# seg_scan_decoder_flat

seg_scan_decoder_flat/floorplan.png
Drawn at 3 px/micron. Pins as bars on the die edge.
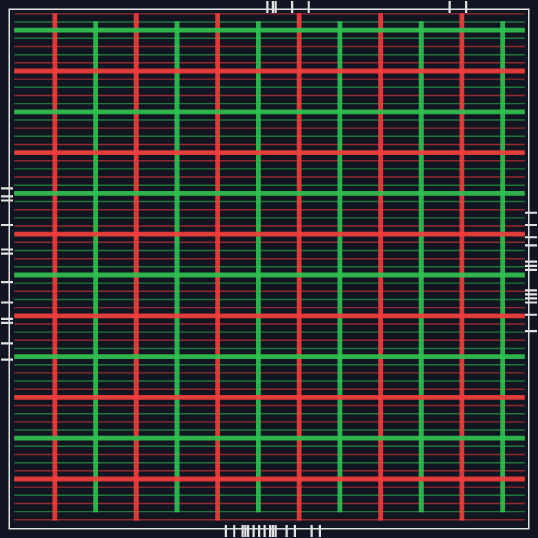
seg_scan_decoder_flat/clock_wires.png
Drawn at 3 px/micron.
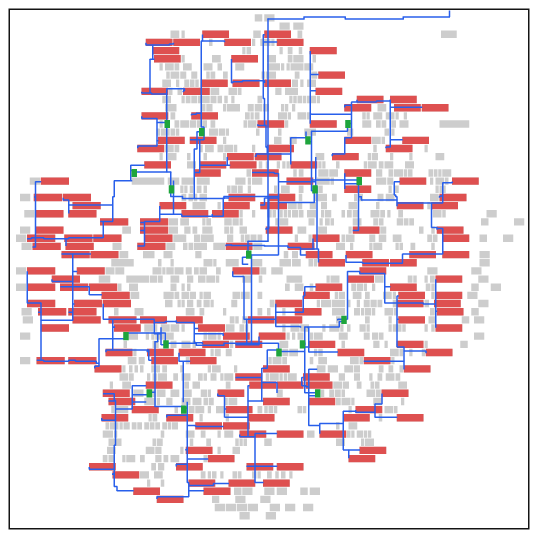
$ cat config.mk
export PLATFORM = sky130hd
export DESIGN_NAME = seg_scan_decoder_flat
export DESIGN_NICKNAME = d
export VERILOG_FILES = /design/src/rtl/seg_scan_decoder_if.sv /design/src/rtl/seg_scan_decoder.sv /design/src/flat_wrapper.sv
export SDC_FILE = /design/constraint.sdc
export NUM_CORES = 1
export LEC_CHECK = 0
export CORE_UTILIZATION = 30
export CTS_BUF_LIST = sky130_fd_sc_hd__clkbuf_2
export CTS_CLUSTER_DIAMETER = 50
export DETAILED_ROUTE_END_ITERATION = 10
export GPL_TIMING_DRIVEN = 0
export HOLD_SLACK_MARGIN = 0.05
export SYNTH_ARGS = -nofsm -noshare
export SYNTH_HDL_FRONTEND = slang
export SYNTH_SLANG_ARGS = --single-unit
export TNS_END_PERCENT = 5
$ cat constraint.sdc
create_clock -name clock -period 6.1 [get_ports clock]
set_input_delay 1.22 -clock clock [delete_from_list [all_inputs] [get_ports clock]]
set_output_delay 1.22 -clock clock [all_outputs]
set_load 0.03 [all_outputs]
$ cat src/rtl/seg_scan_decoder_if.sv
// ---------------------------------------------------------------------------
// seg_scan_decoder_if
//   Groups the read-back display buses and the recovered display status.
//   master : the side driving the display buses (counter path / testbench)
//   slave  : the decoder, which observes the buses and reports status
//
//   enable      [3:0]  digit enables, active-low, bit i selects digit i
//   sevenseg    [7:0]  segments, active-low, bit7=a .. bit1=g, bit0=dp
//   digits      [15:0] recovered BCD, digit i in [4i+3:4i]
//   digit_valid [3:0]  digit i holds a legal, non-stale accepted value
//   dp          [3:0]  decimal point of digit i, active-high
//   err         [3:0]  last accepted pattern of digit i was not a digit
//   stale       [3:0]  digit i has not been accepted for TIMEOUT cycles
//   frame_valid        one-cycle pulse once all four digits were refreshed
// ---------------------------------------------------------------------------
interface seg_scan_decoder_if;
  logic [3:0]  enable;
  logic [7:0]  sevenseg;
  logic [15:0] digits;
  logic [3:0]  digit_valid;
  logic [3:0]  dp;
  logic [3:0]  err;
  logic [3:0]  stale;
  logic        frame_valid;

  modport master (
    output enable, sevenseg,
    input  digits, digit_valid, dp, err, stale, frame_valid
  );

  modport slave (
    input  enable, sevenseg,
    output digits, digit_valid, dp, err, stale, frame_valid
  );
endinterface

$ cat src/rtl/seg_scan_decoder.sv
// ---------------------------------------------------------------------------
// seg_scan_decoder
//   Monitors the active-low seven-segment and digit-enable buses and recovers
//   the BCD value, decimal point, error and staleness status of 4 digits.
//   Works for multiplexed scanning (one enable low) and static drive (all
//   enables low). A pattern is accepted once it has been seen unchanged for
//   STABLE_CYCLES synchronized samples; it is accepted only once per run.
//
//   Ports:
//     clock    rising-edge system clock
//     reset_n  asynchronous active-low reset
//     bus      seg_scan_decoder_if.slave (display buses in, status out)
//
//   Parameters:
//     STABLE_CYCLES  identical samples needed before acceptance (>= 2)
//     TIMEOUT        cycles without acceptance before a digit goes stale
// ---------------------------------------------------------------------------
module seg_scan_decoder #(
  parameter int STABLE_CYCLES = 4,
  parameter int TIMEOUT       = 100000000
) (
  input  logic              clock,
  input  logic              reset_n,
  seg_scan_decoder_if.slave bus
);

  localparam int RUN_W = $clog2(STABLE_CYCLES + 1);
  localparam int TMO_W = $clog2(TIMEOUT + 1);
  localparam logic [RUN_W-1:0] RUN_MAX  = RUN_W'(STABLE_CYCLES);
  localparam logic [RUN_W-1:0] RUN_LAST = RUN_W'(STABLE_CYCLES - 1);
  localparam logic [RUN_W-1:0] RUN_ONE  = RUN_W'(1);
  localparam logic [TMO_W-1:0] TMO_MAX  = TMO_W'(TIMEOUT);
  localparam logic [TMO_W-1:0] TMO_LAST = TMO_W'(TIMEOUT - 1);
  localparam logic [TMO_W-1:0] TMO_ONE  = TMO_W'(1);
  // Bus-idle level (all enables and segments off). The sample registers
  // reset to it so the cleared pipeline never looks like a lit display.
  localparam logic [11:0] BUS_IDLE = 12'hFFF;

  typedef enum logic [1:0] {ST_IDLE, ST_TRACK, ST_LOCKED} state_t;

  state_t           state_reg;
  logic [11:0]      sync1_reg;
  logic [11:0]      sync2_reg;   // synchronized sample S = {enable, sevenseg}
  logic [11:0]      prev_reg;    // S from the previous cycle
  logic [RUN_W-1:0] run_reg;
  logic [3:0]       mask_reg;
  logic [3:0]       mask_next;
  logic             frame_reg;

  logic             sample_same;
  logic             all_off;
  logic             accept;
  logic             seg_legal;
  logic [3:0]       seg_value;

  assign sample_same = (sync2_reg == prev_reg);
  assign all_off     = (sync2_reg[11:8] == 4'hF);
  // Acceptance fires on the edge where the run counter reaches STABLE_CYCLES.
  assign accept      = (state_reg == ST_TRACK) && sample_same && !all_off &&
                       (run_reg >= RUN_LAST);

  // Segment decode of a..g (active-low); anything else is illegal.
  always_comb begin
    seg_legal = 1'b1;
    seg_value = 4'h0;
    case (sync2_reg[7:1])
      7'b0000001: seg_value = 4'd0;
      7'b1001111: seg_value = 4'd1;
      7'b0010010: seg_value = 4'd2;
      7'b0000110: seg_value = 4'd3;
      7'b1001100: seg_value = 4'd4;
      7'b0100100: seg_value = 4'd5;
      7'b0100000: seg_value = 4'd6;
      7'b0001111: seg_value = 4'd7;
      7'b0000000: seg_value = 4'd8;
      7'b0001100: seg_value = 4'd9;
      default: begin
        seg_legal = 1'b0;
        seg_value = 4'hF;
      end
    endcase
  end

  // Synchronizer, run counter and acceptance FSM.
  always_ff @(posedge clock or negedge reset_n) begin
    if (!reset_n) begin
      sync1_reg <= BUS_IDLE;
      sync2_reg <= BUS_IDLE;
      prev_reg  <= BUS_IDLE;
      run_reg   <= '0;
      state_reg <= ST_IDLE;
    end else begin
      sync1_reg <= {bus.enable, bus.sevenseg};
      sync2_reg <= sync1_reg;
      prev_reg  <= sync2_reg;

      if (!sample_same) begin
        run_reg <= RUN_ONE;
      end else if (run_reg != RUN_MAX) begin
        run_reg <= run_reg + RUN_ONE;
      end

      case (state_reg)
        ST_IDLE: begin
          if (!all_off) state_reg <= ST_TRACK;
        end
        ST_TRACK: begin
          if (all_off)     state_reg <= ST_IDLE;
          else if (accept) state_reg <= ST_LOCKED;
        end
        ST_LOCKED: begin
          // A locked pattern is never re-accepted; any change re-tracks.
          if (!sample_same) state_reg <= all_off ? ST_IDLE : ST_TRACK;
        end
        default: state_reg <= ST_IDLE;
      endcase
    end
  end

  // Per-digit result registers and timeout counters.
  for (genvar gi = 0; gi < 4; gi++) begin : g_digit
    logic [3:0]       digit_reg;
    logic             valid_reg;
    logic             dp_reg;
    logic             err_reg;
    logic             stale_reg;
    logic [TMO_W-1:0] tmo_reg;
    logic             digit_acc;
    logic             digit_expire;

    assign digit_acc    = accept && !sync2_reg[8 + gi];
    // Expiry fires once, on the edge the counter reaches TIMEOUT; an
    // acceptance on the same edge takes priority.
    assign digit_expire = !digit_acc && (tmo_reg == TMO_LAST);
    assign mask_next[gi] = digit_acc ? seg_legal :
                           (digit_expire ? 1'b0 : mask_reg[gi]);

    always_ff @(posedge clock or negedge reset_n) begin
      if (!reset_n) begin
        digit_reg <= 4'h0;
        valid_reg <= 1'b0;
        dp_reg    <= 1'b0;
        err_reg   <= 1'b0;
        stale_reg <= 1'b0;
        tmo_reg   <= '0;
      end else if (digit_acc) begin
        digit_reg <= seg_value;
        valid_reg <= seg_legal;
        err_reg   <= !seg_legal;
        dp_reg    <= !sync2_reg[0];
        stale_reg <= 1'b0;
        tmo_reg   <= '0;
      end else begin
        if (tmo_reg != TMO_MAX) tmo_reg <= tmo_reg + TMO_ONE;
        if (digit_expire) begin
          stale_reg <= 1'b1;
          valid_reg <= 1'b0;
        end
      end
    end

    assign bus.digits[4*gi +: 4] = digit_reg;
    assign bus.digit_valid[gi]   = valid_reg;
    assign bus.dp[gi]            = dp_reg;
    assign bus.err[gi]           = err_reg;
    assign bus.stale[gi]         = stale_reg;
  end

  // Frame tracking: the pulse and the mask clear happen on the same edge.
  always_ff @(posedge clock or negedge reset_n) begin
    if (!reset_n) begin
      mask_reg  <= 4'h0;
      frame_reg <= 1'b0;
    end else begin
      frame_reg <= (mask_next == 4'hF);
      mask_reg  <= (mask_next == 4'hF) ? 4'h0 : mask_next;
    end
  end

  assign bus.frame_valid = frame_reg;

endmodule
$ cat src/flat_wrapper.sv
// flat-port wrapper written by rule: the top's interface ports become plain ports
module seg_scan_decoder_flat 
#(
  parameter int STABLE_CYCLES = 4,
  parameter int TIMEOUT       = 100000000
)
  (clock, reset_n, bus_enable, bus_sevenseg, bus_digits, bus_digit_valid, bus_dp, bus_err, bus_stale, bus_frame_valid);
  seg_scan_decoder_if bus_i ();
  input  logic clock;
  input  logic reset_n;
  input wire logic [$bits(bus_i.enable)-1:0] bus_enable;
  input wire logic [$bits(bus_i.sevenseg)-1:0] bus_sevenseg;
  output wire logic [$bits(bus_i.digits)-1:0] bus_digits;
  output wire logic [$bits(bus_i.digit_valid)-1:0] bus_digit_valid;
  output wire logic [$bits(bus_i.dp)-1:0] bus_dp;
  output wire logic [$bits(bus_i.err)-1:0] bus_err;
  output wire logic [$bits(bus_i.stale)-1:0] bus_stale;
  output wire logic [$bits(bus_i.frame_valid)-1:0] bus_frame_valid;
  assign bus_i.enable = bus_enable;
  assign bus_i.sevenseg = bus_sevenseg;
  assign bus_digits = bus_i.digits;
  assign bus_digit_valid = bus_i.digit_valid;
  assign bus_dp = bus_i.dp;
  assign bus_err = bus_i.err;
  assign bus_stale = bus_i.stale;
  assign bus_frame_valid = bus_i.frame_valid;
  seg_scan_decoder #(.STABLE_CYCLES(STABLE_CYCLES), .TIMEOUT(TIMEOUT)) u_core (.clock(clock), .reset_n(reset_n), .bus(bus_i));
endmodule
==> flow_summary.yaml <==
# flow metrics
floorplan:
  core_sq_um: 28700
  die_width_microns: 173
  rows: 62
status:
  status: "completed"
synthesis:
  aoi_share_pct: 4.64
  yosys_cells: 864
  ys_seq_elements: 186
  flop_cell: "dfrtp_1"
grt:
  gr-total-overflow: 0
  first_global_vias: 5753
  grt_pass1_wl_mm: 29.7
drt:
  first_pass_iters: 4
  ant_nets: 0
  wl_per_cell_microns: 13.2
cells_and_area:
  most-common-layout-cells: "dfrtp_1 (150), nor2_1 (139), nand2_1 (78)"
  seq_area_sq_um: 4700
  logic_area_sq_um: 3660
  layout_top_cell: "dfrtp_1"
  layout-drive-gt1-share_pct: 13.4
clock_tree:
  cts_root_buffer: "clkbuf_2"
  clkSinkCount: 186
  cts_max_level: 4
  clock_path_buffers: 2
  postCtsSetupBuffers: 0
critical_path:
  reg2regPathDepth: 7
sta:
  setup_violations: 0
  slew_headroom_pct: 45.5
  fin_crit_sh_pct: 52.3
  tns_ns: 0
placement:
  numPortBuffers: 46
  gp_congestion: 0.791
## Picture notes: seg_scan_decoder_flat/floorplan.png
[red] VSS
[green] VDD
signal pins: 47
met1 rails: 63
rows: 62

## Picture notes: seg_scan_decoder_flat/clock_wires.png
[red] flip-flops | count: 186
[blue] clock wires | length: 2260 microns
[green] clock-net drivers | count: 17
routed clock nets: 18
flops lie: widely spread
clock-net power: 631 uW
clock power share: 32.1%

layout make-up:
type                    instances  area share (%)
inverters                      29            1.09
clock buffers                  17           0.855
multi-input cells             606            36.8
clock inverters                15            1.53
repair buffers                 47            4.95
flip-flops and latches        186            47.2
plain buffers                  43            2.67
well taps                     384            4.83
diodes                          1          0.0252
report_power, final:
part	leakage (nW)	switching, mW	total (mW)	internal [mW]
Clock	0.154	0.463	0.631	0.169
Combinational	1.69	0.0459	0.0671	0.0212
Sequential	2.41	0.0108	1.27	1.26
Total	4.25	0.519	1.97	1.45
metal layers:
layer  track usage [%]  part of all wire (%)
met1              17.6                    50
met2              18.8                    46
met3              2.62                   2.8
met4              3.83                  0.98
met5                 0                     0
per-stage QoR:
step | utilization (%) | setup slack, ns | instances | total power [mW]
after global placement | 33.7 | -4.02 | 1294 | 1.36
after CTS | 34.7 | 2.82 | 1327 | 2.01
after global routing | 34.7 | 2.75 | 1328 | 2.06
final | 34.7 | 2.91 | 1328 | 1.97
after detailed placement | 33.8 | 3.20 | 1295 | 1.36
after floorplan | - | 3.84 | 864 | 1.31
critical path: stages (launching register included):
cell and delay (ns):
dfrtp_1 0.43, buf_4 0.11, clkdlybuf4s50_1 0.66

# wb_rr_arbiter

$ cat config.mk
export PLATFORM = sky130hd
export DESIGN_NAME = wb_rr_arbiter
export DESIGN_NICKNAME = d
export VERILOG_FILES = /design/src/rtl/wb_arb_pkg.sv /design/src/rtl/rr_pick.sv /design/src/rtl/wb_rr_arbiter.sv
export SDC_FILE = /design/constraint.sdc
export NUM_CORES = 1
export LEC_CHECK = 0
export CAP_MARGIN = 20
export CORE_MARGIN = 5
export CORE_UTILIZATION = 59
export DETAILED_ROUTE_END_ITERATION = 7
export PLACE_DENSITY_LB_ADDON = 0.15
export SLEW_MARGIN = 20
export SYNTH_ARGS = -nofsm -noshare
export SYNTH_HDL_FRONTEND = slang
export SYNTH_SLANG_ARGS = --single-unit
$ cat constraint.sdc
create_clock -name clk -period 6.3 [get_ports clk]
set_input_delay 1.89 -clock clk [delete_from_list [all_inputs] [get_ports clk]]
set_output_delay 1.89 -clock clk [all_outputs]
set_load 0.02 [all_outputs]
$ cat src/rtl/wb_arb_pkg.sv
// Shared types and helpers for the Wishbone round-robin bus arbiter.
package wb_arb_pkg;

    // Arbiter FSM states: no owner, owner locked for its cycle, owner aborted by the watchdog.
    typedef enum logic [1:0] {
        IDLE  = 2'd0,
        OWN   = 2'd1,
        ABORT = 2'd2
    } arb_state_t;

    // Binary index of the set bit in a one-hot vector (0 when the vector is empty).
    function automatic int onehot2idx(input logic [31:0] oh);
        int idx;
        idx = 0;
        for (int i = 0; i < 32; i++) begin
            if (oh[i]) idx = i;
        end
        return idx;
    endfunction

endpackage

$ cat src/rtl/rr_pick.sv
// Rotating-priority encoder: first set request found scanning upward from the
// slot after the previous winner, wrapping modulo NUMM. The previous winner is
// scanned last, so it only wins again when nobody else is asking.
module rr_pick
    import wb_arb_pkg::*;
#(
    parameter int NUMM = 3,
    localparam int IDXW = $clog2(NUMM)
) (
    input  logic [NUMM-1:0] i_req,
    input  logic [IDXW-1:0] i_last,
    output logic [IDXW-1:0] o_win,
    output logic            o_valid
);

    // Scan offsets 1..NUMM from the previous winner; the first hit wins.
    always_comb begin
        int j;
        // NOTE: every output gets a default before any conditional assignment, so no latch is inferred.
        o_win   = '0;
        o_valid = 1'b0;
        j       = 0;
        for (int off = 1; off <= NUMM; off++) begin
            j = int'(i_last) + off;
            if (j >= NUMM) j = j - NUMM;
            if (!o_valid && i_req[j]) begin
                o_valid = 1'b1;
                o_win   = IDXW'(j);
            end
        end
    end

endmodule

$ cat src/rtl/wb_rr_arbiter.sv
// Grant controller for the shared Wishbone bus. Ownership is held for the whole
// cyc of the winning master; a watchdog aborts slaves that stall the owner.
module wb_rr_arbiter
    import wb_arb_pkg::*;
#(
    parameter int NUMM    = 3,
    parameter int TIMEOUT = 1023,
    parameter bit PRIO_M0 = 1'b1
) (
    input  logic                    clk,
    input  logic                    rst,
    input  logic [NUMM-1:0]         cyc_i,
    input  logic [NUMM-1:0]         stb_i,
    input  logic                    ack_i,
    input  logic                    err_i,
    output logic [NUMM-1:0]         gnt_o,
    output logic [$clog2(NUMM)-1:0] gnt_idx_o,
    output logic                    busy_o,
    output logic                    timeout_err_o
);

    localparam int IDXW = $clog2(NUMM);
    // A zero TIMEOUT disables the watchdog; keep the counter one bit wide then.
    localparam int WDW  = (TIMEOUT > 0) ? $clog2(TIMEOUT + 1) : 1;

    arb_state_t      r_state;
    logic [NUMM-1:0] r_gnt;
    logic [IDXW-1:0] r_last;
    logic [WDW-1:0]  r_wdog;
    logic            r_tout;

    logic [IDXW-1:0] w_rr_idx;
    logic            w_rr_valid;
    logic [IDXW-1:0] w_win_idx;
    logic            w_win_valid;
    logic [NUMM-1:0] w_win_oh;
    logic            w_own_cyc;
    logic            w_own_stb;
    logic [WDW-1:0]  w_wdog_next;
    logic            w_wdog_hit;

    rr_pick #(
        .NUMM (NUMM)
    ) u_pick (
        .i_req   (cyc_i),
        .i_last  (r_last),
        .o_win   (w_rr_idx),
        .o_valid (w_rr_valid)
    );

    // m0 overrides the rotation when fixed priority is enabled and it is requesting.
    always_comb begin
        w_win_idx   = w_rr_idx;
        w_win_valid = w_rr_valid;
        if (PRIO_M0 && cyc_i[0]) begin
            w_win_idx   = '0;
            w_win_valid = 1'b1;
        end
    end

    assign w_win_oh  = NUMM'(1) << w_win_idx;
    assign w_own_cyc = |(cyc_i & r_gnt);
    assign w_own_stb = |(stb_i & r_gnt);

    // Watchdog next value: cleared by any slave response or an idle strobe, otherwise saturating count.
    always_comb begin
        w_wdog_next = r_wdog;
        if (ack_i || err_i || !w_own_stb) begin
            w_wdog_next = '0;
        end else if (r_wdog != WDW'(TIMEOUT)) begin
            w_wdog_next = r_wdog + WDW'(1);
        end
    end

    assign w_wdog_hit = (TIMEOUT != 0) && (w_wdog_next == WDW'(TIMEOUT));

    // Arbiter FSM: grant, hold for the owner's cycle, re-arbitrate on release, abort on stall.
    always_ff @(posedge clk) begin
        if (rst) begin
            r_state <= IDLE;
            r_gnt   <= '0;
            r_last  <= IDXW'(NUMM - 1);
            r_wdog  <= '0;
            r_tout  <= 1'b0;
        end else begin
            // NOTE: state flops use non-blocking assignment so every read in this block sees the pre-edge value.
            r_tout <= 1'b0;
            case (r_state)
                IDLE: begin
                    r_wdog <= '0;
                    if (w_win_valid) begin
                        r_gnt   <= w_win_oh;
                        r_last  <= w_win_idx;
                        r_state <= OWN;
                    end
                end
                OWN, ABORT: begin
                    if (!w_own_cyc) begin
                        // Release beats a watchdog hit in the same cycle.
                        r_wdog <= '0;
                        if (w_win_valid) begin
                            r_gnt   <= w_win_oh;
                            r_last  <= w_win_idx;
                            r_state <= OWN;
                        end else begin
                            r_gnt   <= '0;
                            r_state <= IDLE;
                        end
                    end else begin
                        r_wdog <= w_wdog_next;
                        if (r_state == OWN && w_wdog_hit) begin
                            r_state <= ABORT;
                            r_tout  <= 1'b1;
                        end
                    end
                end
                default: begin
                    r_gnt   <= '0;
                    r_state <= IDLE;
                end
            endcase
        end
    end

    assign gnt_o         = r_gnt;
    assign gnt_idx_o     = IDXW'(onehot2idx(32'(r_gnt)));
    assign busy_o        = |r_gnt;
    assign timeout_err_o = r_tout;

endmodule

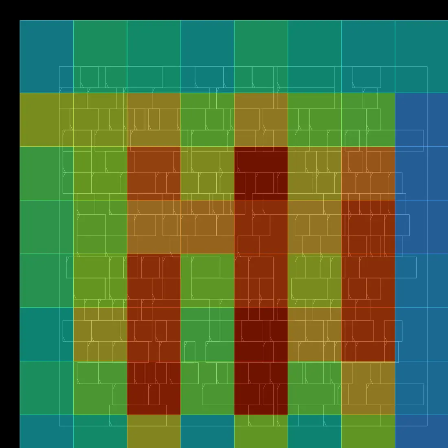
wb_rr_arbiter/congestion_map.png
met2 Use GR: 33.9%
Core Util, Final: 68.4%

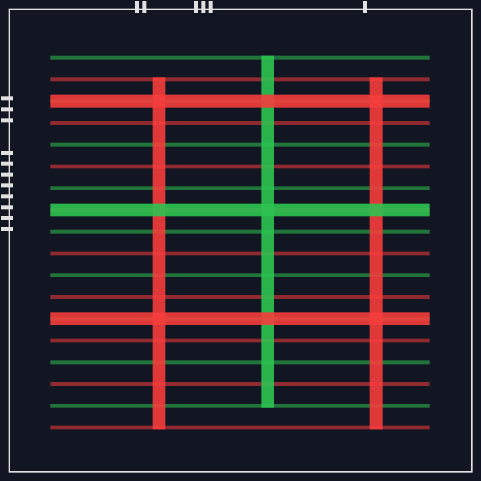
wb_rr_arbiter/floorplan.png
Drawn at 8 px/micron. Pins as bars on the die edge.
[green] VDD
[red] VSS
met1 rails: 18
signal pins: 17

==> report_power, final <==
group          leakage (nW)  switching (mW)  internal (mW)  total, mW
clock network        0.0138          0.0353         0.0223     0.0576
logic                 0.412          0.0655         0.0591      0.125
registers             0.146         0.00976          0.122      0.132
total                 0.572           0.110          0.204      0.314
==> registers in the layout (all words and copies together), names as in the netlist <==
register / count
gnt_o: 3
r_state: 2
r_last: 2
r_wdog: 10
timeout_err_o: 1
==> kinds of logic after synthesis <==
kind of cell / Yosys count / synth area share, %
DFF: 18 / 26.9
and+or+nand+nor: 76 / 32.0
AOI/OAI and AO/OA: 41 / 21.8
buffers and inverters: 17 / 6.63
muxes: 8 / 6.17
adders and majority gates: 7 / 6.54
==> path summary, 6_finish.rpt <==
| path | startpoint | to | slack [ns] | cells past startpoint |
|---|---|---|---|---|
| setup / recovery | cyc_i[1] | r_state[0] | 2.75 | 7 |
| hold / removal | gnt_o[0] | gnt_o[0] | 0.53 | 2 |
| setup reg to reg | r_last[0] | r_state[0] | 3.86 | 8 |
| hold reg to reg | gnt_o[0] | gnt_o[0] | 0.53 | 2 |
==> flow_summary.yaml <==
# flow metrics
floorplan:
  fp_util_pct: 61.1
  dieArea_sq_um: 3320
  die_y_microns: 57.6
  rows: 17
hold_path:
  hp-class: "reg -> reg"
placement:
  dp_hpwl_mm: 2.37
  dpl_cell_area_sq_um: 1480
critical_path:
  endpoint_kind: "flip-flop"
  path_delay_family: "AND-OR/OR-AND gates"
  crit_arrival_ns: 3.73
cells_and_area:
  fin_nets: 196
  area.growth.synth_to_final_pct: 11.9
  most-common-layout-cells: "dfxtp_1 (18), nor2_1 (17), clkdlybuf4s50_1 (16)"
  layoutNonFillerInstCount: 205
  fillCellCount: 196
  clock_area_share_pct: 1.50
sta:
  fmax_mhz: 282
  finalHoldViolations: 0
  rsz0062_at_grt: "no"
clock_tree:
  clock_latency_ns: 0.30
  clock_path_buffers: 2
  cts_made_buffers: 3
  cts_root_buffer: "clkbuf_4"
status:
  status: "completed"
drt:
  routed.top_layer: "met4"
  wl_met3_microns: 99
job:
  drv_cap: 0
power_and_ir_drop:
  finalPower_uw: 314
  power_density_nw_per_um2: 210
synthesis:
  yosysTopAreaCell: "dfxtp_1"
  edf_count: 0
grt:
  busiest_layer: "met2"

# pc_unit_flat

pc_unit_flat/congestion_map.png
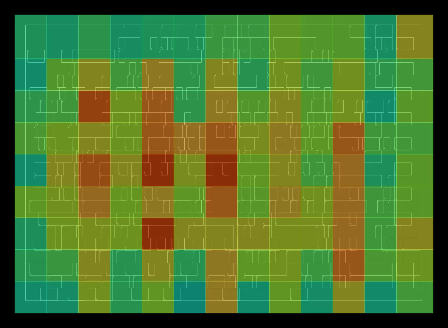
**config.mk**
```make
export PLATFORM = sky130hd
export DESIGN_NAME = pc_unit_flat
export DESIGN_NICKNAME = d
export VERILOG_FILES = /design/src/rtl/pc_unit_if.sv /design/src/rtl/pc_unit.sv /design/src/flat_wrapper.sv
export SDC_FILE = /design/constraint.sdc
export NUM_CORES = 1
export LEC_CHECK = 0
export ABC_AREA = 1
export CELL_PAD_IN_SITES_DETAIL_PLACEMENT = 1
export CELL_PAD_IN_SITES_GLOBAL_PLACEMENT = 1
export CORE_ASPECT_RATIO = 0.7
export CORE_MARGIN = 2
export CORE_UTILIZATION = 32
export CTS_CLUSTER_SIZE = 28
export DETAILED_ROUTE_END_ITERATION = 8
export PLACE_DENSITY_LB_ADDON = 0.1
export SETUP_SLACK_MARGIN = 0.1
export SYNTH_ARGS = -nofsm -noshare
export SYNTH_HDL_FRONTEND = slang
export SYNTH_SLANG_ARGS = --single-unit
```
**constraint.sdc**
```tcl
create_clock -name clk -period 1.86 [get_ports clk]
set_input_delay 0.279 -clock clk [delete_from_list [all_inputs] [get_ports clk]]
set_output_delay 0.279 -clock clk [all_outputs]
set_load 0.005 [all_outputs]
```
**src/rtl/pc_unit_if.sv**
```systemverilog
`default_nettype none
// ============================================================================
//  Module      : pc_unit_if
//  Description : Strobe and bus bundle between the CPU control unit (master)
//                and the program counter stage (slave).
//                Master drives : pc_w, pc_r, pc_rst, pc_inc, pc_push, pc_pop,
//                                data_bus_in[7:0]
//                Slave drives  : addr_bus_out[ADDR_W-1:0], addr_oe,
//                                load_pending, pc_value[ADDR_W-1:0], stk_err
//  Revision    : 1.0 - initial release
// ============================================================================
interface pc_unit_if #(
    parameter int ADDR_W = 16
);
    logic              pc_w;
    logic              pc_r;
    logic              pc_rst;
    logic              pc_inc;
    logic              pc_push;
    logic              pc_pop;
    logic [7:0]        data_bus_in;
    logic [ADDR_W-1:0] addr_bus_out;
    logic              addr_oe;
    logic              load_pending;
    logic [ADDR_W-1:0] pc_value;
    logic              stk_err;

    modport master (
        output pc_w, pc_r, pc_rst, pc_inc, pc_push, pc_pop, data_bus_in,
        input  addr_bus_out, addr_oe, load_pending, pc_value, stk_err
    );

    modport slave (
        input  pc_w, pc_r, pc_rst, pc_inc, pc_push, pc_pop, data_bus_in,
        output addr_bus_out, addr_oe, load_pending, pc_value, stk_err
    );
endinterface : pc_unit_if
`default_nettype wire

```
**src/rtl/pc_unit.sv**
```systemverilog
`default_nettype none
// ============================================================================
//  Module      : pc_unit
//  Description : 16-bit program counter stage. Supplies the fetch address,
//                increments on pc_inc, loads a new PC from the 8-bit data bus
//                as a low-byte / high-byte pair, and soft-resets on pc_rst.
//                Optional return stack enabled by macro PC_STACK_EN.
//  Ports       : clk              - system clock, rising edge
//                rst_n            - asynchronous active-low reset
//                bus (slave)      - strobes, data_bus_in, addr_bus_out,
//                                   addr_oe, load_pending, pc_value, stk_err
//  Parameters  : ADDR_W      - PC width, must be 16
//                RESET_VEC   - PC value after rst_n or pc_rst
//                STACK_DEPTH - return stack entries (PC_STACK_EN only)
//  Revision    : 1.0 - initial release
// ============================================================================
module pc_unit #(
    parameter int                 ADDR_W      = 16,
    parameter logic [ADDR_W-1:0]  RESET_VEC   = 16'h0000,
    parameter int                 STACK_DEPTH = 4
) (
    input  wire logic clk,
    input  wire logic rst_n,
    pc_unit_if.slave  bus
);

    // The two-beat load concatenates exactly two bytes.
    if (ADDR_W != 16) begin : g_addr_w_check
        $error("pc_unit: ADDR_W must be 16");
    end

    typedef enum logic [0:0] {
        ST_IDLE    = 1'b0,
        ST_LO_HELD = 1'b1
    } state_t;

    state_t            state_q, state_d;
    logic [ADDR_W-1:0] pc_q, pc_d;
    logic [7:0]        lo_hold_q, lo_hold_d;

    // Stack hooks into the main PC path.
    logic              w_pop_ok;
    logic [ADDR_W-1:0] w_pop_val;
    logic              w_stk_err;

    logic              w_first_beat;
    logic              w_commit;

    assign w_first_beat = bus.pc_w && (state_q == ST_IDLE);
    assign w_commit     = bus.pc_w && (state_q == ST_LO_HELD);

    // ------------------------------------------------------------------------
    // Main next-state logic: pc_rst > pop > load commit > increment
    // ------------------------------------------------------------------------
    always_comb begin
        state_d   = state_q;
        pc_d      = pc_q;
        lo_hold_d = lo_hold_q;

        if (bus.pc_rst) begin
            // Any beat in this cycle is discarded along with a held low byte.
            state_d = ST_IDLE;
            pc_d    = RESET_VEC;
        end else begin
            // The load FSM advances regardless of a pop; only the PC write
            // of a commit can be overridden.
            if (w_first_beat) begin
                lo_hold_d = bus.data_bus_in;
                state_d   = ST_LO_HELD;
            end else if (w_commit) begin
                state_d = ST_IDLE;
            end

            if (w_pop_ok) begin
                pc_d = w_pop_val;
            end else if (w_commit) begin
                pc_d = {bus.data_bus_in, lo_hold_q};
            end else if (bus.pc_inc) begin
                pc_d = pc_q + ADDR_W'(1);
            end
        end
    end

    always_ff @(posedge clk or negedge rst_n) begin
        if (!rst_n) begin
            state_q   <= ST_IDLE;
            pc_q      <= RESET_VEC;
            lo_hold_q <= 8'h00;
        end else begin
            state_q   <= state_d;
            pc_q      <= pc_d;
            lo_hold_q <= lo_hold_d;
        end
    end

`ifdef PC_STACK_EN
    // ------------------------------------------------------------------------
    // Return stack: sp counts filled entries, 0..STACK_DEPTH
    // ------------------------------------------------------------------------
    localparam int              SP_W    = $clog2(STACK_DEPTH + 1);
    localparam logic [SP_W-1:0] SP_FULL = SP_W'(STACK_DEPTH);

    logic [ADDR_W-1:0] stack_q [STACK_DEPTH];
    logic [ADDR_W-1:0] stack_d [STACK_DEPTH];
    logic [SP_W-1:0]   sp_q, sp_d;
    logic              stk_err_q, stk_err_d;
    logic              w_push_ok;
    logic              w_pop_legal;

    // Simultaneous push and pop is treated as a fault, not a swap.
    assign w_push_ok   = bus.pc_push && !bus.pc_pop && (sp_q != SP_FULL);
    assign w_pop_legal = bus.pc_pop && !bus.pc_push && (sp_q != '0);

    always_comb begin
        sp_d      = sp_q;
        stk_err_d = stk_err_q;
        stack_d   = stack_q;
        w_pop_ok  = 1'b0;
        w_pop_val = '0;

        // Top of stack lives at sp-1; decoded by loop to keep index widths exact.
        for (int i = 0; i < STACK_DEPTH; i++) begin
            if (sp_q == SP_W'(i + 1)) begin
                w_pop_val = stack_q[i];
            end
        end

        if (bus.pc_rst) begin
            sp_d      = '0;
            stk_err_d = 1'b0;
        end else if (w_push_ok) begin
            // Pushes the PC as it stands this cycle, before any load/inc.
            for (int i = 0; i < STACK_DEPTH; i++) begin
                if (sp_q == SP_W'(i)) begin
                    stack_d[i] = pc_q;
                end
            end
            sp_d = sp_q + SP_W'(1);
        end else if (w_pop_legal) begin
            w_pop_ok = 1'b1;
            sp_d     = sp_q - SP_W'(1);
        end else if (bus.pc_push || bus.pc_pop) begin
            stk_err_d = 1'b1;
        end
    end

    always_ff @(posedge clk or negedge rst_n) begin
        if (!rst_n) begin
            sp_q      <= '0;
            stk_err_q <= 1'b0;
            for (int i = 0; i < STACK_DEPTH; i++) begin
                stack_q[i] <= '0;
            end
        end else begin
            sp_q      <= sp_d;
            stk_err_q <= stk_err_d;
            for (int i = 0; i < STACK_DEPTH; i++) begin
                stack_q[i] <= stack_d[i];
            end
        end
    end

    assign w_stk_err = stk_err_q;
`else
    // Stack absent: push/pop strobes are accepted and ignored.
    logic unused_stack_ok;
    assign unused_stack_ok = ^{bus.pc_push, bus.pc_pop, (STACK_DEPTH > 0)};
    assign w_pop_ok        = 1'b0;
    assign w_pop_val       = '0;
    assign w_stk_err       = 1'b0;
`endif

    // ------------------------------------------------------------------------
    // Outputs: address path is combinational from pc_r and the registered PC,
    // so a fetch with pc_inc shows the pre-increment address.
    // ------------------------------------------------------------------------
    assign bus.addr_bus_out = bus.pc_r ? pc_q : '0;
    assign bus.addr_oe      = bus.pc_r;
    assign bus.load_pending = (state_q == ST_LO_HELD);
    assign bus.pc_value     = pc_q;
    assign bus.stk_err      = w_stk_err;

endmodule : pc_unit
`default_nettype wire
```
**src/flat_wrapper.sv**
```systemverilog
// flat-port wrapper written by rule: the top's interface ports become plain ports
module pc_unit_flat 
#(
    parameter int                 ADDR_W      = 16,
    parameter logic [ADDR_W-1:0]  RESET_VEC   = 16'h0000,
    parameter int                 STACK_DEPTH = 4
)
  (clk, rst_n, bus_pc_w, bus_pc_r, bus_pc_rst, bus_pc_inc, bus_pc_push, bus_pc_pop, bus_data_bus_in, bus_addr_bus_out, bus_addr_oe, bus_load_pending, bus_pc_value, bus_stk_err);
  pc_unit_if #(.ADDR_W(ADDR_W)) bus_i ();
  input  wire logic clk;
  input  wire logic rst_n;
  input wire logic [$bits(bus_i.pc_w)-1:0] bus_pc_w;
  input wire logic [$bits(bus_i.pc_r)-1:0] bus_pc_r;
  input wire logic [$bits(bus_i.pc_rst)-1:0] bus_pc_rst;
  input wire logic [$bits(bus_i.pc_inc)-1:0] bus_pc_inc;
  input wire logic [$bits(bus_i.pc_push)-1:0] bus_pc_push;
  input wire logic [$bits(bus_i.pc_pop)-1:0] bus_pc_pop;
  input wire logic [$bits(bus_i.data_bus_in)-1:0] bus_data_bus_in;
  output wire logic [$bits(bus_i.addr_bus_out)-1:0] bus_addr_bus_out;
  output wire logic [$bits(bus_i.addr_oe)-1:0] bus_addr_oe;
  output wire logic [$bits(bus_i.load_pending)-1:0] bus_load_pending;
  output wire logic [$bits(bus_i.pc_value)-1:0] bus_pc_value;
  output wire logic [$bits(bus_i.stk_err)-1:0] bus_stk_err;
  assign bus_i.pc_w = bus_pc_w;
  assign bus_i.pc_r = bus_pc_r;
  assign bus_i.pc_rst = bus_pc_rst;
  assign bus_i.pc_inc = bus_pc_inc;
  assign bus_i.pc_push = bus_pc_push;
  assign bus_i.pc_pop = bus_pc_pop;
  assign bus_i.data_bus_in = bus_data_bus_in;
  assign bus_addr_bus_out = bus_i.addr_bus_out;
  assign bus_addr_oe = bus_i.addr_oe;
  assign bus_load_pending = bus_i.load_pending;
  assign bus_pc_value = bus_i.pc_value;
  assign bus_stk_err = bus_i.stk_err;
  pc_unit #(.ADDR_W(ADDR_W), .RESET_VEC(RESET_VEC), .STACK_DEPTH(STACK_DEPTH)) u_core (.clk(clk), .rst_n(rst_n), .bus(bus_i));
endmodule
```
==> flow_summary.yaml <==
# flow metrics
clock_tree:
  clock_path_buffers: 2
  cts_tree: "yes"
  cts_hold_buf: 0
synthesis:
  async_reset_ff_share_pct: 100
  synth_seq_share_pct: 37.1
  flop_cell: "dfrtp_1"
  ys_top_cells_by_area: "dfrtp_1 (37%), nand2_1 (17%), inv_1 (9.1%)"
  syn_inst: 251
sta:
  fin_crit_sh_pct: 90.1
  final_max_slew_viol_count: 0
drt:
  routed.top_layer: "met4"
  wl_met3_microns: 221
critical_path:
  r2r_slack_ns: 0.28
  critPathLaunchType: "primary input"
power_and_ir_drop:
  power_density_nw_per_um2: 606
grt:
  grt_max_degree: 26
status:
  status: "completed"
job:
  drv_cap: 0
floorplan:
  ios: 51
Notes on pc_unit_flat/congestion_map.png above:
Core Util, Final: 45.3%
met2 Use GR: 32.1%
GR Layer Usage met1: 24.4%

==> logic make-up after synthesis <==
| family | synth area share [%] |
|---|---|
| other | 0.223 |
| and+or+nand+nor | 35.9 |
| buffers and inverters | 13.1 |
| AOI/OAI and AO/OA | 10.8 |
| DFF | 37.1 |
| xor gates and xnor gates | 2.08 |
| adders and majority gates | 0.742 |
==> state kept, by name, summed over array words and instances (netlist names) <==
register	cells
u_core.lo_hold_q	8
u_core.bus.load_pending	1
u_core.bus.pc_value	16
==> area by class of cell <==
type / instances / share of cell area (%)
well taps: 72 / 3.86
inverters: 44 / 7.09
multi-input cells: 173 / 36.0
flip-flops and latches: 25 / 27.1
repair buffers: 54 / 24.0
clock buffers: 3 / 1.77
clock inverters: 1 / 0.215
==> report_power, final <==
group | switching (mW) | internal, mW
logic | 0.176 | 0.202
clock network | 0.195 | 0.151
registers | 0.0816 | 0.608
==> metal layers <==
metal / GRT usage (%) / vias up
met1: 24.4 / 821
met3: 3.60 / 4
li1: - / 862
met5: 0 / -
met2: 32.1 / 40
met4: 4.81 / 0
==> what timing repair did <==
action	CTS	global route
gates resized	1	5
endpoints found under the hold margin	0	0
gates cloned	1	0
setup endpoints to repair	16	7

# fetch_controller

## src/rtl/fetch_controller_pkg.sv

```systemverilog
// Shared definitions for the fetch controller: 3-bit state encoding,
// opcode constants and a small opcode classification helper.
package fetch_controller_pkg;

    typedef enum logic [2:0] {
        IDLE   = 3'd0,
        FETCH  = 3'd1,
        DECODE = 3'd2,
        EXEC   = 3'd3,
        FETCH2 = 3'd4,
        JUMP   = 3'd5,
        HALT   = 3'd6
    } fetchState_t;

    localparam logic [3:0] OP_JC   = 4'b1000;
    localparam logic [3:0] OP_JNC  = 4'b1001;
    localparam logic [3:0] OP_JZ   = 4'b1010;
    localparam logic [3:0] OP_JNZ  = 4'b1011;
    localparam logic [3:0] OP_JMP  = 4'b1100;
    localparam logic [3:0] OP_HALT = 4'b1111;

    // True for the four flag-conditional jump opcodes (1000..1011).
    function automatic logic isCondOp(input logic [3:0] op);
        return (op[3:2] == 2'b10);
    endfunction

endpackage

```

## src/rtl/fetch_controller_jump_cond.sv

```systemverilog
// Combinational jump classifier: decides whether an opcode is a two-byte
// jump and whether that jump is taken given the ALU flags.
// Optional feature macro: FETCH_COND_JUMP_EN enables JC/JNC/JZ/JNZ; without
// it only JMP is a jump and the flags are not consulted.
import fetch_controller_pkg::*;

module jump_cond (
    input  logic [3:0] instr,
    input  logic       c_flag,
    input  logic       z_flag,
    output logic       is_jump,
    output logic       taken
);

`ifndef FETCH_COND_JUMP_EN
    // Flags have no consumer when conditional jumps are compiled out.
    logic unusedFlags;
    assign unusedFlags = c_flag ^ z_flag;
`endif

    // Classify the opcode and evaluate its branch condition.
    always_comb begin
        is_jump = 1'b0;
        taken   = 1'b0;
        case (instr)
            OP_JMP: begin
                is_jump = 1'b1;
                taken   = 1'b1;
            end
`ifdef FETCH_COND_JUMP_EN
            OP_JC: begin
                is_jump = 1'b1;
                taken   = c_flag;
            end
            OP_JNC: begin
                is_jump = 1'b1;
                taken   = ~c_flag;
            end
            OP_JZ: begin
                is_jump = 1'b1;
                taken   = z_flag;
            end
            OP_JNZ: begin
                is_jump = 1'b1;
                taken   = ~z_flag;
            end
`endif
            default: begin
                is_jump = 1'b0;
                taken   = 1'b0;
            end
        endcase
    end

endmodule

```

## src/rtl/fetch_controller.sv

```systemverilog
// Instruction fetch/decode sequencer. Drives the PC (increment/load) and the
// external fetch register, issues one-cycle ALU execute strobes, and parks in
// HALT on opcode 1111 until reset. All outputs are decoded from the state and
// the captured jump registers; instr/oprnd come from the external fetch
// register, which only changes on enableF.
// Optional feature macro: FETCH_COND_JUMP_EN (conditional jumps). Without it
// opcodes 1000..1011 are one-byte NOPs.
// stateDbg exposes the current state for observation.
import fetch_controller_pkg::*;

module fetch_controller (
    input  logic        clk,
    input  logic        reset,
    input  logic        go,
    input  logic [3:0]  instr,
    input  logic [3:0]  oprnd,
    input  logic        c_flag,
    input  logic        z_flag,
    output logic        enableC,
    output logic        loadC,
    output logic [11:0] inC,
    output logic        enableF,
    output logic        exec,
    output logic [3:0]  aluop,
    output logic [3:0]  aluarg,
    output logic        halted,
    output logic [2:0]  stateDbg
);

    fetchState_t state;
    fetchState_t stateNext;
    logic [3:0]  hi;
    logic        taken;
    logic        isJump;
    logic        jumpTaken;

    jump_cond uJumpCond (
        .instr   (instr),
        .c_flag  (c_flag),
        .z_flag  (z_flag),
        .is_jump (isJump),
        .taken   (jumpTaken)
    );

    assign stateDbg = state;

    // State register plus jump high-address nibble and taken flag, both
    // captured while the opcode byte is being decoded.
    always_ff @(posedge clk or negedge reset) begin
        if (!reset) begin
            state <= IDLE;
            hi    <= 4'h0;
            taken <= 1'b0;
        end else begin
            state <= stateNext;
            if (state == DECODE) begin
                hi    <= oprnd;
                taken <= jumpTaken;
            end
        end
    end

    // Next-state and Moore output decode.
    always_comb begin
        stateNext = state;
        enableC   = 1'b0;
        loadC     = 1'b0;
        inC       = 12'h000;
        enableF   = 1'b0;
        exec      = 1'b0;
        aluop     = 4'h0;
        aluarg    = 4'h0;
        halted    = 1'b0;
        case (state)
            IDLE: begin
                if (go) begin
                    stateNext = FETCH;
                end
            end
            FETCH: begin
                enableF   = 1'b1;
                stateNext = DECODE;
            end
            DECODE: begin
                // PC steps past the opcode byte regardless of opcode.
                enableC = 1'b1;
                if (instr == OP_HALT) begin
                    stateNext = HALT;
                end else if (isJump) begin
                    stateNext = FETCH2;
                end else if (isCondOp(instr)) begin
                    // Only reachable with conditional jumps compiled out.
                    stateNext = FETCH;
                end else begin
                    stateNext = EXEC;
                end
            end
            EXEC: begin
                exec      = 1'b1;
                aluop     = instr;
                aluarg    = oprnd;
                stateNext = FETCH;
            end
            FETCH2: begin
                enableF   = 1'b1;
                stateNext = JUMP;
            end
            JUMP: begin
                // Fetch register now holds the address byte.
                if (taken) begin
                    loadC = 1'b1;
                    inC   = {hi, instr, oprnd};
                end else begin
                    enableC = 1'b1;
                end
                stateNext = FETCH;
            end
            HALT: begin
                halted    = 1'b1;
                stateNext = HALT;
            end
            default: begin
                stateNext = IDLE;
            end
        endcase
    end

endmodule
```

## config.mk

```make
export PLATFORM = sky130hd
export DESIGN_NAME = fetch_controller
export DESIGN_NICKNAME = d
export VERILOG_FILES = /design/src/rtl/fetch_controller_pkg.sv /design/src/rtl/fetch_controller_jump_cond.sv /design/src/rtl/fetch_controller.sv
export SDC_FILE = /design/constraint.sdc
export NUM_CORES = 1
export LEC_CHECK = 0
export ABC_AREA = 1
export CORE_MARGIN = 5
export CORE_UTILIZATION = 37
export CTS_BUF_LIST = sky130_fd_sc_hd__clkbuf_8
export CTS_CLUSTER_SIZE = 25
export DETAILED_ROUTE_END_ITERATION = 6
export PLACE_DENSITY = 0.95
export SKIP_CTS_REPAIR_TIMING = 1
export SYNTH_ARGS = -nofsm -noshare
export SYNTH_HDL_FRONTEND = slang
export SYNTH_SLANG_ARGS = --single-unit
```

## constraint.sdc

```tcl
create_clock -name clk -period 2.7 [get_ports clk]
set_input_delay 0.675 -clock clk [delete_from_list [all_inputs] [get_ports clk]]
set_output_delay 0.675 -clock clk [all_outputs]
set_load 0.005 [all_outputs]
```

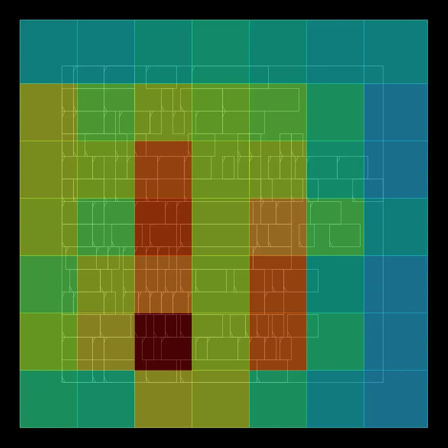
fetch_controller/congestion_map.png
post-DR wirelength/cell: 12.0 microns
GR Layer Usage met1: 16.2%

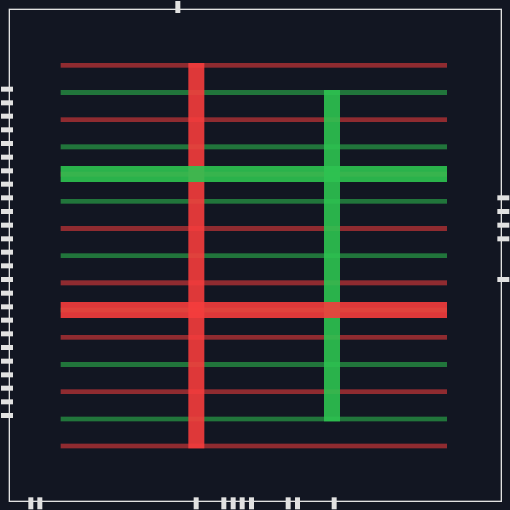
fetch_controller/floorplan.png
Drawn at 10 px/micron. Pins as bars on the die edge.
[green] VDD
[red] VSS
rows: 14
met5 straps: 2
met4 straps: 2
die width: 49.1 microns
VDD IR max: 188 uV

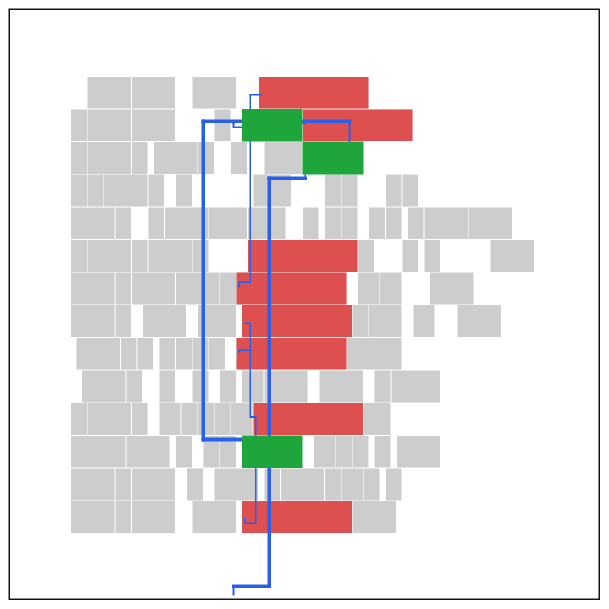
fetch_controller/clock_wires.png
Drawn at 12 px/micron.
[red] flip-flops | count: 8
[blue] clock wires | length: 135 microns
[green] clock-net drivers | count: 3
routed clock nets: 4

==> flow_summary.yaml <==
# flow metrics
status:
  status: "completed"
sta:
  setup_violations: 0
  finalHoldViolations: 0
  slew_headroom_pct: 74.9
  postLayoutSetupSlackWorst_ns: 0.130
  worst_pin_slew_ns: 0.375
  fin_crit_ns: 2.57
  fin_crit_sh_pct: 95.2
  final_max_slew_viol_count: 0
placement:
  dp_hpwl_mm: 1.41
  place_inst: 140
  gp_congestion: 0.811
critical_path:
  crit_required_ns: 2.03
  reg2regPathDepth: 6
  cp.depth: 4
  critPathLaunchType: "primary input"
  endpoint_kind: "primary output"
  worstSetupPathType: "in -> out"
  crit_arrival_ns: 1.90
synthesis:
  async_reset_ff_share_pct: 100
  edf_count: 0
  syn_inst: 88
  ys_top_cells_by_area: "dfrtp_1 (35%), nor2_1 (19%), nand2_1 (13%)"
  top_cells_by_count: "nor2_1 (28), nand2_1 (19), inv_1 (12), dfrtp_1 (8), o21ai_2 (5)"
  yosys_warnings: 0
clock_tree:
  cts_root_buffer: "clkbuf_8"
  cts_made_buffers: 3
  cts_tree: "yes"
  clock_path_buffers: 2
floorplan:
  core_sq_um: 1470
  fp_util_pct: 38.4
  rows: 14
grt:
  grt_pass1_wl_mm: 2.87
  grt_max_degree: 11
  gr-total-overflow: 0
drt:
  ant_nets: 0
  viasPerCell: 4.71
  drt-total-wl_mm: 1.72
cells_and_area:
  antennaDiodeCount: 0
  area.growth.synth_to_final_pct: 76.3
  layoutNonFillerInstCount: 143
  layout-drive-gt1-share_pct: 10.2
job:
  drv_cap: 0
power_and_ir_drop:
  clock_power_share_pct: 48.6
  power_frac_seq_pct: 41.7
-- worst reg2reg max path: cells and delay by family (launching register included) --
| family | cells | cell delay (ns) |
|---|---|---|
| simple gates | 3 | 0.28 |
| flops | 1 | 0.44 |
| compound gates | 1 | 0.05 |
| buf+inv | 2 | 0.28 |
-- cells by family (layout without fill, tap and decap cells) --
group	count (synthesis)	count (layout)	synth area share [%]
and+or+nand+nor	54	54	40.1
buffers and inverters	17	56	13.1
AOI/OAI and AO/OA	9	9	11.3
DFF	8	8	35.5
-- final cells by class --
| class | count | area (sq um) |
|---|---|---|
| multi-input combinational | 63 | 290 |
| inverter | 14 | 52.6 |
| tap | 16 | 20.0 |
| fill | 122 | 477 |
| clock buffer | 3 | 41.3 |
| timing repair buffer | 39 | 390 |
| sequential | 8 | 200 |
-- routing by layer --
| metal | global-route usage, % | up-vias | wire length, microns |
|---|---|---|---|
| met4 | 14.3 | 0 | 78 |
| li1 | - | 346 | - |
| met1 | 16.2 | 283 | 691 |
| met2 | 23.0 | 39 | 745 |
| met5 | 0 | - | 0 |
| met3 | 7.34 | 6 | 204 |
-- flip-flops by register name, indices dropped and copies added (netlist names) --
name      count
taken         1
stateDbg      3
hi            4

# spi_xfer_seq

spi_xfer_seq/floorplan.png
Drawn at 2 px/micron. Pins as bars on the die edge.
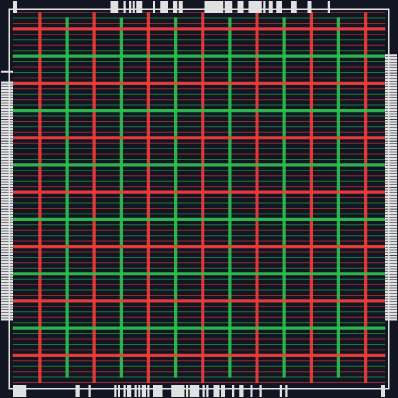
spi_xfer_seq/congestion_map.png
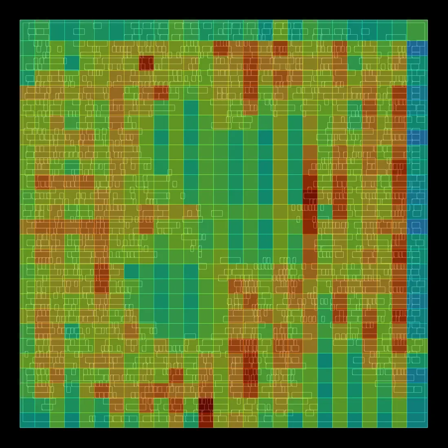
spi_xfer_seq/util_map.png
Drawn at 1.5 px/micron. The die is cut into 19 by 19 equal tiles; white is low, dark blue is high, 0 to 100% covered.
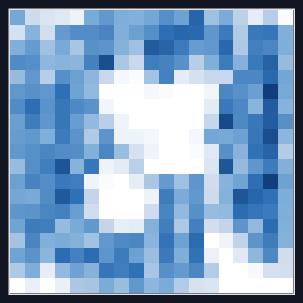
File: src/rtl/spi_xfer_seq_pkg.sv
// Shared constants for the spi_master byte-stream sequencer: FSM encodings,
// transfer size limit and the byte-slot position helper (byte 0 at the MSB end).
package spi_xfer_seq_pkg;

    localparam int unsigned MAX_BYTES = 16;

    localparam logic [2:0] ST_IDLE  = 3'd0;
    localparam logic [2:0] ST_FILL  = 3'd1;
    localparam logic [2:0] ST_REQ   = 3'd2;
    localparam logic [2:0] ST_RUN   = 3'd3;
    localparam logic [2:0] ST_DRAIN = 3'd4;

    function automatic int unsigned slot_msb(input int unsigned idx);
        return 127 - 8 * idx;
    endfunction

endpackage

File: src/rtl/spi_seq_bytebuf.sv
// 16-byte buffer: indexed byte write, parallel load and MSB-first byte shift-out.
// Used once to pack tx bytes and once to unpack the received word.
module spi_seq_bytebuf
    import spi_xfer_seq_pkg::*;
(
    input  logic         clk,
    input  logic         rstn,
    input  logic         clr,
    input  logic         wr_en,
    input  logic [3:0]   wr_idx,
    input  logic [7:0]   wr_byte,
    input  logic         ld_en,
    input  logic [127:0] ld_data,
    input  logic         shift_en,
    output logic [127:0] data_o
);

    logic [127:0] data_q;
    logic [127:0] data_d;
    logic [127:0] shifted;

    assign shifted = {data_q[119:0], 8'h00};

    // Priority: clear, parallel load, shift, then single-slot write.
    generate
        for (genvar gi = 0; gi < MAX_BYTES; gi++) begin : g_slot
            localparam int unsigned MSB = slot_msb(gi);
            assign data_d[MSB -: 8] = clr                                ? 8'h00 :
                                      ld_en                              ? ld_data[MSB -: 8] :
                                      shift_en                           ? shifted[MSB -: 8] :
                                      (wr_en && (wr_idx == 4'(gi)))      ? wr_byte :
                                                                           data_q[MSB -: 8];
        end
    endgenerate

    always_ff @(posedge clk or posedge rstn) begin
        if (rstn) begin
            data_q <= '0;
        end else begin
            data_q <= data_d;
        end
    end

    assign data_o = data_q;

endmodule

File: src/rtl/spi_xfer_seq.sv
// Byte-stream front end for spi_master: packs tx bytes, runs the mst_ctrl start/busy
// handshake, then streams the received word out byte by byte.
// Build option SPI_XFER_SEQ_TIMEOUT_EN adds a REQ-state timeout with sticky err_timeout.
module spi_xfer_seq
    import spi_xfer_seq_pkg::*;
#(
    parameter int unsigned TIMEOUT_CYC = 4096
) (
    input  logic         clk,
    input  logic         rstn,
    input  logic [7:0]   tx_data,
    input  logic         tx_valid,
    input  logic         tx_last,
    output logic         tx_ready,
    output logic [7:0]   rx_data,
    output logic         rx_valid,
    output logic         rx_last,
    input  logic         rx_ready,
    output logic [127:0] mst_wfifo,
    output logic [7:0]   mst_ctrl,
    input  logic [127:0] mst_rfifo,
    input  logic [7:0]   mst_status,
    output logic         seq_busy,
    output logic         err_timeout
);

    logic [2:0]   state_q, state_d;
    logic [4:0]   cnt_q, cnt_d;
    logic [4:0]   k_q, k_d;
    logic         tx_ready_q, tx_ready_d;
    logic [7:0]   mst_ctrl_q, mst_ctrl_d;
    logic         err_q, err_d;
    logic         tx_wr, tx_clr, rx_ld, rx_shift;
    logic         tx_fire, rx_fire, timeout_hit, in_xfer;
    logic [3:0]   len4;
    logic [127:0] rx_word;
    logic         unused_bits;

`ifdef SPI_XFER_SEQ_TIMEOUT_EN
    logic [12:0] tmo_q, tmo_d;

    assign tmo_d       = (state_q == ST_REQ && !mst_status[7]) ? tmo_q + 13'd1 : 13'd0;
    assign timeout_hit = (state_q == ST_REQ) && !mst_status[7] && (tmo_q == 13'(TIMEOUT_CYC - 1));

    always_ff @(posedge clk or posedge rstn) begin
        if (rstn) begin
            tmo_q <= '0;
        end else begin
            tmo_q <= tmo_d;
        end
    end
`else
    logic unused_tmo;
    assign unused_tmo  = (TIMEOUT_CYC == 0);
    assign timeout_hit = 1'b0;
`endif

    assign tx_fire  = tx_valid && tx_ready_q;
    assign rx_valid = (state_q == ST_DRAIN);
    assign rx_data  = rx_word[127:120];
    assign rx_last  = rx_valid && (k_q == cnt_q - 5'd1);
    assign rx_fire  = rx_valid && rx_ready;

    always_comb begin
        state_d  = state_q;
        cnt_d    = cnt_q;
        k_d      = k_q;
        err_d    = err_q;
        tx_wr    = 1'b0;
        tx_clr   = 1'b0;
        rx_ld    = 1'b0;
        rx_shift = 1'b0;
        case (state_q)
            ST_IDLE: begin
                if (tx_fire) begin
                    tx_wr   = 1'b1;
                    cnt_d   = 5'd1;
                    err_d   = 1'b0;
                    state_d = tx_last ? ST_REQ : ST_FILL;
                end
            end
            ST_FILL: begin
                if (tx_fire) begin
                    tx_wr = 1'b1;
                    cnt_d = cnt_q + 5'd1;
                    // The 16th byte closes the transfer even without tx_last.
                    if (tx_last || cnt_q == 5'(MAX_BYTES - 1)) begin
                        state_d = ST_REQ;
                    end
                end
            end
            ST_REQ: begin
                if (mst_status[7]) begin
                    state_d = ST_RUN;
                end else if (timeout_hit) begin
                    state_d = ST_IDLE;
                    cnt_d   = 5'd0;
                    err_d   = 1'b1;
                    tx_clr  = 1'b1;
                end
            end
            ST_RUN: begin
                if (!mst_status[7]) begin
                    rx_ld   = 1'b1;
                    state_d = ST_DRAIN;
                end
            end
            ST_DRAIN: begin
                if (rx_fire) begin
                    rx_shift = 1'b1;
                    k_d      = k_q + 5'd1;
                    if (rx_last) begin
                        state_d = ST_IDLE;
                        cnt_d   = 5'd0;
                        k_d     = 5'd0;
                        tx_clr  = 1'b1;
                    end
                end
            end
            default: begin
                state_d = ST_IDLE;
                cnt_d   = 5'd0;
                k_d     = 5'd0;
            end
        endcase
    end

    // Outputs registered from the next state so they are glitch-free and zero in reset.
    assign in_xfer    = (state_d == ST_REQ) || (state_d == ST_RUN) || (state_d == ST_DRAIN);
    assign len4       = 4'(cnt_d - 5'd1);
    assign mst_ctrl_d = {state_d == ST_REQ, 3'b000, in_xfer ? len4 : 4'h0};
    assign tx_ready_d = (state_d == ST_IDLE) || (state_d == ST_FILL && cnt_d < 5'(MAX_BYTES));

    always_ff @(posedge clk or posedge rstn) begin
        if (rstn) begin
            state_q    <= ST_IDLE;
            cnt_q      <= '0;
            k_q        <= '0;
            tx_ready_q <= 1'b0;
            mst_ctrl_q <= '0;
            err_q      <= 1'b0;
        end else begin
            state_q    <= state_d;
            cnt_q      <= cnt_d;
            k_q        <= k_d;
            tx_ready_q <= tx_ready_d;
            mst_ctrl_q <= mst_ctrl_d;
            err_q      <= err_d;
        end
    end

    spi_seq_bytebuf u_tx_buf (
        .clk      (clk),
        .rstn     (rstn),
        .clr      (tx_clr),
        .wr_en    (tx_wr),
        .wr_idx   (cnt_q[3:0]),
        .wr_byte  (tx_data),
        .ld_en    (1'b0),
        .ld_data  ('0),
        .shift_en (1'b0),
        .data_o   (mst_wfifo)
    );

    spi_seq_bytebuf u_rx_buf (
        .clk      (clk),
        .rstn     (rstn),
        .clr      (1'b0),
        .wr_en    (1'b0),
        .wr_idx   (4'd0),
        .wr_byte  (8'h00),
        .ld_en    (rx_ld),
        .ld_data  (mst_rfifo),
        .shift_en (rx_shift),
        .data_o   (rx_word)
    );

    assign unused_bits = ^{rx_word[119:0], mst_status[6:0]};

    assign tx_ready    = tx_ready_q;
    assign mst_ctrl    = mst_ctrl_q;
    assign seq_busy    = (state_q != ST_IDLE);
    assign err_timeout = err_q;

endmodule

File: config.mk
export PLATFORM = sky130hd
export DESIGN_NAME = spi_xfer_seq
export DESIGN_NICKNAME = d
export VERILOG_FILES = /design/src/rtl/spi_xfer_seq_pkg.sv /design/src/rtl/spi_seq_bytebuf.sv /design/src/rtl/spi_xfer_seq.sv
export SDC_FILE = /design/constraint.sdc
export NUM_CORES = 1
export LEC_CHECK = 0
export ABC_AREA = 1
export CELL_PAD_IN_SITES_DETAIL_PLACEMENT = 0
export CELL_PAD_IN_SITES_GLOBAL_PLACEMENT = 1
export CORE_UTILIZATION = 34
export CTS_BUF_LIST = sky130_fd_sc_hd__clkbuf_8
export DETAILED_ROUTE_END_ITERATION = 10
export PLACE_DENSITY = 0.81
export SLEW_MARGIN = 30
export SYNTH_ARGS = -nofsm -noshare
export SYNTH_HDL_FRONTEND = slang
export SYNTH_SLANG_ARGS = --single-unit
File: constraint.sdc
create_clock -name clk -period 8.71 [get_ports clk]
set_clock_uncertainty 0.2 [all_clocks]
set_input_delay 0.871 -clock clk [delete_from_list [all_inputs] [get_ports clk]]
set_output_delay 0.871 -clock clk [all_outputs]
set_load 0.02 [all_outputs]
==> flow_summary.yaml <==
# flow metrics
drt:
  num_vias: 9986
  wl_per_cell_microns: 16.0
placement:
  gp_congestion: 0.816
  place_inst: 1993
critical_path:
  crit_required_ns: 7.64
  crit_arrival_ns: 2.94
  worstSetupPathType: "reg -> out"
  crit_chain: "inv_1, ha_1, inv_1, nand2_1, nand3_1, nand2_1, a21oi_4, nand2_1, inv_1, clkdlybuf4s50_1"
status:
  status: "completed"
sta:
  final_max_slew_viol_count: 0
  worst_pin_slew_ns: 0.853
  fin_crit_sh_pct: 46.1
  tns_ns: 0
floorplan:
  core_sq_um: 34500
clock_tree:
  cts_tree: "yes"
synthesis:
  ys_seq_elements: 275
  syn_area_per_cell_sq_um: 8.89
cells_and_area:
  logic_area_sq_um: 3930
  area.growth.synth_to_final_pct: 34.9
  most-common-layout-cells: "o21ai_0 (454), clkdlybuf4s50_1 (286), dfrtp_1 (275)"
## Picture notes: spi_xfer_seq/floorplan.png
[red] VSS
[green] VDD
rows: 68
met5 straps: 13
signal pins: 298
met4 straps: 13

## Picture notes: spi_xfer_seq/congestion_map.png
GR peak layer: met2
GR Layer Usage met3: 6.14%
met2 Use GR: 30.2%

## Picture notes: spi_xfer_seq/util_map.png
tiles over 75% full: 7.5%
nearly empty tiles: 12%
mean over tiles: 43%

synthesized netlist by cell type (all sizes together):
| master | instances | area share [%] |
|---|---|---|
| buf | 40 | 2.1 |
| nand3 | 47 | 2.2 |
| nor2 | 26 | 1.0 |
| a22oi | 1 | 0.063 |
| a221oi | 1 | 0.074 |
| or2 | 1 | 0.053 |
| nand2 | 212 | 6.9 |
| ha | 8 | 0.84 |
| clkinv | 3 | 0.14 |
| o211ai | 8 | 0.51 |
| nor3 | 7 | 0.29 |
| inv | 168 | 5.4 |
| nor3b | 1 | 0.11 |
| a32oi | 2 | 0.15 |
| conb | 1 | 0.032 |
| a31oi | 1 | 0.053 |
| nand4 | 1 | 0.053 |
| dfrtp | 275 | 58 |
| clkbuf | 53 | 1.7 |
| a21oi | 14 | 0.72 |
| xor2 | 3 | 0.22 |
| o22ai | 1 | 0.053 |
| o21ai | 462 | 19 |
| o32ai | 1 | 0.074 |
flip-flops by register name, summed over array words and instances (netlist names):
register	cells
state_q	3
u_rx_buf.data_o	128
tx_ready	1
mst_ctrl	5
u_tx_buf.data_o	128
k_q	5
cnt_q	5

# kgp_mdu

### src/rtl/kgp_mdu_pkg.sv
// rtl/kgp_mdu_pkg.sv - shared op and FSM state encodings for the kgp_mdu multiply/divide unit
package kgp_mdu_pkg;

   typedef enum logic [1:0] {
      OP_MULU = 2'b00,
      OP_MUL  = 2'b01,
      OP_DIVU = 2'b10,
      OP_DIV  = 2'b11
   } op_e;

   typedef enum logic [1:0] {
      ST_IDLE = 2'b00,
      ST_RUN  = 2'b01,
      ST_FIX  = 2'b10
   } state_e;

endpackage

### src/rtl/kgp_mdu_addsub.sv
// rtl/kgp_mdu_addsub.sv - WIDTH+1-bit adder/subtractor with carry out (carry=1 on subtract means x>=y)
module kgp_mdu_addsub #(
   parameter int WIDTH = 32
) (
   input  logic [WIDTH:0] x,
   input  logic [WIDTH:0] y,
   input  logic           sub,
   output logic [WIDTH:0] sum,
   output logic           cout
);

   logic [WIDTH:0]   y_sel;
   logic [WIDTH+1:0] full;

   assign y_sel = sub ? ~y : y;
   assign full  = {1'b0, x} + {1'b0, y_sel} + {{(WIDTH+1){1'b0}}, sub};
   assign sum   = full[WIDTH:0];
   assign cout  = full[WIDTH+1];

endmodule

### src/rtl/kgp_mdu.sv
// rtl/kgp_mdu.sv - iterative multiply/divide unit: shift-add multiply, restoring divide, sign fix at end
module kgp_mdu
   import kgp_mdu_pkg::*;
#(
   parameter int WIDTH = 32,
   parameter int CNT_W = $clog2(WIDTH) + 1
) (
   input  logic             clk,
   input  logic             rst,
   input  logic             start,
   input  logic [1:0]       op,
   input  logic [WIDTH-1:0] a,
   input  logic [WIDTH-1:0] b,
   output logic             busy,
   output logic             done,
   output logic [WIDTH-1:0] hi,
   output logic [WIDTH-1:0] lo,
   output logic             dz
);

   state_e             state, next_state;
   op_e                op_q;
   logic               sa_q, sb_q;
   logic [WIDTH-1:0]   a_q, b_mag, work_hi, work_lo;
   logic [CNT_W-1:0]   cnt;

   logic               accept, last_iter, is_div, signed_in;
   logic [WIDTH:0]     as_x, as_y, as_sum;
   logic               as_cout;
   logic [2*WIDTH-1:0] prod, prod_fix;
   logic [WIDTH-1:0]   res_hi, res_lo;
   logic               res_dz;

   assign accept    = (state == ST_IDLE) && start;
   assign last_iter = (cnt == CNT_W'(WIDTH - 1));
   assign is_div    = (op_q == OP_DIVU) || (op_q == OP_DIV);
   assign signed_in = (op_e'(op) == OP_MUL) || (op_e'(op) == OP_DIV);

   always_ff @(posedge clk or negedge rst) begin
      if (!rst) state <= ST_IDLE;
      else      state <= next_state;
   end

   always_comb begin
      next_state = state;
      busy       = 1'b0;
      case (state)
         ST_IDLE: if (start) next_state = ST_RUN;
         ST_RUN: begin
            busy = 1'b1;
            if (last_iter) next_state = ST_FIX;
         end
         ST_FIX: begin
            busy       = 1'b1;
            next_state = ST_IDLE;
         end
         default: next_state = ST_IDLE;
      endcase
   end

   // Divide feeds {remainder, next dividend bit}; multiply feeds the zero-extended partial product.
   always_comb begin
      as_x = is_div ? {work_hi, work_lo[WIDTH-1]} : {1'b0, work_hi};
      as_y = {1'b0, b_mag};
   end

   kgp_mdu_addsub #(.WIDTH(WIDTH)) u_addsub (
      .x    (as_x),
      .y    (as_y),
      .sub  (is_div),
      .sum  (as_sum),
      .cout (as_cout)
   );

   always_ff @(posedge clk or negedge rst) begin
      if (!rst) begin
         op_q    <= OP_MULU;
         sa_q    <= 1'b0;
         sb_q    <= 1'b0;
         a_q     <= '0;
         b_mag   <= '0;
         work_hi <= '0;
         work_lo <= '0;
         cnt     <= '0;
      end else if (accept) begin
         op_q    <= op_e'(op);
         sa_q    <= signed_in && a[WIDTH-1];
         sb_q    <= signed_in && b[WIDTH-1];
         a_q     <= a;
         b_mag   <= (signed_in && b[WIDTH-1]) ? -b : b;
         work_hi <= '0;
         work_lo <= (signed_in && a[WIDTH-1]) ? -a : a;
         cnt     <= '0;
      end else if (state == ST_RUN) begin
         cnt <= cnt + 1'b1;
         if (is_div) begin
            work_lo <= {work_lo[WIDTH-2:0], as_cout};
            work_hi <= as_cout ? as_sum[WIDTH-1:0] : as_x[WIDTH-1:0];
         end else if (work_lo[0]) begin
            work_hi <= as_sum[WIDTH:1];
            work_lo <= {as_sum[0], work_lo[WIDTH-1:1]};
         end else begin
            work_hi <= {1'b0, work_hi[WIDTH-1:1]};
            work_lo <= {work_hi[0], work_lo[WIDTH-1:1]};
         end
      end
   end

   // Remainder takes the dividend sign; quotient and product take the xor of both signs.
   always_comb begin
      prod     = {work_hi, work_lo};
      prod_fix = (sa_q ^ sb_q) ? -prod : prod;
      res_hi   = prod_fix[2*WIDTH-1:WIDTH];
      res_lo   = prod_fix[WIDTH-1:0];
      res_dz   = 1'b0;
      if (is_div) begin
         if (b_mag == '0) begin
            res_lo = '1;
            res_hi = a_q;
            res_dz = 1'b1;
         end else begin
            res_lo = (sa_q ^ sb_q) ? -work_lo : work_lo;
            res_hi = sa_q ? -work_hi : work_hi;
         end
      end
   end

   always_ff @(posedge clk or negedge rst) begin
      if (!rst) begin
         done <= 1'b0;
         hi   <= '0;
         lo   <= '0;
         dz   <= 1'b0;
      end else begin
         done <= (state == ST_FIX);
         if (state == ST_FIX) begin
            hi <= res_hi;
            lo <= res_lo;
            dz <= res_dz;
         end
      end
   end

endmodule

### config.mk
export PLATFORM = sky130hd
export DESIGN_NAME = kgp_mdu
export DESIGN_NICKNAME = d
export VERILOG_FILES = /design/src/rtl/kgp_mdu_pkg.sv /design/src/rtl/kgp_mdu_addsub.sv /design/src/rtl/kgp_mdu.sv
export SDC_FILE = /design/constraint.sdc
export NUM_CORES = 1
export LEC_CHECK = 0
export CORE_MARGIN = 2
export CORE_UTILIZATION = 45
export DETAILED_ROUTE_END_ITERATION = 16
export GPL_TIMING_DRIVEN = 0
export PLACE_DENSITY = 0.77
export SLEW_MARGIN = 20
export SYNTH_ARGS = -nofsm -noshare
export SYNTH_HDL_FRONTEND = slang
export SYNTH_SLANG_ARGS = --single-unit
export TNS_END_PERCENT = 100
### constraint.sdc
create_clock -name clk -period 8.78 [get_ports clk]
set_clock_uncertainty 0.2 [all_clocks]
set_input_delay 1.756 -clock clk [delete_from_list [all_inputs] [get_ports clk]]
set_output_delay 1.756 -clock clk [all_outputs]
set_load 0.03 [all_outputs]
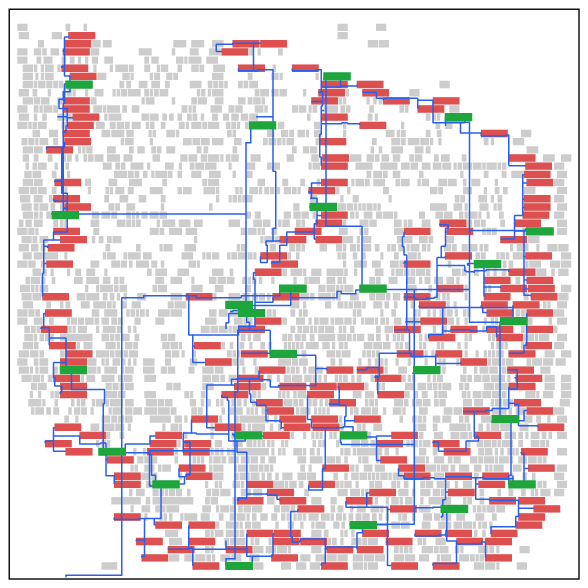
kgp_mdu/clock_wires.png
Drawn at 3 px/micron.
[blue] clock wires | length: 3010 microns
[red] flip-flops | count: 205
[green] clock-net drivers | count: 25
flops lie: widely spread
routed clock nets: 26
clock-net power: 1.09 mW
clock power share: 14.4%
clk latency of the worst-skew pair: 0.55 ns

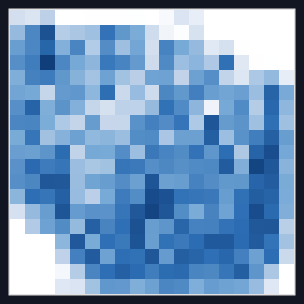
kgp_mdu/util_map.png
Drawn at 1.5 px/micron. The die is cut into 19 by 19 equal tiles; white is low, dark blue is high, 0 to 100% covered.
nearly empty tiles: 12%
mean over tiles: 50%
tiles over 75% full: 16%

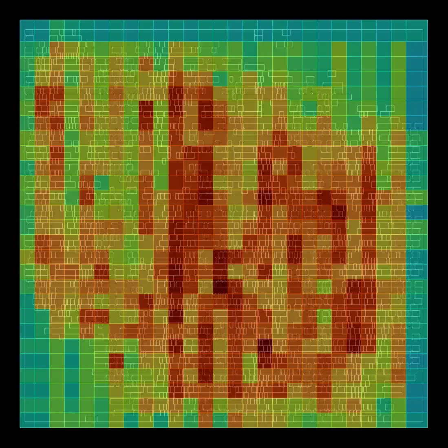
kgp_mdu/congestion_map.png
GR peak layer: met2
Overall Global Routing Usage: 30.2%
GR Layer Usage met3: 4.89%

==> flow_summary.yaml <==
# flow metrics
floorplan:
  core_sq_um: 33700
cells_and_area:
  fillCellCount: 3203
  n_all_buffers: 298
  seq_cells: 205
  sh_comb_area_pct: 52.2
sta:
  fin_crit_ns: 6.21
  fmax_mhz: 161
  hold_ws_ns: 0.283
  final_max_slew_viol_count: 0
clock_tree:
  post_cts_resized: 0
drt:
  drc: 0
  ant_nets: 0
  num_vias: 15300
critical_path:
  critPathLaunchType: "flip-flop"
  crit_required_ns: 8.97
status:
  status: "completed"
placement:
  place_inst: 2501
synthesis:
  yosys_cells: 1916
  flop_cell: "dfrtp_1"
grt:
  first_global_vias: 14900
-- logic make-up (layout without fill, tap and decap cells) --
family / after synthesis / in the layout / synth area share [%]
AOI/OAI and AO/OA: 540 / 540 / 21.5
xor gates and xnor gates: 211 / 211 / 11.9
adders and majority gates: 41 / 41 / 3.36
buffers and inverters: 198 / 381 / 5.06
DFF: 205 / 205 / 33.2
muxes: 82 / 82 / 5.69
and+or+nand+nor: 639 / 639 / 19.3
-- stage by stage --
step / instance area (sq um) / TNS (ns)
after floorplan: 15500 / 0
after global placement: 17400 / -540.99
after detailed placement: 17400 / 0
after CTS: 18300 / 0
after global routing: 18300 / 0
final: 18300 / 0
-- how the worst max path moves through the flow --
stage	endpoint	cells past startpoint	from	slack, ns
2_1_floorplan	work_hi[29]	15	op_q[1]	4.49
3_3_place_gp	hi[20]	1	rst	-2.67
3_5_place_dp	work_hi[13]	14	op_q[1]	2.57
4_1_cts	work_hi[13]	14	op_q[1]	2.54
5_1_grt	work_hi[7]	18	op_q[1]	2.24
6_report	work_hi[13]	14	op_q[1]	2.57
-- report_power, final --
group          internal [mW]  total (mW)  switching (mW)
Clock                  0.654        1.09           0.433
Combinational           1.81        4.93            3.13
Sequential              1.25        1.53           0.287

# gbus_wr_dma

gbus_wr_dma/m4.png
Drawn at 3 px/micron.
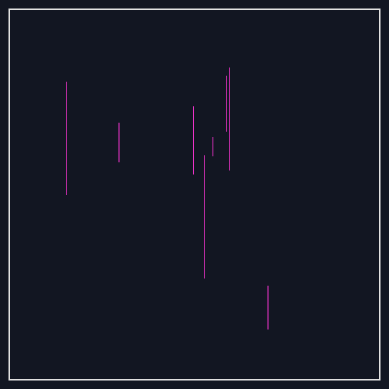
gbus_wr_dma/floorplan.png
Drawn at 4 px/micron. Pins as bars on the die edge.
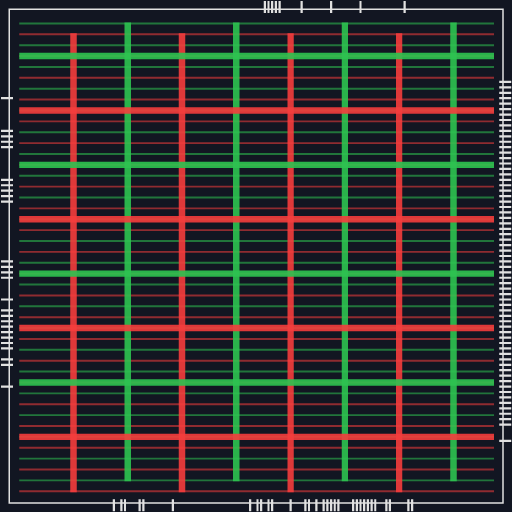
$ cat config.mk
export PLATFORM = sky130hd
export DESIGN_NAME = gbus_wr_dma
export DESIGN_NICKNAME = d
export VERILOG_FILES = /design/src/rtl/gbus_wr_dma.sv
export SDC_FILE = /design/constraint.sdc
export NUM_CORES = 1
export LEC_CHECK = 0
export ABC_AREA = 1
export CAP_MARGIN = 30
export CELL_PAD_IN_SITES_DETAIL_PLACEMENT = 0
export CELL_PAD_IN_SITES_GLOBAL_PLACEMENT = 1
export CORE_MARGIN = 2
export CORE_UTILIZATION = 40
export CTS_CLUSTER_DIAMETER = 150
export CTS_CLUSTER_SIZE = 30
export DETAILED_ROUTE_END_ITERATION = 16
export PLACE_DENSITY = 0.9
export SYNTH_ARGS = -nofsm -noshare
export SYNTH_HDL_FRONTEND = slang
export SYNTH_SLANG_ARGS = --single-unit
$ cat constraint.sdc
create_clock -name clk -period 6.37 [get_ports clk]
set_clock_uncertainty 0.2 [all_clocks]
set_input_delay 1.274 -clock clk [delete_from_list [all_inputs] [get_ports clk]]
set_output_delay 1.274 -clock clk [all_outputs]
set_load 0.02 [all_outputs]
$ cat src/rtl/gbus_wr_dma.sv
// rtl/gbus_wr_dma.sv - descriptor-driven stream-to-gbus write DMA
//
// Copies a source word stream into the cmem of a range of cores over the
// gbus write port. Each job writes cfg_len words into every core from
// cfg_core_start to cfg_core_end inclusive, starting at cfg_cmem_base.
//
// Ports:
//   clk, rstn                      clock, asynchronous active-low reset
//   cfg_vld                        one-cycle descriptor strobe
//   cfg_head_bias/core_start/
//   core_end/cmem_base/len         job descriptor
//   src_data, src_vld, src_rdy     source stream handshake
//   gbus_req, gbus_gnt             bus request / arbiter grant
//   gbus_addr, gbus_wen, gbus_wdata registered gbus write port
//   abort                          synchronous job cancel
//   busy, done, err                status (done/err are one-cycle pulses)

module gbus_wr_dma #(
    parameter int GBUS_DATA_WIDTH      = 32,
    parameter int BUS_CMEM_ADDR_WIDTH  = 13,
    parameter int BUS_CORE_ADDR_WIDTH  = 4,
    parameter int HEAD_SRAM_BIAS_WIDTH = 2,
    parameter int LEN_WIDTH            = 13
) (
    input  logic                             clk,
    input  logic                             rstn,
    input  logic                             cfg_vld,
    input  logic [HEAD_SRAM_BIAS_WIDTH-1:0]  cfg_head_bias,
    input  logic [BUS_CORE_ADDR_WIDTH-1:0]   cfg_core_start,
    input  logic [BUS_CORE_ADDR_WIDTH-1:0]   cfg_core_end,
    input  logic [BUS_CMEM_ADDR_WIDTH-1:0]   cfg_cmem_base,
    input  logic [LEN_WIDTH-1:0]             cfg_len,
    input  logic [GBUS_DATA_WIDTH-1:0]       src_data,
    input  logic                             src_vld,
    output logic                             src_rdy,
    output logic                             gbus_req,
    input  logic                             gbus_gnt,
    output logic [HEAD_SRAM_BIAS_WIDTH+BUS_CORE_ADDR_WIDTH+BUS_CMEM_ADDR_WIDTH-1:0] gbus_addr,
    output logic                             gbus_wen,
    output logic [GBUS_DATA_WIDTH-1:0]       gbus_wdata,
    input  logic                             abort,
    output logic                             busy,
    output logic                             done,
    output logic                             err
);

    localparam logic [1:0] ST_IDLE = 2'd0;
    localparam logic [1:0] ST_RUN  = 2'd1;
    localparam logic [1:0] ST_DONE = 2'd2;

    logic [1:0]                       state;
    logic [HEAD_SRAM_BIAS_WIDTH-1:0]  head_q;
    logic [BUS_CORE_ADDR_WIDTH-1:0]   core_end_q;
    logic [BUS_CORE_ADDR_WIDTH-1:0]   core_idx;
    logic [BUS_CMEM_ADDR_WIDTH-1:0]   base_q;
    logic [LEN_WIDTH-1:0]             len_q;
    logic [LEN_WIDTH-1:0]             word_cnt;
    logic                             err_q;

    logic                             xfer;
    logic                             last_word;
    logic                             last_core;
    logic                             cfg_ok;
    logic [BUS_CMEM_ADDR_WIDTH-1:0]   cmem_addr;

    assign busy     = (state != ST_IDLE);
    assign done     = (state == ST_DONE);
    assign gbus_req = (state == ST_RUN);
    assign err      = err_q;

    // Abort masks the ready so a cancelled cycle never consumes a word.
    assign src_rdy   = gbus_req & gbus_gnt & ~abort;
    assign xfer      = src_rdy & src_vld;
    assign last_word = (word_cnt == len_q - LEN_WIDTH'(1));
    assign last_core = (core_idx == core_end_q);
    assign cfg_ok    = (cfg_core_start <= cfg_core_end);

    // Truncation to the cmem width gives the modulo-2^N wrap for free.
    assign cmem_addr = base_q + BUS_CMEM_ADDR_WIDTH'(word_cnt);

    always_ff @(posedge clk or negedge rstn) begin
        if (!rstn) begin
            state      <= ST_IDLE;
            head_q     <= '0;
            core_end_q <= '0;
            core_idx   <= '0;
            base_q     <= '0;
            len_q      <= '0;
            word_cnt   <= '0;
            err_q      <= 1'b0;
            gbus_wen   <= 1'b0;
            gbus_addr  <= '0;
            gbus_wdata <= '0;
        end else begin
            // A descriptor is rejected if a job is in flight or the core
            // range is reversed; in both cases nothing is latched.
            err_q    <= cfg_vld & (busy | ~cfg_ok);
            gbus_wen <= xfer;
            if (xfer) begin
                gbus_addr  <= {head_q, core_idx, cmem_addr};
                gbus_wdata <= src_data;
            end

            case (state)
                ST_IDLE: begin
                    if (cfg_vld && cfg_ok) begin
                        head_q     <= cfg_head_bias;
                        core_end_q <= cfg_core_end;
                        core_idx   <= cfg_core_start;
                        base_q     <= cfg_cmem_base;
                        len_q      <= cfg_len;
                        word_cnt   <= '0;
                        state      <= (cfg_len == '0) ? ST_DONE : ST_RUN;
                    end
                end
                ST_RUN: begin
                    if (abort) begin
                        state <= ST_IDLE;
                    end else if (xfer) begin
                        if (last_word) begin
                            word_cnt <= '0;
                            // Stop at core_end rather than incrementing, so
                            // core_end = max never wraps the index.
                            if (last_core) begin
                                state <= ST_DONE;
                            end else begin
                                core_idx <= core_idx + BUS_CORE_ADDR_WIDTH'(1);
                            end
                        end else begin
                            word_cnt <= word_cnt + LEN_WIDTH'(1);
                        end
                    end
                end
                ST_DONE: state <= ST_IDLE;
                default: state <= ST_IDLE;
            endcase
        end
    end

endmodule
==> flow_summary.yaml <==
# flow metrics
cells_and_area:
  seq_share_pct: 35.1
  layoutNonFillerInstCount: 993
  antennaDiodeCount: 0
  layout_top_cell: "nand2_1"
  buffer_area_share_pct: 17.9
synthesis:
  yosysChipArea_sq_um: 5670
  syn_inst: 684
  syn-cell-area_sq_um: 5670
  edf_count: 0
  yosysTopAreaCell: "dfrtp_1"
  syn_area_per_cell_sq_um: 8.29
  top_cells_by_count: "nand2_1 (225), dfrtp_1 (104), inv_1 (53), nor2_1 (41), a21oi_1 (34)"
  most_common_cell: "nand2_1"
hold_path:
  whs_path_depth: 2
  hp-class: "reg -> reg"
critical_path:
  crit_end: "src_rdy"
  r2r-start: "state[1]"
  endpoint_kind: "primary output"
  reg2regPathDepth: 12
  worstSetupPathType: "in -> out"
  crit_chain: "clkdlybuf4s50_1, nand2_1, nor2_2, clkdlybuf4s50_1"
  cp.buffers_inverters: 2
drt:
  drt-total-wl_mm: 13.4
  viasPerCell: 4.89
  drc: 0
  first_pass_iters: 4
  wl_per_cell_microns: 13.5
placement:
  dp_hpwl_mm: 9.97
  numPortBuffers: 130
  place_inst: 977
power_and_ir_drop:
  p_leak_nw: 3.49
status:
  status: "completed"
floorplan:
  ios: 131
  taps: 180
job:
  drv_cap: 0
clock_tree:
  cts_root_buffer: "clkbuf_16"
sta:
  final_max_slew_viol_count: 0
  fin_crit_ns: 4.00
grt:
  grt_usage_pct: 18.8
About gbus_wr_dma/m4.png:
main direction: vertical
nets with wire on the layer: 5

About gbus_wr_dma/floorplan.png:
[green] VDD
[red] VSS
met4 straps: 8
met5 straps: 8
signal pins: 131
rows: 43
met1 rails: 44
die extent in y: 123 microns
VDD IR max: 239 uV
CORE AREA: 13900 sq um

## cell families (layout without fill, tap and decap cells)
group	Yosys count	count (layout)	share of synthesized area, %
simple gates	352	352	27.0
flops	104	104	45.9
compound gates	84	84	8.52
buf+inv	76	205	5.85
xor+xnor	32	32	4.94
fa+ha+maj	20	20	4.55
mux	16	16	3.18
## per-layer routing
layer  global-route usage, %  up-vias  wire length, microns
met5                       0        -                     0
met4                    4.97        0                   186
met3                    4.89       18                   820
met2                    32.6      141                  6330
met1                    23.2     2235                  6030
li1                        -     2458                     -
## report_power, final
group,switching [mW],internal (mW)
clock network,0.247,0.319
registers,0.207,0.945
logic,0.871,0.678
total,1.32,1.94
## state kept, by name (all words and copies together) (netlist names)
| signal | cells |
|---|---|
| core_idx | 4 |
| gbus_wdata | 32 |
| err | 1 |
| gbus_addr | 19 |
| word_cnt | 13 |
| state | 2 |
| len_q | 13 |
| base_q | 13 |
| head_q | 2 |
| gbus_wen | 1 |
| core_end_q | 4 |
## tightest hold or removal path: cells and delay by family, from the launching register on
family | cells | cell delay [ns]
simple gates | 2 | 0.11
flops | 1 | 0.34

# dmem_arbiter

dmem_arbiter/clock_wires.png
Drawn at 4 px/micron.
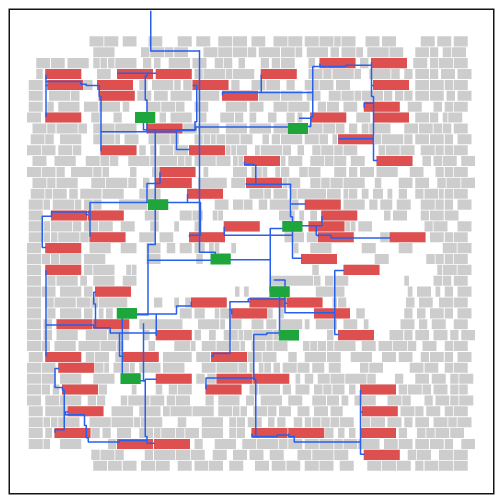
## config.mk

```make
export PLATFORM = sky130hd
export DESIGN_NAME = dmem_arbiter
export DESIGN_NICKNAME = d
export VERILOG_FILES = /design/src/rtl/dmem_arb_pkg.sv /design/src/rtl/dmem_arb_watchdog.sv /design/src/rtl/dmem_arbiter.sv
export SDC_FILE = /design/constraint.sdc
export NUM_CORES = 1
export LEC_CHECK = 0
export CAP_MARGIN = 20
export CORE_MARGIN = 4
export CORE_UTILIZATION = 44
export CTS_BUF_LIST = sky130_fd_sc_hd__clkbuf_8
export CTS_CLUSTER_DIAMETER = 200
export DETAILED_ROUTE_END_ITERATION = 16
export GPL_ROUTABILITY_DRIVEN = 0
export GPL_TIMING_DRIVEN = 0
export PLACE_DENSITY = 0.95
export SETUP_SLACK_MARGIN = 0.2
export SYNTH_ARGS = -nofsm -noshare
export SYNTH_HDL_FRONTEND = slang
export SYNTH_HIERARCHICAL = 1
export SYNTH_SLANG_ARGS = --single-unit
```

## constraint.sdc

```tcl
create_clock -name clk -period 6.85 [get_ports clk]
set_input_delay 1.7125 -clock clk [delete_from_list [all_inputs] [get_ports clk]]
set_output_delay 1.7125 -clock clk [all_outputs]
set_load 0.01 [all_outputs]
```

## src/rtl/dmem_arb_pkg.sv

```systemverilog
// Shared types for the data-memory arbiter: FSM states, owner encoding, watchdog default
// and the round-robin pick used in IDLE.
package dmem_arb_pkg;

   typedef enum logic [1:0] {
      IDLE  = 2'd0,
      ISSUE = 2'd1,
      RESP  = 2'd2
   } state_t;

   typedef enum logic {
      OWNER_CPU = 1'b0,
      OWNER_DBG = 1'b1
   } owner_t;

   localparam int DEF_TIMEOUT_CYCLES = 16;

   // A lone eligible requester wins; on a tie the one that did not go last wins.
   function automatic owner_t rr_pick(input logic cpu_elig, input logic dbg_elig,
                                      input owner_t last_owner);
      if (cpu_elig && dbg_elig)
         return (last_owner == OWNER_CPU) ? OWNER_DBG : OWNER_CPU;
      else if (dbg_elig)
         return OWNER_DBG;
      else
         return OWNER_CPU;
   endfunction

endpackage

```

## src/rtl/dmem_arb_watchdog.sv

```systemverilog
// Per-requester starvation watchdog: saturating count of pending-not-granted cycles with a
// sticky flag set on the edge the count reaches TIMEOUT_CYCLES; never stalls the requester.
module dmem_arb_watchdog
   import dmem_arb_pkg::*;
#(
   parameter int TIMEOUT_CYCLES = DEF_TIMEOUT_CYCLES
) (
   input  logic clk,
   input  logic reset,
   input  logic req,
   input  logic gnt,
   output logic starve
);

   localparam int CNT_W = $clog2(TIMEOUT_CYCLES + 1);
   localparam logic [CNT_W-1:0] CNT_MAX = CNT_W'(TIMEOUT_CYCLES);

   logic [CNT_W-1:0] cnt;
   logic [CNT_W-1:0] cnt_nxt;

   always_comb begin
      cnt_nxt = cnt;
      if (!req || gnt)
         cnt_nxt = '0;
      else if (cnt != CNT_MAX)
         cnt_nxt = cnt + 1'b1;
   end

   always_ff @(posedge clk or posedge reset) begin
      if (reset) begin
         cnt    <= '0;
         starve <= 1'b0;
      end else begin
         cnt <= cnt_nxt;
         if (cnt_nxt == CNT_MAX)
            starve <= 1'b1;
      end
   end

endmodule

```

## src/rtl/dmem_arbiter.sv

```systemverilog
// Round-robin arbiter/sequencer sharing one sync data memory between CPU and debug ports (DMEM_ARB_WATCHDOG_EN adds fault_starve).
// gnt + mem_en one cycle after req is sampled in IDLE, rvalid one cycle later; requesters hold req until gnt.
module dmem_arbiter
   import dmem_arb_pkg::*;
#(
   parameter int ADDR_W = 32,
   parameter int DATA_W = 32
`ifdef DMEM_ARB_WATCHDOG_EN
   , parameter int TIMEOUT_CYCLES = DEF_TIMEOUT_CYCLES
`endif
) (
   input  logic              clk,
   input  logic              reset,
   input  logic              cpu_req,
   input  logic              cpu_we,
   input  logic [ADDR_W-1:0] cpu_addr,
   input  logic [DATA_W-1:0] cpu_wdata,
   output logic              cpu_gnt,
   output logic              cpu_rvalid,
   output logic [DATA_W-1:0] cpu_rdata,
   input  logic              dbg_req,
   input  logic              dbg_we,
   input  logic [ADDR_W-1:0] dbg_addr,
   input  logic [DATA_W-1:0] dbg_wdata,
   output logic              dbg_gnt,
   output logic              dbg_rvalid,
   output logic [DATA_W-1:0] dbg_rdata,
   input  logic              dbg_lock,
   output logic              mem_en,
   output logic              mem_we,
   output logic [ADDR_W-1:0] mem_addr,
   output logic [DATA_W-1:0] mem_wdata,
   input  logic [DATA_W-1:0] mem_rdata
`ifdef DMEM_ARB_WATCHDOG_EN
   , output logic            fault_starve
`endif
);

   state_t            state;
   state_t            state_nxt;
   owner_t            last_owner;
   owner_t            win_owner;
   owner_t            cmd_owner;
   logic              cmd_we;
   logic [ADDR_W-1:0] cmd_addr;
   logic [DATA_W-1:0] cmd_wdata;
   logic              cmd_load;
   logic              cpu_elig;
   logic              dbg_elig;

   assign cpu_elig = cpu_req && !dbg_lock;
   assign dbg_elig = dbg_req;

   always_comb begin
      state_nxt = state;
      cmd_load  = 1'b0;
      win_owner = rr_pick(cpu_elig, dbg_elig, last_owner);
      case (state)
         IDLE: begin
            if (cpu_elig || dbg_elig) begin
               cmd_load  = 1'b1;
               state_nxt = ISSUE;
            end
         end
         ISSUE:   state_nxt = cmd_we ? IDLE : RESP;
         RESP:    state_nxt = IDLE;
         default: state_nxt = IDLE;
      endcase
   end

   always_ff @(posedge clk or posedge reset) begin
      if (reset) begin
         state      <= IDLE;
         last_owner <= OWNER_CPU;
         cmd_owner  <= OWNER_CPU;
         cmd_we     <= 1'b0;
         cmd_addr   <= '0;
         cmd_wdata  <= '0;
      end else begin
         state <= state_nxt;
         // Command is frozen here; requester-side changes after this edge are ignored.
         if (cmd_load) begin
            cmd_owner <= win_owner;
            cmd_we    <= (win_owner == OWNER_DBG) ? dbg_we    : cpu_we;
            cmd_addr  <= (win_owner == OWNER_DBG) ? dbg_addr  : cpu_addr;
            cmd_wdata <= (win_owner == OWNER_DBG) ? dbg_wdata : cpu_wdata;
         end
         if (state == ISSUE)
            last_owner <= cmd_owner;
      end
   end

   assign mem_en     = (state == ISSUE);
   assign mem_we     = (state == ISSUE) && cmd_we;
   assign mem_addr   = (state == ISSUE) ? cmd_addr : '0;
   assign mem_wdata  = ((state == ISSUE) && cmd_we) ? cmd_wdata : '0;

   assign cpu_gnt    = (state == ISSUE) && (cmd_owner == OWNER_CPU);
   assign dbg_gnt    = (state == ISSUE) && (cmd_owner == OWNER_DBG);
   assign cpu_rvalid = (state == RESP)  && (cmd_owner == OWNER_CPU);
   assign dbg_rvalid = (state == RESP)  && (cmd_owner == OWNER_DBG);
   assign cpu_rdata  = cpu_rvalid ? mem_rdata : '0;
   assign dbg_rdata  = dbg_rvalid ? mem_rdata : '0;

`ifdef DMEM_ARB_WATCHDOG_EN
   logic cpu_starve;
   logic dbg_starve;

   dmem_arb_watchdog #(.TIMEOUT_CYCLES(TIMEOUT_CYCLES)) u_wd_cpu (
      .clk    (clk),
      .reset  (reset),
      .req    (cpu_req),
      .gnt    (cpu_gnt),
      .starve (cpu_starve)
   );

   dmem_arb_watchdog #(.TIMEOUT_CYCLES(TIMEOUT_CYCLES)) u_wd_dbg (
      .clk    (clk),
      .reset  (reset),
      .req    (dbg_req),
      .gnt    (dbg_gnt),
      .starve (dbg_starve)
   );

   assign fault_starve = cpu_starve || dbg_starve;
`endif

endmodule

```

==> flow_summary.yaml <==
# flow metrics
status:
  status: "completed"
sta:
  postLayoutSetupSlackWorst_ns: 2.24
  slew_headroom_pct: 38.7
  tns_ns: 0
  fmax_mhz: 217
  rsz0062_at_grt: "no"
clock_tree:
  cts_hold_buf: 0
  post_cts_resized: 0
  cts_made_buffers: 9
cells_and_area:
  fillCellCount: 915
  final_cell_area_sq_um: 9040
  layout_top_cell: "clkdlybuf4s50_1"
drt:
  ant_nets: 0
  wl_per_cell_microns: 20.1
job:
  tool_warnings: 26
floorplan:
  die_y_microns: 121
  core_sq_um: 12200
hold_path:
  min_from: "cmd_wdata[21]"
  hp-class: "reg -> reg"
critical_path:
  endpoint_kind: "primary output"
  cp_max_fo: 2
  crit_chain: "clkdlybuf4s50_1, and2_1, clkdlybuf4s50_1"
  slowest_delay_ns: 0.54
  critPathLaunch: "mem_rdata[3]"
synthesis:
  flop_cell: "dfrtp_1"
  ys_types: 27
  yosysChipArea_sq_um: 5590
  edf_count: 0
  floorplan.nets: 721
  syn_area_per_cell_sq_um: 10.1
  most_common_cell: "and2_1"
  async_reset_ff_share_pct: 100
grt:
  gr-total-overflow: 0
placement:
  preCtsSetupSlack_ns: 2.23
  dpl_cell_area_sq_um: 8810
Notes on dmem_arbiter/clock_wires.png above:
[green] clock-net drivers | count: 9
[red] flip-flops | count: 69
[blue] clock wires | length: 1010 microns
flops lie: widely spread

==> per-layer routing <==
metal	wire length [microns]	GRT usage, %	part of all wire, %	up-vias
li1	-	-	-	2658
met1	7470	29.8	36	2746
met2	11200	51.6	54	263
met3	1500	5.99	7.2	44
met4	740	11.8	3.5	0
met5	0	0	0	-
==> cell families after synthesis <==
logic type	share of synthesized area, %
AND-OR/OR-AND	37.8
buffers and inverters	8.66
flip-flops	30.9
AND/OR/NAND/NOR	22.7
==> power breakdown <==
group	switching (mW)	internal [mW]
clock network	0.163	0.223
logic	0.761	0.997
registers	0.142	0.610
==> layout make-up <==
class	count	area [sq um]	area share [%]
inverter	10	52.6	0.581
tap	168	210	2.33
multi-input combinational	403	3380	37.4
timing repair buffer	300	3000	33.2
sequential	69	1730	19.1
clock buffer	11	151	1.68
antenna	2	5.00	0.0554
buffer	72	434	4.80
clock inverter	5	73.8	0.817
==> critical path: cells and delay by family <==
kind          cells  cell delay [ns]
simple gates      1             0.14
buf+inv           2             1.04
==> state kept, by name, indices dropped and copies added, names as in the netlist <==
signal / flops
cmd_addr: 32
state: 2
cmd_owner: 1
last_owner: 1
cmd_wdata: 32
cmd_we: 1

# lsu_lq_age_flat

[src/rtl/lsu_lq_age_if.sv]
// lsu_lq_age_if: issue, store-retire and ROB-retire signals of the load queue
interface lsu_lq_age_if #(
  parameter int ADDR_WIDTH = 32,
  parameter int TAG_WIDTH  = 6,
  parameter int LQ_DEPTH   = 8
);
  logic                        i_flush;
  logic [TAG_WIDTH-1:0]        i_rob_head_tag;
  logic                        i_alloc_en;
  logic [TAG_WIDTH-1:0]        i_alloc_tag;
  logic [ADDR_WIDTH-1:0]       i_alloc_addr;
  logic [3:0]                  i_alloc_width;
  logic                        i_sq_retire_en;
  logic [TAG_WIDTH-1:0]        i_sq_retire_tag;
  logic [ADDR_WIDTH-1:0]       i_sq_retire_addr;
  logic [3:0]                  i_sq_retire_width;
  logic                        i_rob_retire_en;
  logic [TAG_WIDTH-1:0]        i_rob_retire_tag;
  logic                        o_rob_retire_mis_speculated;
  logic                        o_full;
  logic                        o_empty;
  logic [$clog2(LQ_DEPTH):0]   o_count;
  modport master (
    output i_flush, i_rob_head_tag, i_alloc_en, i_alloc_tag, i_alloc_addr, i_alloc_width,
           i_sq_retire_en, i_sq_retire_tag, i_sq_retire_addr, i_sq_retire_width,
           i_rob_retire_en, i_rob_retire_tag,
    input  o_rob_retire_mis_speculated, o_full, o_empty, o_count
  );
  modport slave (
    input  i_flush, i_rob_head_tag, i_alloc_en, i_alloc_tag, i_alloc_addr, i_alloc_width,
           i_sq_retire_en, i_sq_retire_tag, i_sq_retire_addr, i_sq_retire_width,
           i_rob_retire_en, i_rob_retire_tag,
    output o_rob_retire_mis_speculated, o_full, o_empty, o_count
  );
endinterface

[src/rtl/lsu_lq_age.sv]
// lsu_lq_age: age-aware byte-accurate load queue; flags younger overlapping loads on store retire
module lsu_lq_age #(
  parameter int ADDR_WIDTH = 32,
  parameter int TAG_WIDTH  = 6,
  parameter int LQ_DEPTH   = 8
) (
  input logic         clk,
  input logic         n_rst,
  lsu_lq_age_if.slave lq
);
  localparam int IW = $clog2(LQ_DEPTH);
  localparam int CW = IW + 1;
  logic [LQ_DEPTH-1:0]   valid, mis, hit, match;
  logic [ADDR_WIDTH-1:0] addr [LQ_DEPTH];
  logic [3:0]            width [LQ_DEPTH];
  logic [TAG_WIDTH-1:0]  tag [LQ_DEPTH];
  logic [IW-1:0]         free_idx;
  logic [CW-1:0]         count;
  logic                  alloc;
  logic [TAG_WIDTH-1:0]  store_age;
  logic [ADDR_WIDTH:0]   store_end;
  assign store_age = lq.i_sq_retire_tag - lq.i_rob_head_tag;
  assign store_end = {1'b0, lq.i_sq_retire_addr} + {{(ADDR_WIDTH-3){1'b0}}, lq.i_sq_retire_width};
  // end sums carry one extra bit so ranges touching the top of memory do not wrap
  for (genvar i = 0; i < LQ_DEPTH; i++) begin : g_slot
    logic [TAG_WIDTH-1:0] load_age;
    logic [ADDR_WIDTH:0]  load_end;
    assign load_age = tag[i] - lq.i_rob_head_tag;
    assign load_end = {1'b0, addr[i]} + {{(ADDR_WIDTH-3){1'b0}}, width[i]};
    assign hit[i]   = lq.i_sq_retire_en & valid[i] & (load_age > store_age) &
                      ({1'b0, addr[i]} < store_end) & ({1'b0, lq.i_sq_retire_addr} < load_end);
    assign match[i] = lq.i_rob_retire_en & valid[i] & (tag[i] == lq.i_rob_retire_tag);
  end
  always_comb begin
    free_idx = '0;
    count    = '0;
    for (int k = LQ_DEPTH - 1; k >= 0; k--) begin
      free_idx = valid[k] ? free_idx : IW'(k);
      count    = count + CW'(valid[k]);
    end
  end
  assign alloc = lq.i_alloc_en & ~&valid;
  assign lq.o_full  = &valid;
  assign lq.o_empty = ~|valid;
  assign lq.o_count = count;
  assign lq.o_rob_retire_mis_speculated = |(match & (mis | hit));
  always_ff @(posedge clk or negedge n_rst)
    if (!n_rst) begin
      valid <= '0;
      mis   <= '0;
    end else if (lq.i_flush) begin
      valid <= '0;
      mis   <= '0;
    end else begin
      for (int k = 0; k < LQ_DEPTH; k++)
        if (alloc && free_idx == IW'(k)) begin
          valid[k] <= 1'b1;
          mis[k]   <= 1'b0;
        end else begin
          if (hit[k]) mis[k] <= 1'b1;
          if (match[k]) valid[k] <= 1'b0;
        end
    end
  always_ff @(posedge clk)
    if (alloc && !lq.i_flush) begin
      addr[free_idx]  <= lq.i_alloc_addr;
      width[free_idx] <= lq.i_alloc_width;
      tag[free_idx]   <= lq.i_alloc_tag;
    end
endmodule

[src/flat_wrapper.sv]
// flat-port wrapper written by rule: the top's interface ports become plain ports
module lsu_lq_age_flat 
#(
  parameter int ADDR_WIDTH = 32,
  parameter int TAG_WIDTH  = 6,
  parameter int LQ_DEPTH   = 8
)
  (clk, n_rst, lq_i_flush, lq_i_rob_head_tag, lq_i_alloc_en, lq_i_alloc_tag, lq_i_alloc_addr, lq_i_alloc_width, lq_i_sq_retire_en, lq_i_sq_retire_tag, lq_i_sq_retire_addr, lq_i_sq_retire_width, lq_i_rob_retire_en, lq_i_rob_retire_tag, lq_o_rob_retire_mis_speculated, lq_o_full, lq_o_empty, lq_o_count);
  lsu_lq_age_if #(.ADDR_WIDTH(ADDR_WIDTH), .TAG_WIDTH(TAG_WIDTH), .LQ_DEPTH(LQ_DEPTH)) lq_i ();
  input logic clk;
  input logic n_rst;
  input wire logic [$bits(lq_i.i_flush)-1:0] lq_i_flush;
  input wire logic [$bits(lq_i.i_rob_head_tag)-1:0] lq_i_rob_head_tag;
  input wire logic [$bits(lq_i.i_alloc_en)-1:0] lq_i_alloc_en;
  input wire logic [$bits(lq_i.i_alloc_tag)-1:0] lq_i_alloc_tag;
  input wire logic [$bits(lq_i.i_alloc_addr)-1:0] lq_i_alloc_addr;
  input wire logic [$bits(lq_i.i_alloc_width)-1:0] lq_i_alloc_width;
  input wire logic [$bits(lq_i.i_sq_retire_en)-1:0] lq_i_sq_retire_en;
  input wire logic [$bits(lq_i.i_sq_retire_tag)-1:0] lq_i_sq_retire_tag;
  input wire logic [$bits(lq_i.i_sq_retire_addr)-1:0] lq_i_sq_retire_addr;
  input wire logic [$bits(lq_i.i_sq_retire_width)-1:0] lq_i_sq_retire_width;
  input wire logic [$bits(lq_i.i_rob_retire_en)-1:0] lq_i_rob_retire_en;
  input wire logic [$bits(lq_i.i_rob_retire_tag)-1:0] lq_i_rob_retire_tag;
  output wire logic [$bits(lq_i.o_rob_retire_mis_speculated)-1:0] lq_o_rob_retire_mis_speculated;
  output wire logic [$bits(lq_i.o_full)-1:0] lq_o_full;
  output wire logic [$bits(lq_i.o_empty)-1:0] lq_o_empty;
  output wire logic [$bits(lq_i.o_count)-1:0] lq_o_count;
  assign lq_i.i_flush = lq_i_flush;
  assign lq_i.i_rob_head_tag = lq_i_rob_head_tag;
  assign lq_i.i_alloc_en = lq_i_alloc_en;
  assign lq_i.i_alloc_tag = lq_i_alloc_tag;
  assign lq_i.i_alloc_addr = lq_i_alloc_addr;
  assign lq_i.i_alloc_width = lq_i_alloc_width;
  assign lq_i.i_sq_retire_en = lq_i_sq_retire_en;
  assign lq_i.i_sq_retire_tag = lq_i_sq_retire_tag;
  assign lq_i.i_sq_retire_addr = lq_i_sq_retire_addr;
  assign lq_i.i_sq_retire_width = lq_i_sq_retire_width;
  assign lq_i.i_rob_retire_en = lq_i_rob_retire_en;
  assign lq_i.i_rob_retire_tag = lq_i_rob_retire_tag;
  assign lq_o_rob_retire_mis_speculated = lq_i.o_rob_retire_mis_speculated;
  assign lq_o_full = lq_i.o_full;
  assign lq_o_empty = lq_i.o_empty;
  assign lq_o_count = lq_i.o_count;
  lsu_lq_age #(.ADDR_WIDTH(ADDR_WIDTH), .TAG_WIDTH(TAG_WIDTH), .LQ_DEPTH(LQ_DEPTH)) u_core (.clk(clk), .n_rst(n_rst), .lq(lq_i));
endmodule
[config.mk]
export PLATFORM = sky130hd
export DESIGN_NAME = lsu_lq_age_flat
export DESIGN_NICKNAME = d
export VERILOG_FILES = /design/src/rtl/lsu_lq_age_if.sv /design/src/rtl/lsu_lq_age.sv /design/src/flat_wrapper.sv
export SDC_FILE = /design/constraint.sdc
export NUM_CORES = 1
export LEC_CHECK = 0
export ABC_AREA = 1
export CORE_ASPECT_RATIO = 0.75
export CORE_UTILIZATION = 50
export DETAILED_ROUTE_END_ITERATION = 16
export HOLD_SLACK_MARGIN = 0.1
export PLACE_DENSITY = 0.78
export RECOVER_POWER = 100
export SYNTH_ARGS = -nofsm -noshare
export SYNTH_HDL_FRONTEND = slang
export SYNTH_SLANG_ARGS = --single-unit
[constraint.sdc]
create_clock -name clk -period 7.55 [get_ports clk]
set_clock_uncertainty 0.15 [all_clocks]
set_input_delay 0.755 -clock clk [delete_from_list [all_inputs] [get_ports clk]]
set_output_delay 0.755 -clock clk [all_outputs]
set_load 0.01 [all_outputs]
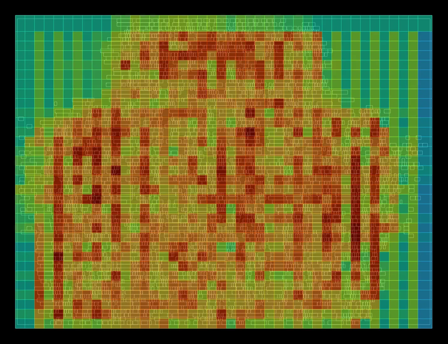
lsu_lq_age_flat/congestion_map.png
met2 Use GR: 42.8%
GR Layer Usage met3: 4.71%
post-DR wirelength/cell: 19.4 microns
GR Layer Usage met1: 43.6%

==> flow_summary.yaml <==
# flow metrics
placement:
  preCtsSetupSlack_ns: 0.841
power_and_ir_drop:
  irDropWorstVdd_uv: 158
cells_and_area:
  logic_area_sq_um: 21100
  most-common-layout-cells: "nand2_1 (958), ha_1 (623), inv_1 (440)"
  clock_area_share_pct: 3.42
floorplan:
  rows: 81
  core_sq_um: 65500
  taps: 871
  fp_util_pct: 50.9
critical_path:
  critPathLaunchType: "primary input"
  crit_required_ns: 6.64
synthesis:
  yosysTopAreaCell: "edfxtp_1"
  mux_share_pct: 0
  top_cells_by_count: "nand2_1 (957), ha_1 (623), inv_1 (440), nor2_1 (370), edfxtp_1 (336)"
  ys_sh_xor_pct: 8.23
  synth_seq_share_pct: 31.5
  flop_cell: "edfxtp_1"
  syn_area_per_cell_sq_um: 8.37
  adder_share_pct: 24.7
  syn-cell-area_sq_um: 33300
  logic_family: "adder cells"
  ys_types: 57
drt:
  drt-total-wl_mm: 98.7
  ant_nets: 0
  drt_iter0_drc: 3000
  num_vias: 28900
status:
  violations: "capacitance limit, slew limit"
  status: "complete, but fails checks"
clock_tree:
  cts_root_buffer: "clkbuf_16"
  clk_pin_slew_ns: 0.06
  cts_hold_buf: 0
  post_cts_resized: 0
  cts_made_buffers: 41
job:
  drv_cap: 8
  tool_warnings: 29
sta:
  final_max_slew_viol_count: 326
  tns_ns: 0
[sequential cells by signal, summed over array words and instances (netlist names)]
| name | flops |
|---|---|
| u_core.width | 32 |
| u_core.valid | 8 |
| u_core.mis | 8 |
| u_core.tag | 48 |
| u_core.addr | 256 |
[report_power, final]
part / switching, mW / total (mW) / internal, mW
combinational: 0.642 / 1.02 / 0.381
sequential: 0.0242 / 2.19 / 2.16
clock: 0.847 / 1.94 / 1.09
[final timing paths]
| path | slack, ns | start | to | depth (start not counted) |
|---|---|---|---|---|
| setup reg to reg | 2.76 | u_core.valid[6] | u_core.width[7][2] | 7 |
| min in group asynchronous | 0.58 | n_rst | u_core.valid[0] | 1 |
| hold / removal | 0.38 | u_core.mis[4] | u_core.mis[4] | 2 |
| hold reg to reg | 0.38 | u_core.mis[4] | u_core.mis[4] | 2 |
| max in group asynchronous | 6.09 | n_rst | u_core.valid[3] | 1 |
| setup / recovery | 0.63 | lq_i_sq_retire_addr[1] | lq_o_rob_retire_mis_speculated | 30 |
[tightest hold or removal path, stage by stage (launching register included)]
cell,delay [ns]
dfrtp_1,0.36
inv_1,0.07
a21oi_1,0.07

# relu_execution

relu_execution/clock_wires.png
Drawn at 2 px/micron.
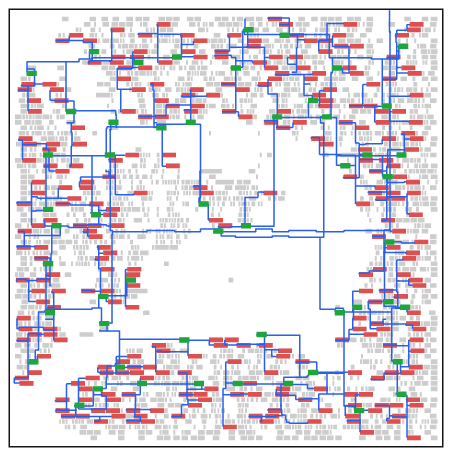
relu_execution/m4.png
Drawn at 1.5 px/micron.
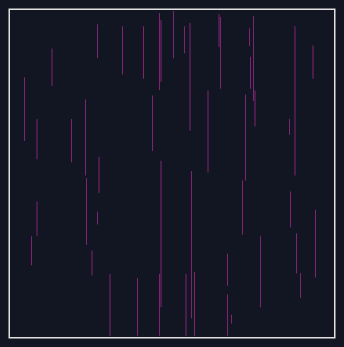
relu_execution/congestion_map.png
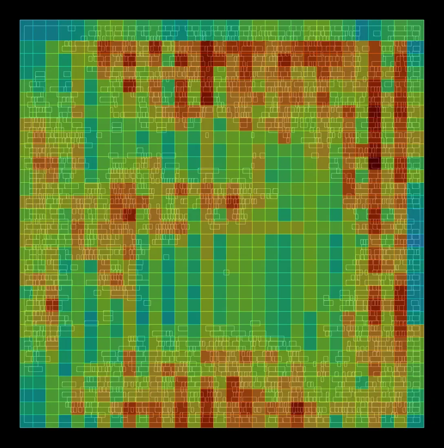
File: src/rtl/accel_exec_pkg.sv
// Shared definitions for the tile-based execution units: tile geometry,
// ReLU sequencer states and tile-count arithmetic.
package accel_exec_pkg;

    localparam int unsigned TILE_ELEMS = 32;

    typedef enum logic [1:0] {
        IDLE       = 2'd0,
        WAIT_READ  = 2'd1,
        ISSUE_READ = 2'd2,
        COMPLETE   = 2'd3
    } relu_state_t;

    // Ceiling divide of an element count by the tile size, 11 bits so 1023 -> 32 fits.
    function automatic logic [10:0] tiles_for_len(input logic [9:0] len);
        logic [10:0] l;
        l = {1'b0, len};
        return (l + 11'(TILE_ELEMS - 1)) / 11'(TILE_ELEMS);
    endfunction

endpackage

File: src/rtl/relu_tile.sv
// Combinational per-lane ReLU with tail masking; lanes at or beyond
// valid_lanes are forced to zero (valid_lanes == 0 means a full tile).
module relu_tile
    import accel_exec_pkg::*;
#(
    parameter int unsigned DATA_WIDTH = 8,
    parameter int unsigned LANES      = TILE_ELEMS
) (
    input  logic [LANES-1:0][DATA_WIDTH-1:0] tile_in,
    input  logic [5:0]                       valid_lanes,
    output logic [LANES-1:0][DATA_WIDTH-1:0] tile_out
);

    logic [6:0] limit;

    always_comb begin
        tile_out = '0;
        limit    = (valid_lanes == '0) ? 7'(LANES) : {1'b0, valid_lanes};
        for (int unsigned i = 0; i < LANES; i++) begin
            if ((7'(i) < limit) && !tile_in[i][DATA_WIDTH-1]) begin
                tile_out[i] = tile_in[i];
            end
        end
    end

endmodule

File: src/rtl/relu_execution.sv
// Element-wise ReLU execution unit: streams tiles from a source buffer,
// clamps negatives to zero and writes each tile to a destination buffer.
module relu_execution
    import accel_exec_pkg::*;
#(
    parameter  int unsigned DATA_WIDTH = 8,
    parameter  int unsigned TILE_WIDTH = 256,
    localparam int unsigned ELEMS      = TILE_WIDTH / DATA_WIDTH
) (
    input  logic                             clk,
    input  logic                             rst,
    input  logic                             start,
    input  logic [4:0]                       src_buffer_id,
    input  logic [4:0]                       dest_buffer_id,
    input  logic [9:0]                       length,
    output logic                             busy,
    output logic                             done,
    output logic                             vec_read_enable,
    output logic [4:0]                       vec_read_buffer_id,
    input  logic [ELEMS-1:0][DATA_WIDTH-1:0] vec_read_tile,
    input  logic                             vec_read_valid,
    output logic                             vec_write_enable,
    output logic [4:0]                       vec_write_buffer_id,
    output logic [ELEMS-1:0][DATA_WIDTH-1:0] vec_write_tile
);

    relu_state_t state_q, state_d;
    logic [9:0]  length_q, length_d;
    logic [10:0] total_q, total_d;
    logic [10:0] count_q, count_d;
    logic        rd_en_q, rd_en_d;
    logic        wr_en_q, wr_en_d;
    logic        done_q, done_d;
    logic        busy_q, busy_d;
    logic [4:0]  rd_id_q, rd_id_d;
    logic [4:0]  wr_id_q, wr_id_d;
    logic [ELEMS-1:0][DATA_WIDTH-1:0] wtile_q, wtile_d;

    logic [15:0] remain;
    logic [5:0]  valid_lanes;
    logic [ELEMS-1:0][DATA_WIDTH-1:0] relu_out;

    // Elements still owed for the current tile; only the last tile can be partial.
    always_comb begin
        remain      = {6'b0, length_q} - (16'(count_q) * 16'(ELEMS));
        valid_lanes = (remain >= 16'(ELEMS)) ? 6'd0 : remain[5:0];
    end

    relu_tile #(
        .DATA_WIDTH (DATA_WIDTH),
        .LANES      (ELEMS)
    ) u_relu_tile (
        .tile_in     (vec_read_tile),
        .valid_lanes (valid_lanes),
        .tile_out    (relu_out)
    );

    always_comb begin
        state_d  = state_q;
        length_d = length_q;
        total_d  = total_q;
        count_d  = count_q;
        rd_id_d  = rd_id_q;
        wr_id_d  = wr_id_q;
        wtile_d  = wtile_q;
        rd_en_d  = 1'b0;
        wr_en_d  = 1'b0;
        done_d   = 1'b0;
        case (state_q)
            IDLE: begin
                if (start) begin
                    length_d = length;
                    rd_id_d  = src_buffer_id;
                    wr_id_d  = dest_buffer_id;
                    total_d  = tiles_for_len(length);
                    count_d  = '0;
                    if (length == '0) begin
                        state_d = COMPLETE;
                    end else begin
                        rd_en_d = 1'b1;
                        state_d = WAIT_READ;
                    end
                end
            end
            WAIT_READ: begin
                if (vec_read_valid) begin
                    wtile_d = relu_out;
                    wr_en_d = 1'b1;
                    count_d = count_q + 11'd1;
                    state_d = (count_q + 11'd1 == total_q) ? COMPLETE : ISSUE_READ;
                end
            end
            ISSUE_READ: begin
                rd_en_d = 1'b1;
                state_d = WAIT_READ;
            end
            COMPLETE: begin
                done_d  = 1'b1;
                state_d = IDLE;
            end
            default: state_d = IDLE;
        endcase
        busy_d = (state_d != IDLE);
    end

    always_ff @(posedge clk) begin
        if (!rst) begin
            state_q  <= IDLE;
            length_q <= '0;
            total_q  <= '0;
            count_q  <= '0;
            rd_en_q  <= 1'b0;
            wr_en_q  <= 1'b0;
            done_q   <= 1'b0;
            busy_q   <= 1'b0;
            rd_id_q  <= '0;
            wr_id_q  <= '0;
            wtile_q  <= '0;
        end else begin
            state_q  <= state_d;
            length_q <= length_d;
            total_q  <= total_d;
            count_q  <= count_d;
            rd_en_q  <= rd_en_d;
            wr_en_q  <= wr_en_d;
            done_q   <= done_d;
            busy_q   <= busy_d;
            rd_id_q  <= rd_id_d;
            wr_id_q  <= wr_id_d;
            wtile_q  <= wtile_d;
        end
    end

    assign busy                = busy_q;
    assign done                = done_q;
    assign vec_read_enable     = rd_en_q;
    assign vec_read_buffer_id  = rd_id_q;
    assign vec_write_enable    = wr_en_q;
    assign vec_write_buffer_id = wr_id_q;
    assign vec_write_tile      = wtile_q;

endmodule

File: config.mk
export PLATFORM = sky130hd
export DESIGN_NAME = relu_execution
export DESIGN_NICKNAME = d
export VERILOG_FILES = /design/src/rtl/accel_exec_pkg.sv /design/src/rtl/relu_tile.sv /design/src/rtl/relu_execution.sv
export SDC_FILE = /design/constraint.sdc
export NUM_CORES = 1
export LEC_CHECK = 0
export ABC_AREA = 1
export CAP_MARGIN = 20
export CORE_AREA = 2 2 214 216
export CTS_BUF_LIST = sky130_fd_sc_hd__clkbuf_8
export DETAILED_ROUTE_END_ITERATION = 8
export DIE_AREA = 0 0 216 218
export MAX_ROUTING_LAYER = met4
export PLACE_DENSITY = 0.68
export SLEW_MARGIN = 30
export SYNTH_ARGS = -nofsm -noshare
export SYNTH_HDL_FRONTEND = slang
export SYNTH_SLANG_ARGS = --single-unit
File: constraint.sdc
create_clock -name clk -period 4.5 [get_ports clk]
set_input_delay 0.45 -clock clk [delete_from_list [all_inputs] [get_ports clk]]
set_output_delay 0.45 -clock clk [all_outputs]
set_load 0.01 [all_outputs]
==> flow_summary.yaml <==
# flow metrics
status:
  status: "completed"
synthesis:
  yosysTopAreaCell: "dfxtp_1"
  edf_count: 0
  yosysTopAreaCellShare_pct: 45.1
  async_reset_ff_share_pct: 0
  ys_seq_elements: 299
critical_path:
  crit_end: "vec_write_tile[30]"
  worstSetupPathType: "reg -> reg"
  crit_required_ns: 4.97
  crit_arrival_ns: 4.10
  crit_slowest_cell: "nor2_4"
  cp_max_fo: 11
grt:
  grt_usage_pct: 20.5
  grt_max_degree: 177
  first_global_vias: 13400
  grt_pass1_wl_mm: 74.4
clock_tree:
  clock_path_buffers: 3
  postCtsSetupBuffers: 0
  clkSinkCount: 299
  cts_max_level: 2
  clock_latency_ns: 0.64
floorplan:
  taps: 600
  ios: 550
cells_and_area:
  sh_comb_area_pct: 29.2
  seq_area_sq_um: 5990
  buffer_area_share_pct: 27.5
sta:
  fin_crit_sh_pct: 80.5
  postLayoutSetupSlackWorst_ns: 0.875
  finalHoldViolations: 0
  worst_pin_slew_ns: 0.939
  final_max_slew_viol_count: 0
  slew_headroom_pct: 37.4
  fin_crit_ns: 3.62
  rsz0062_at_grt: "no"
placement:
  numPortBuffers: 549
  place_inst: 2913
job:
  tool_warnings: 30
  drv_cap: 0
drt:
  drc: 0
  drt_iter0_drc: 1051
About relu_execution/clock_wires.png:
[red] flip-flops | count: 299
[blue] clock wires | length: 4630 microns
[green] clock-net drivers | count: 53
routed clock nets: 54
flops lie: widely spread

About relu_execution/m4.png:
wire length on this layer: 1720 microns
share of all routed wire: 3.5%
routed via count: 14300
final WL: 49.5 mm

About relu_execution/congestion_map.png:
met2 Use GR: 33.5%
GR peak layer: met2
post-DR wirelength/cell: 16.5 microns

## metal layers
metal / share of wire [%] / GRT usage [%]
met4: 3.5 / 8.24
met3: 6.4 / 4.00
met5: 0 / -
met2: 48 / 33.5
met1: 42 / 24.7
## cells by family after synthesis
group,count (synthesis),share of synthesized area (%)
buffers and inverters,350,10.4
XOR/XNOR,10,0.660
AND-OR/OR-AND,281,10.9
flip-flops,299,45.1
AND/OR/NAND/NOR,919,32.2
adder cells (fa/ha/maj),7,0.717
## layout by cell type (no fill, tap or decap), types with 5 or more instances in the layout
master           netlist  final
inv_2                  7      5
nand2_1              398    397
dfxtp_1              299    299
nand4_1              142    142
clkdlybuf4s50_1        0    548
a21oi_1              243    243
nand3b_1              64     64
nand3_1               96     96
buf_4                  5      6
clkbuf_8               0     70
o21ai_0               29     29
ha_1                   6      6
nor3_1                 7      7
nor2_1               186    186
inv_1                231    245
xor2_1                 9      9
or2_2                  5      5
## power breakdown
part           switching, mW  internal [mW]  total (mW)
registers             0.0477           2.72        2.76
logic                  0.450          0.427       0.878
clock network           1.14           1.54        2.68
total                   1.64           4.69        6.32


==> gallery <==
Local utilization.
shot_01.png
Drawn at 2 px/micron. The die is cut into 12 by 12 equal tiles; white is low, dark blue is high, 0 to 100% covered.
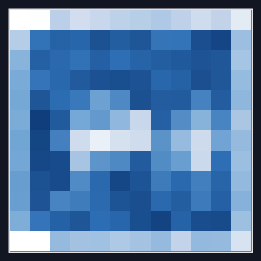
shot_02.png
Drawn at 1 px/micron. The die is cut into 22 by 22 equal tiles; white is low, dark blue is high, 0 to 100% covered.
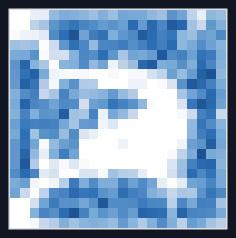
shot_03.png
Drawn at 1.5 px/micron. The die is cut into 17 by 17 equal tiles; white is low, dark blue is high, 0 to 100% covered.
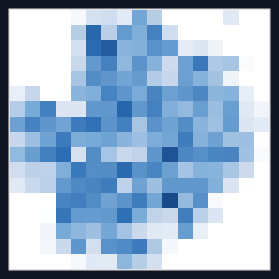
shot_04.png
Drawn at 3 px/micron. The die is cut into 9 by 6 equal tiles; white is low, dark blue is high, 0 to 100% covered.
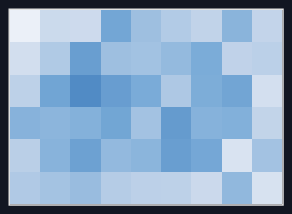
shot_05.png
Drawn at 2 px/micron. The die is cut into 12 by 12 equal tiles; white is low, dark blue is high, 0 to 100% covered.
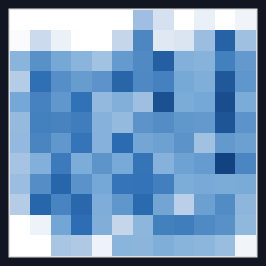
shot_06.png
Drawn at 6 px/micron. The die is cut into 10 by 10 equal tiles; white is low, dark blue is high, 0 to 100% covered.
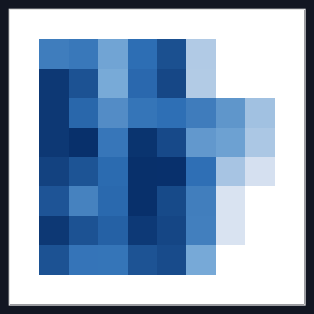
| from | picture |
|---|---|
| pc_unit_flat | shot_04.png |
| gbus_wr_dma | shot_05.png |
| dmem_arbiter | shot_01.png |
| relu_execution | shot_02.png |
| seg_scan_decoder_flat | shot_03.png |
| fetch_controller | shot_06.png |
The one with the largest die is shot_02.png.
The one with the lowest utilization is shot_03.png.

Key to shot_03.png:
fullest tile: 90%
nearly empty tiles: 28%
mean over tiles: 32%


==> layout pictures side by side <==
Supply network.
Plate I
Drawn at 2 px/micron. Pins as bars on the die edge.
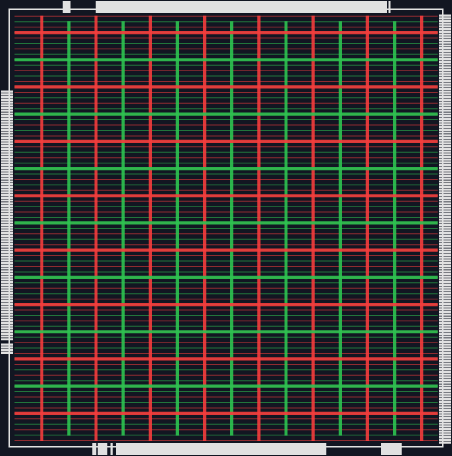
Plate II
Drawn at 2 px/micron. Pins as bars on the die edge.
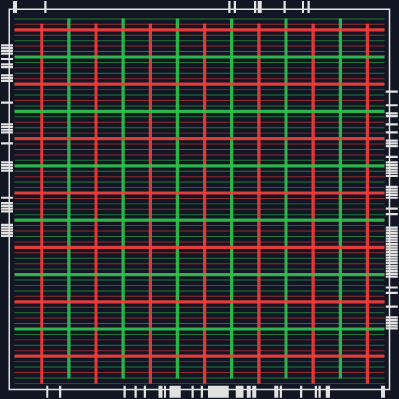
Plate III
Drawn at 1.5 px/micron. Pins as bars on the die edge.
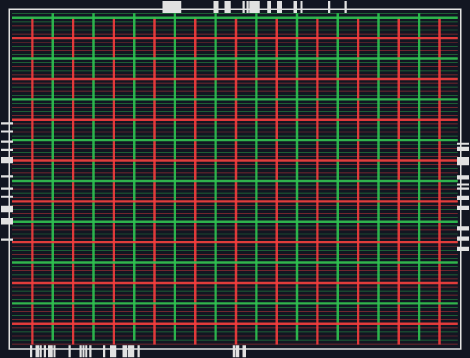
Plate IV
Drawn at 4 px/micron. Pins as bars on the die edge.
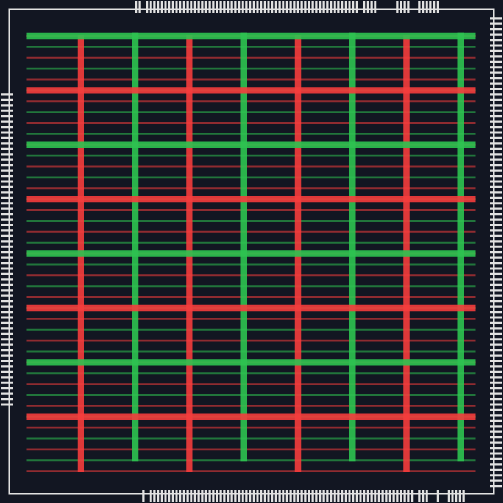
Plate V
Drawn at 4 px/micron. Pins as bars on the die edge.
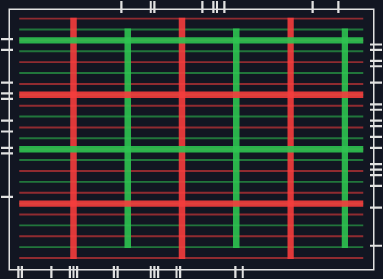
pc_unit_flat is Plate V.
relu_execution is Plate I.
dmem_arbiter is Plate IV.
lsu_lq_age_flat is Plate III.
kgp_mdu is Plate II.
The one with the largest die is Plate III.
The one with the smallest die is Plate V.

Key to Plate V:
[green] VDD
[red] VSS
met4 straps: 6
rows: 22
met5 straps: 4

Power is estimated from default activity; no workload was simulated.
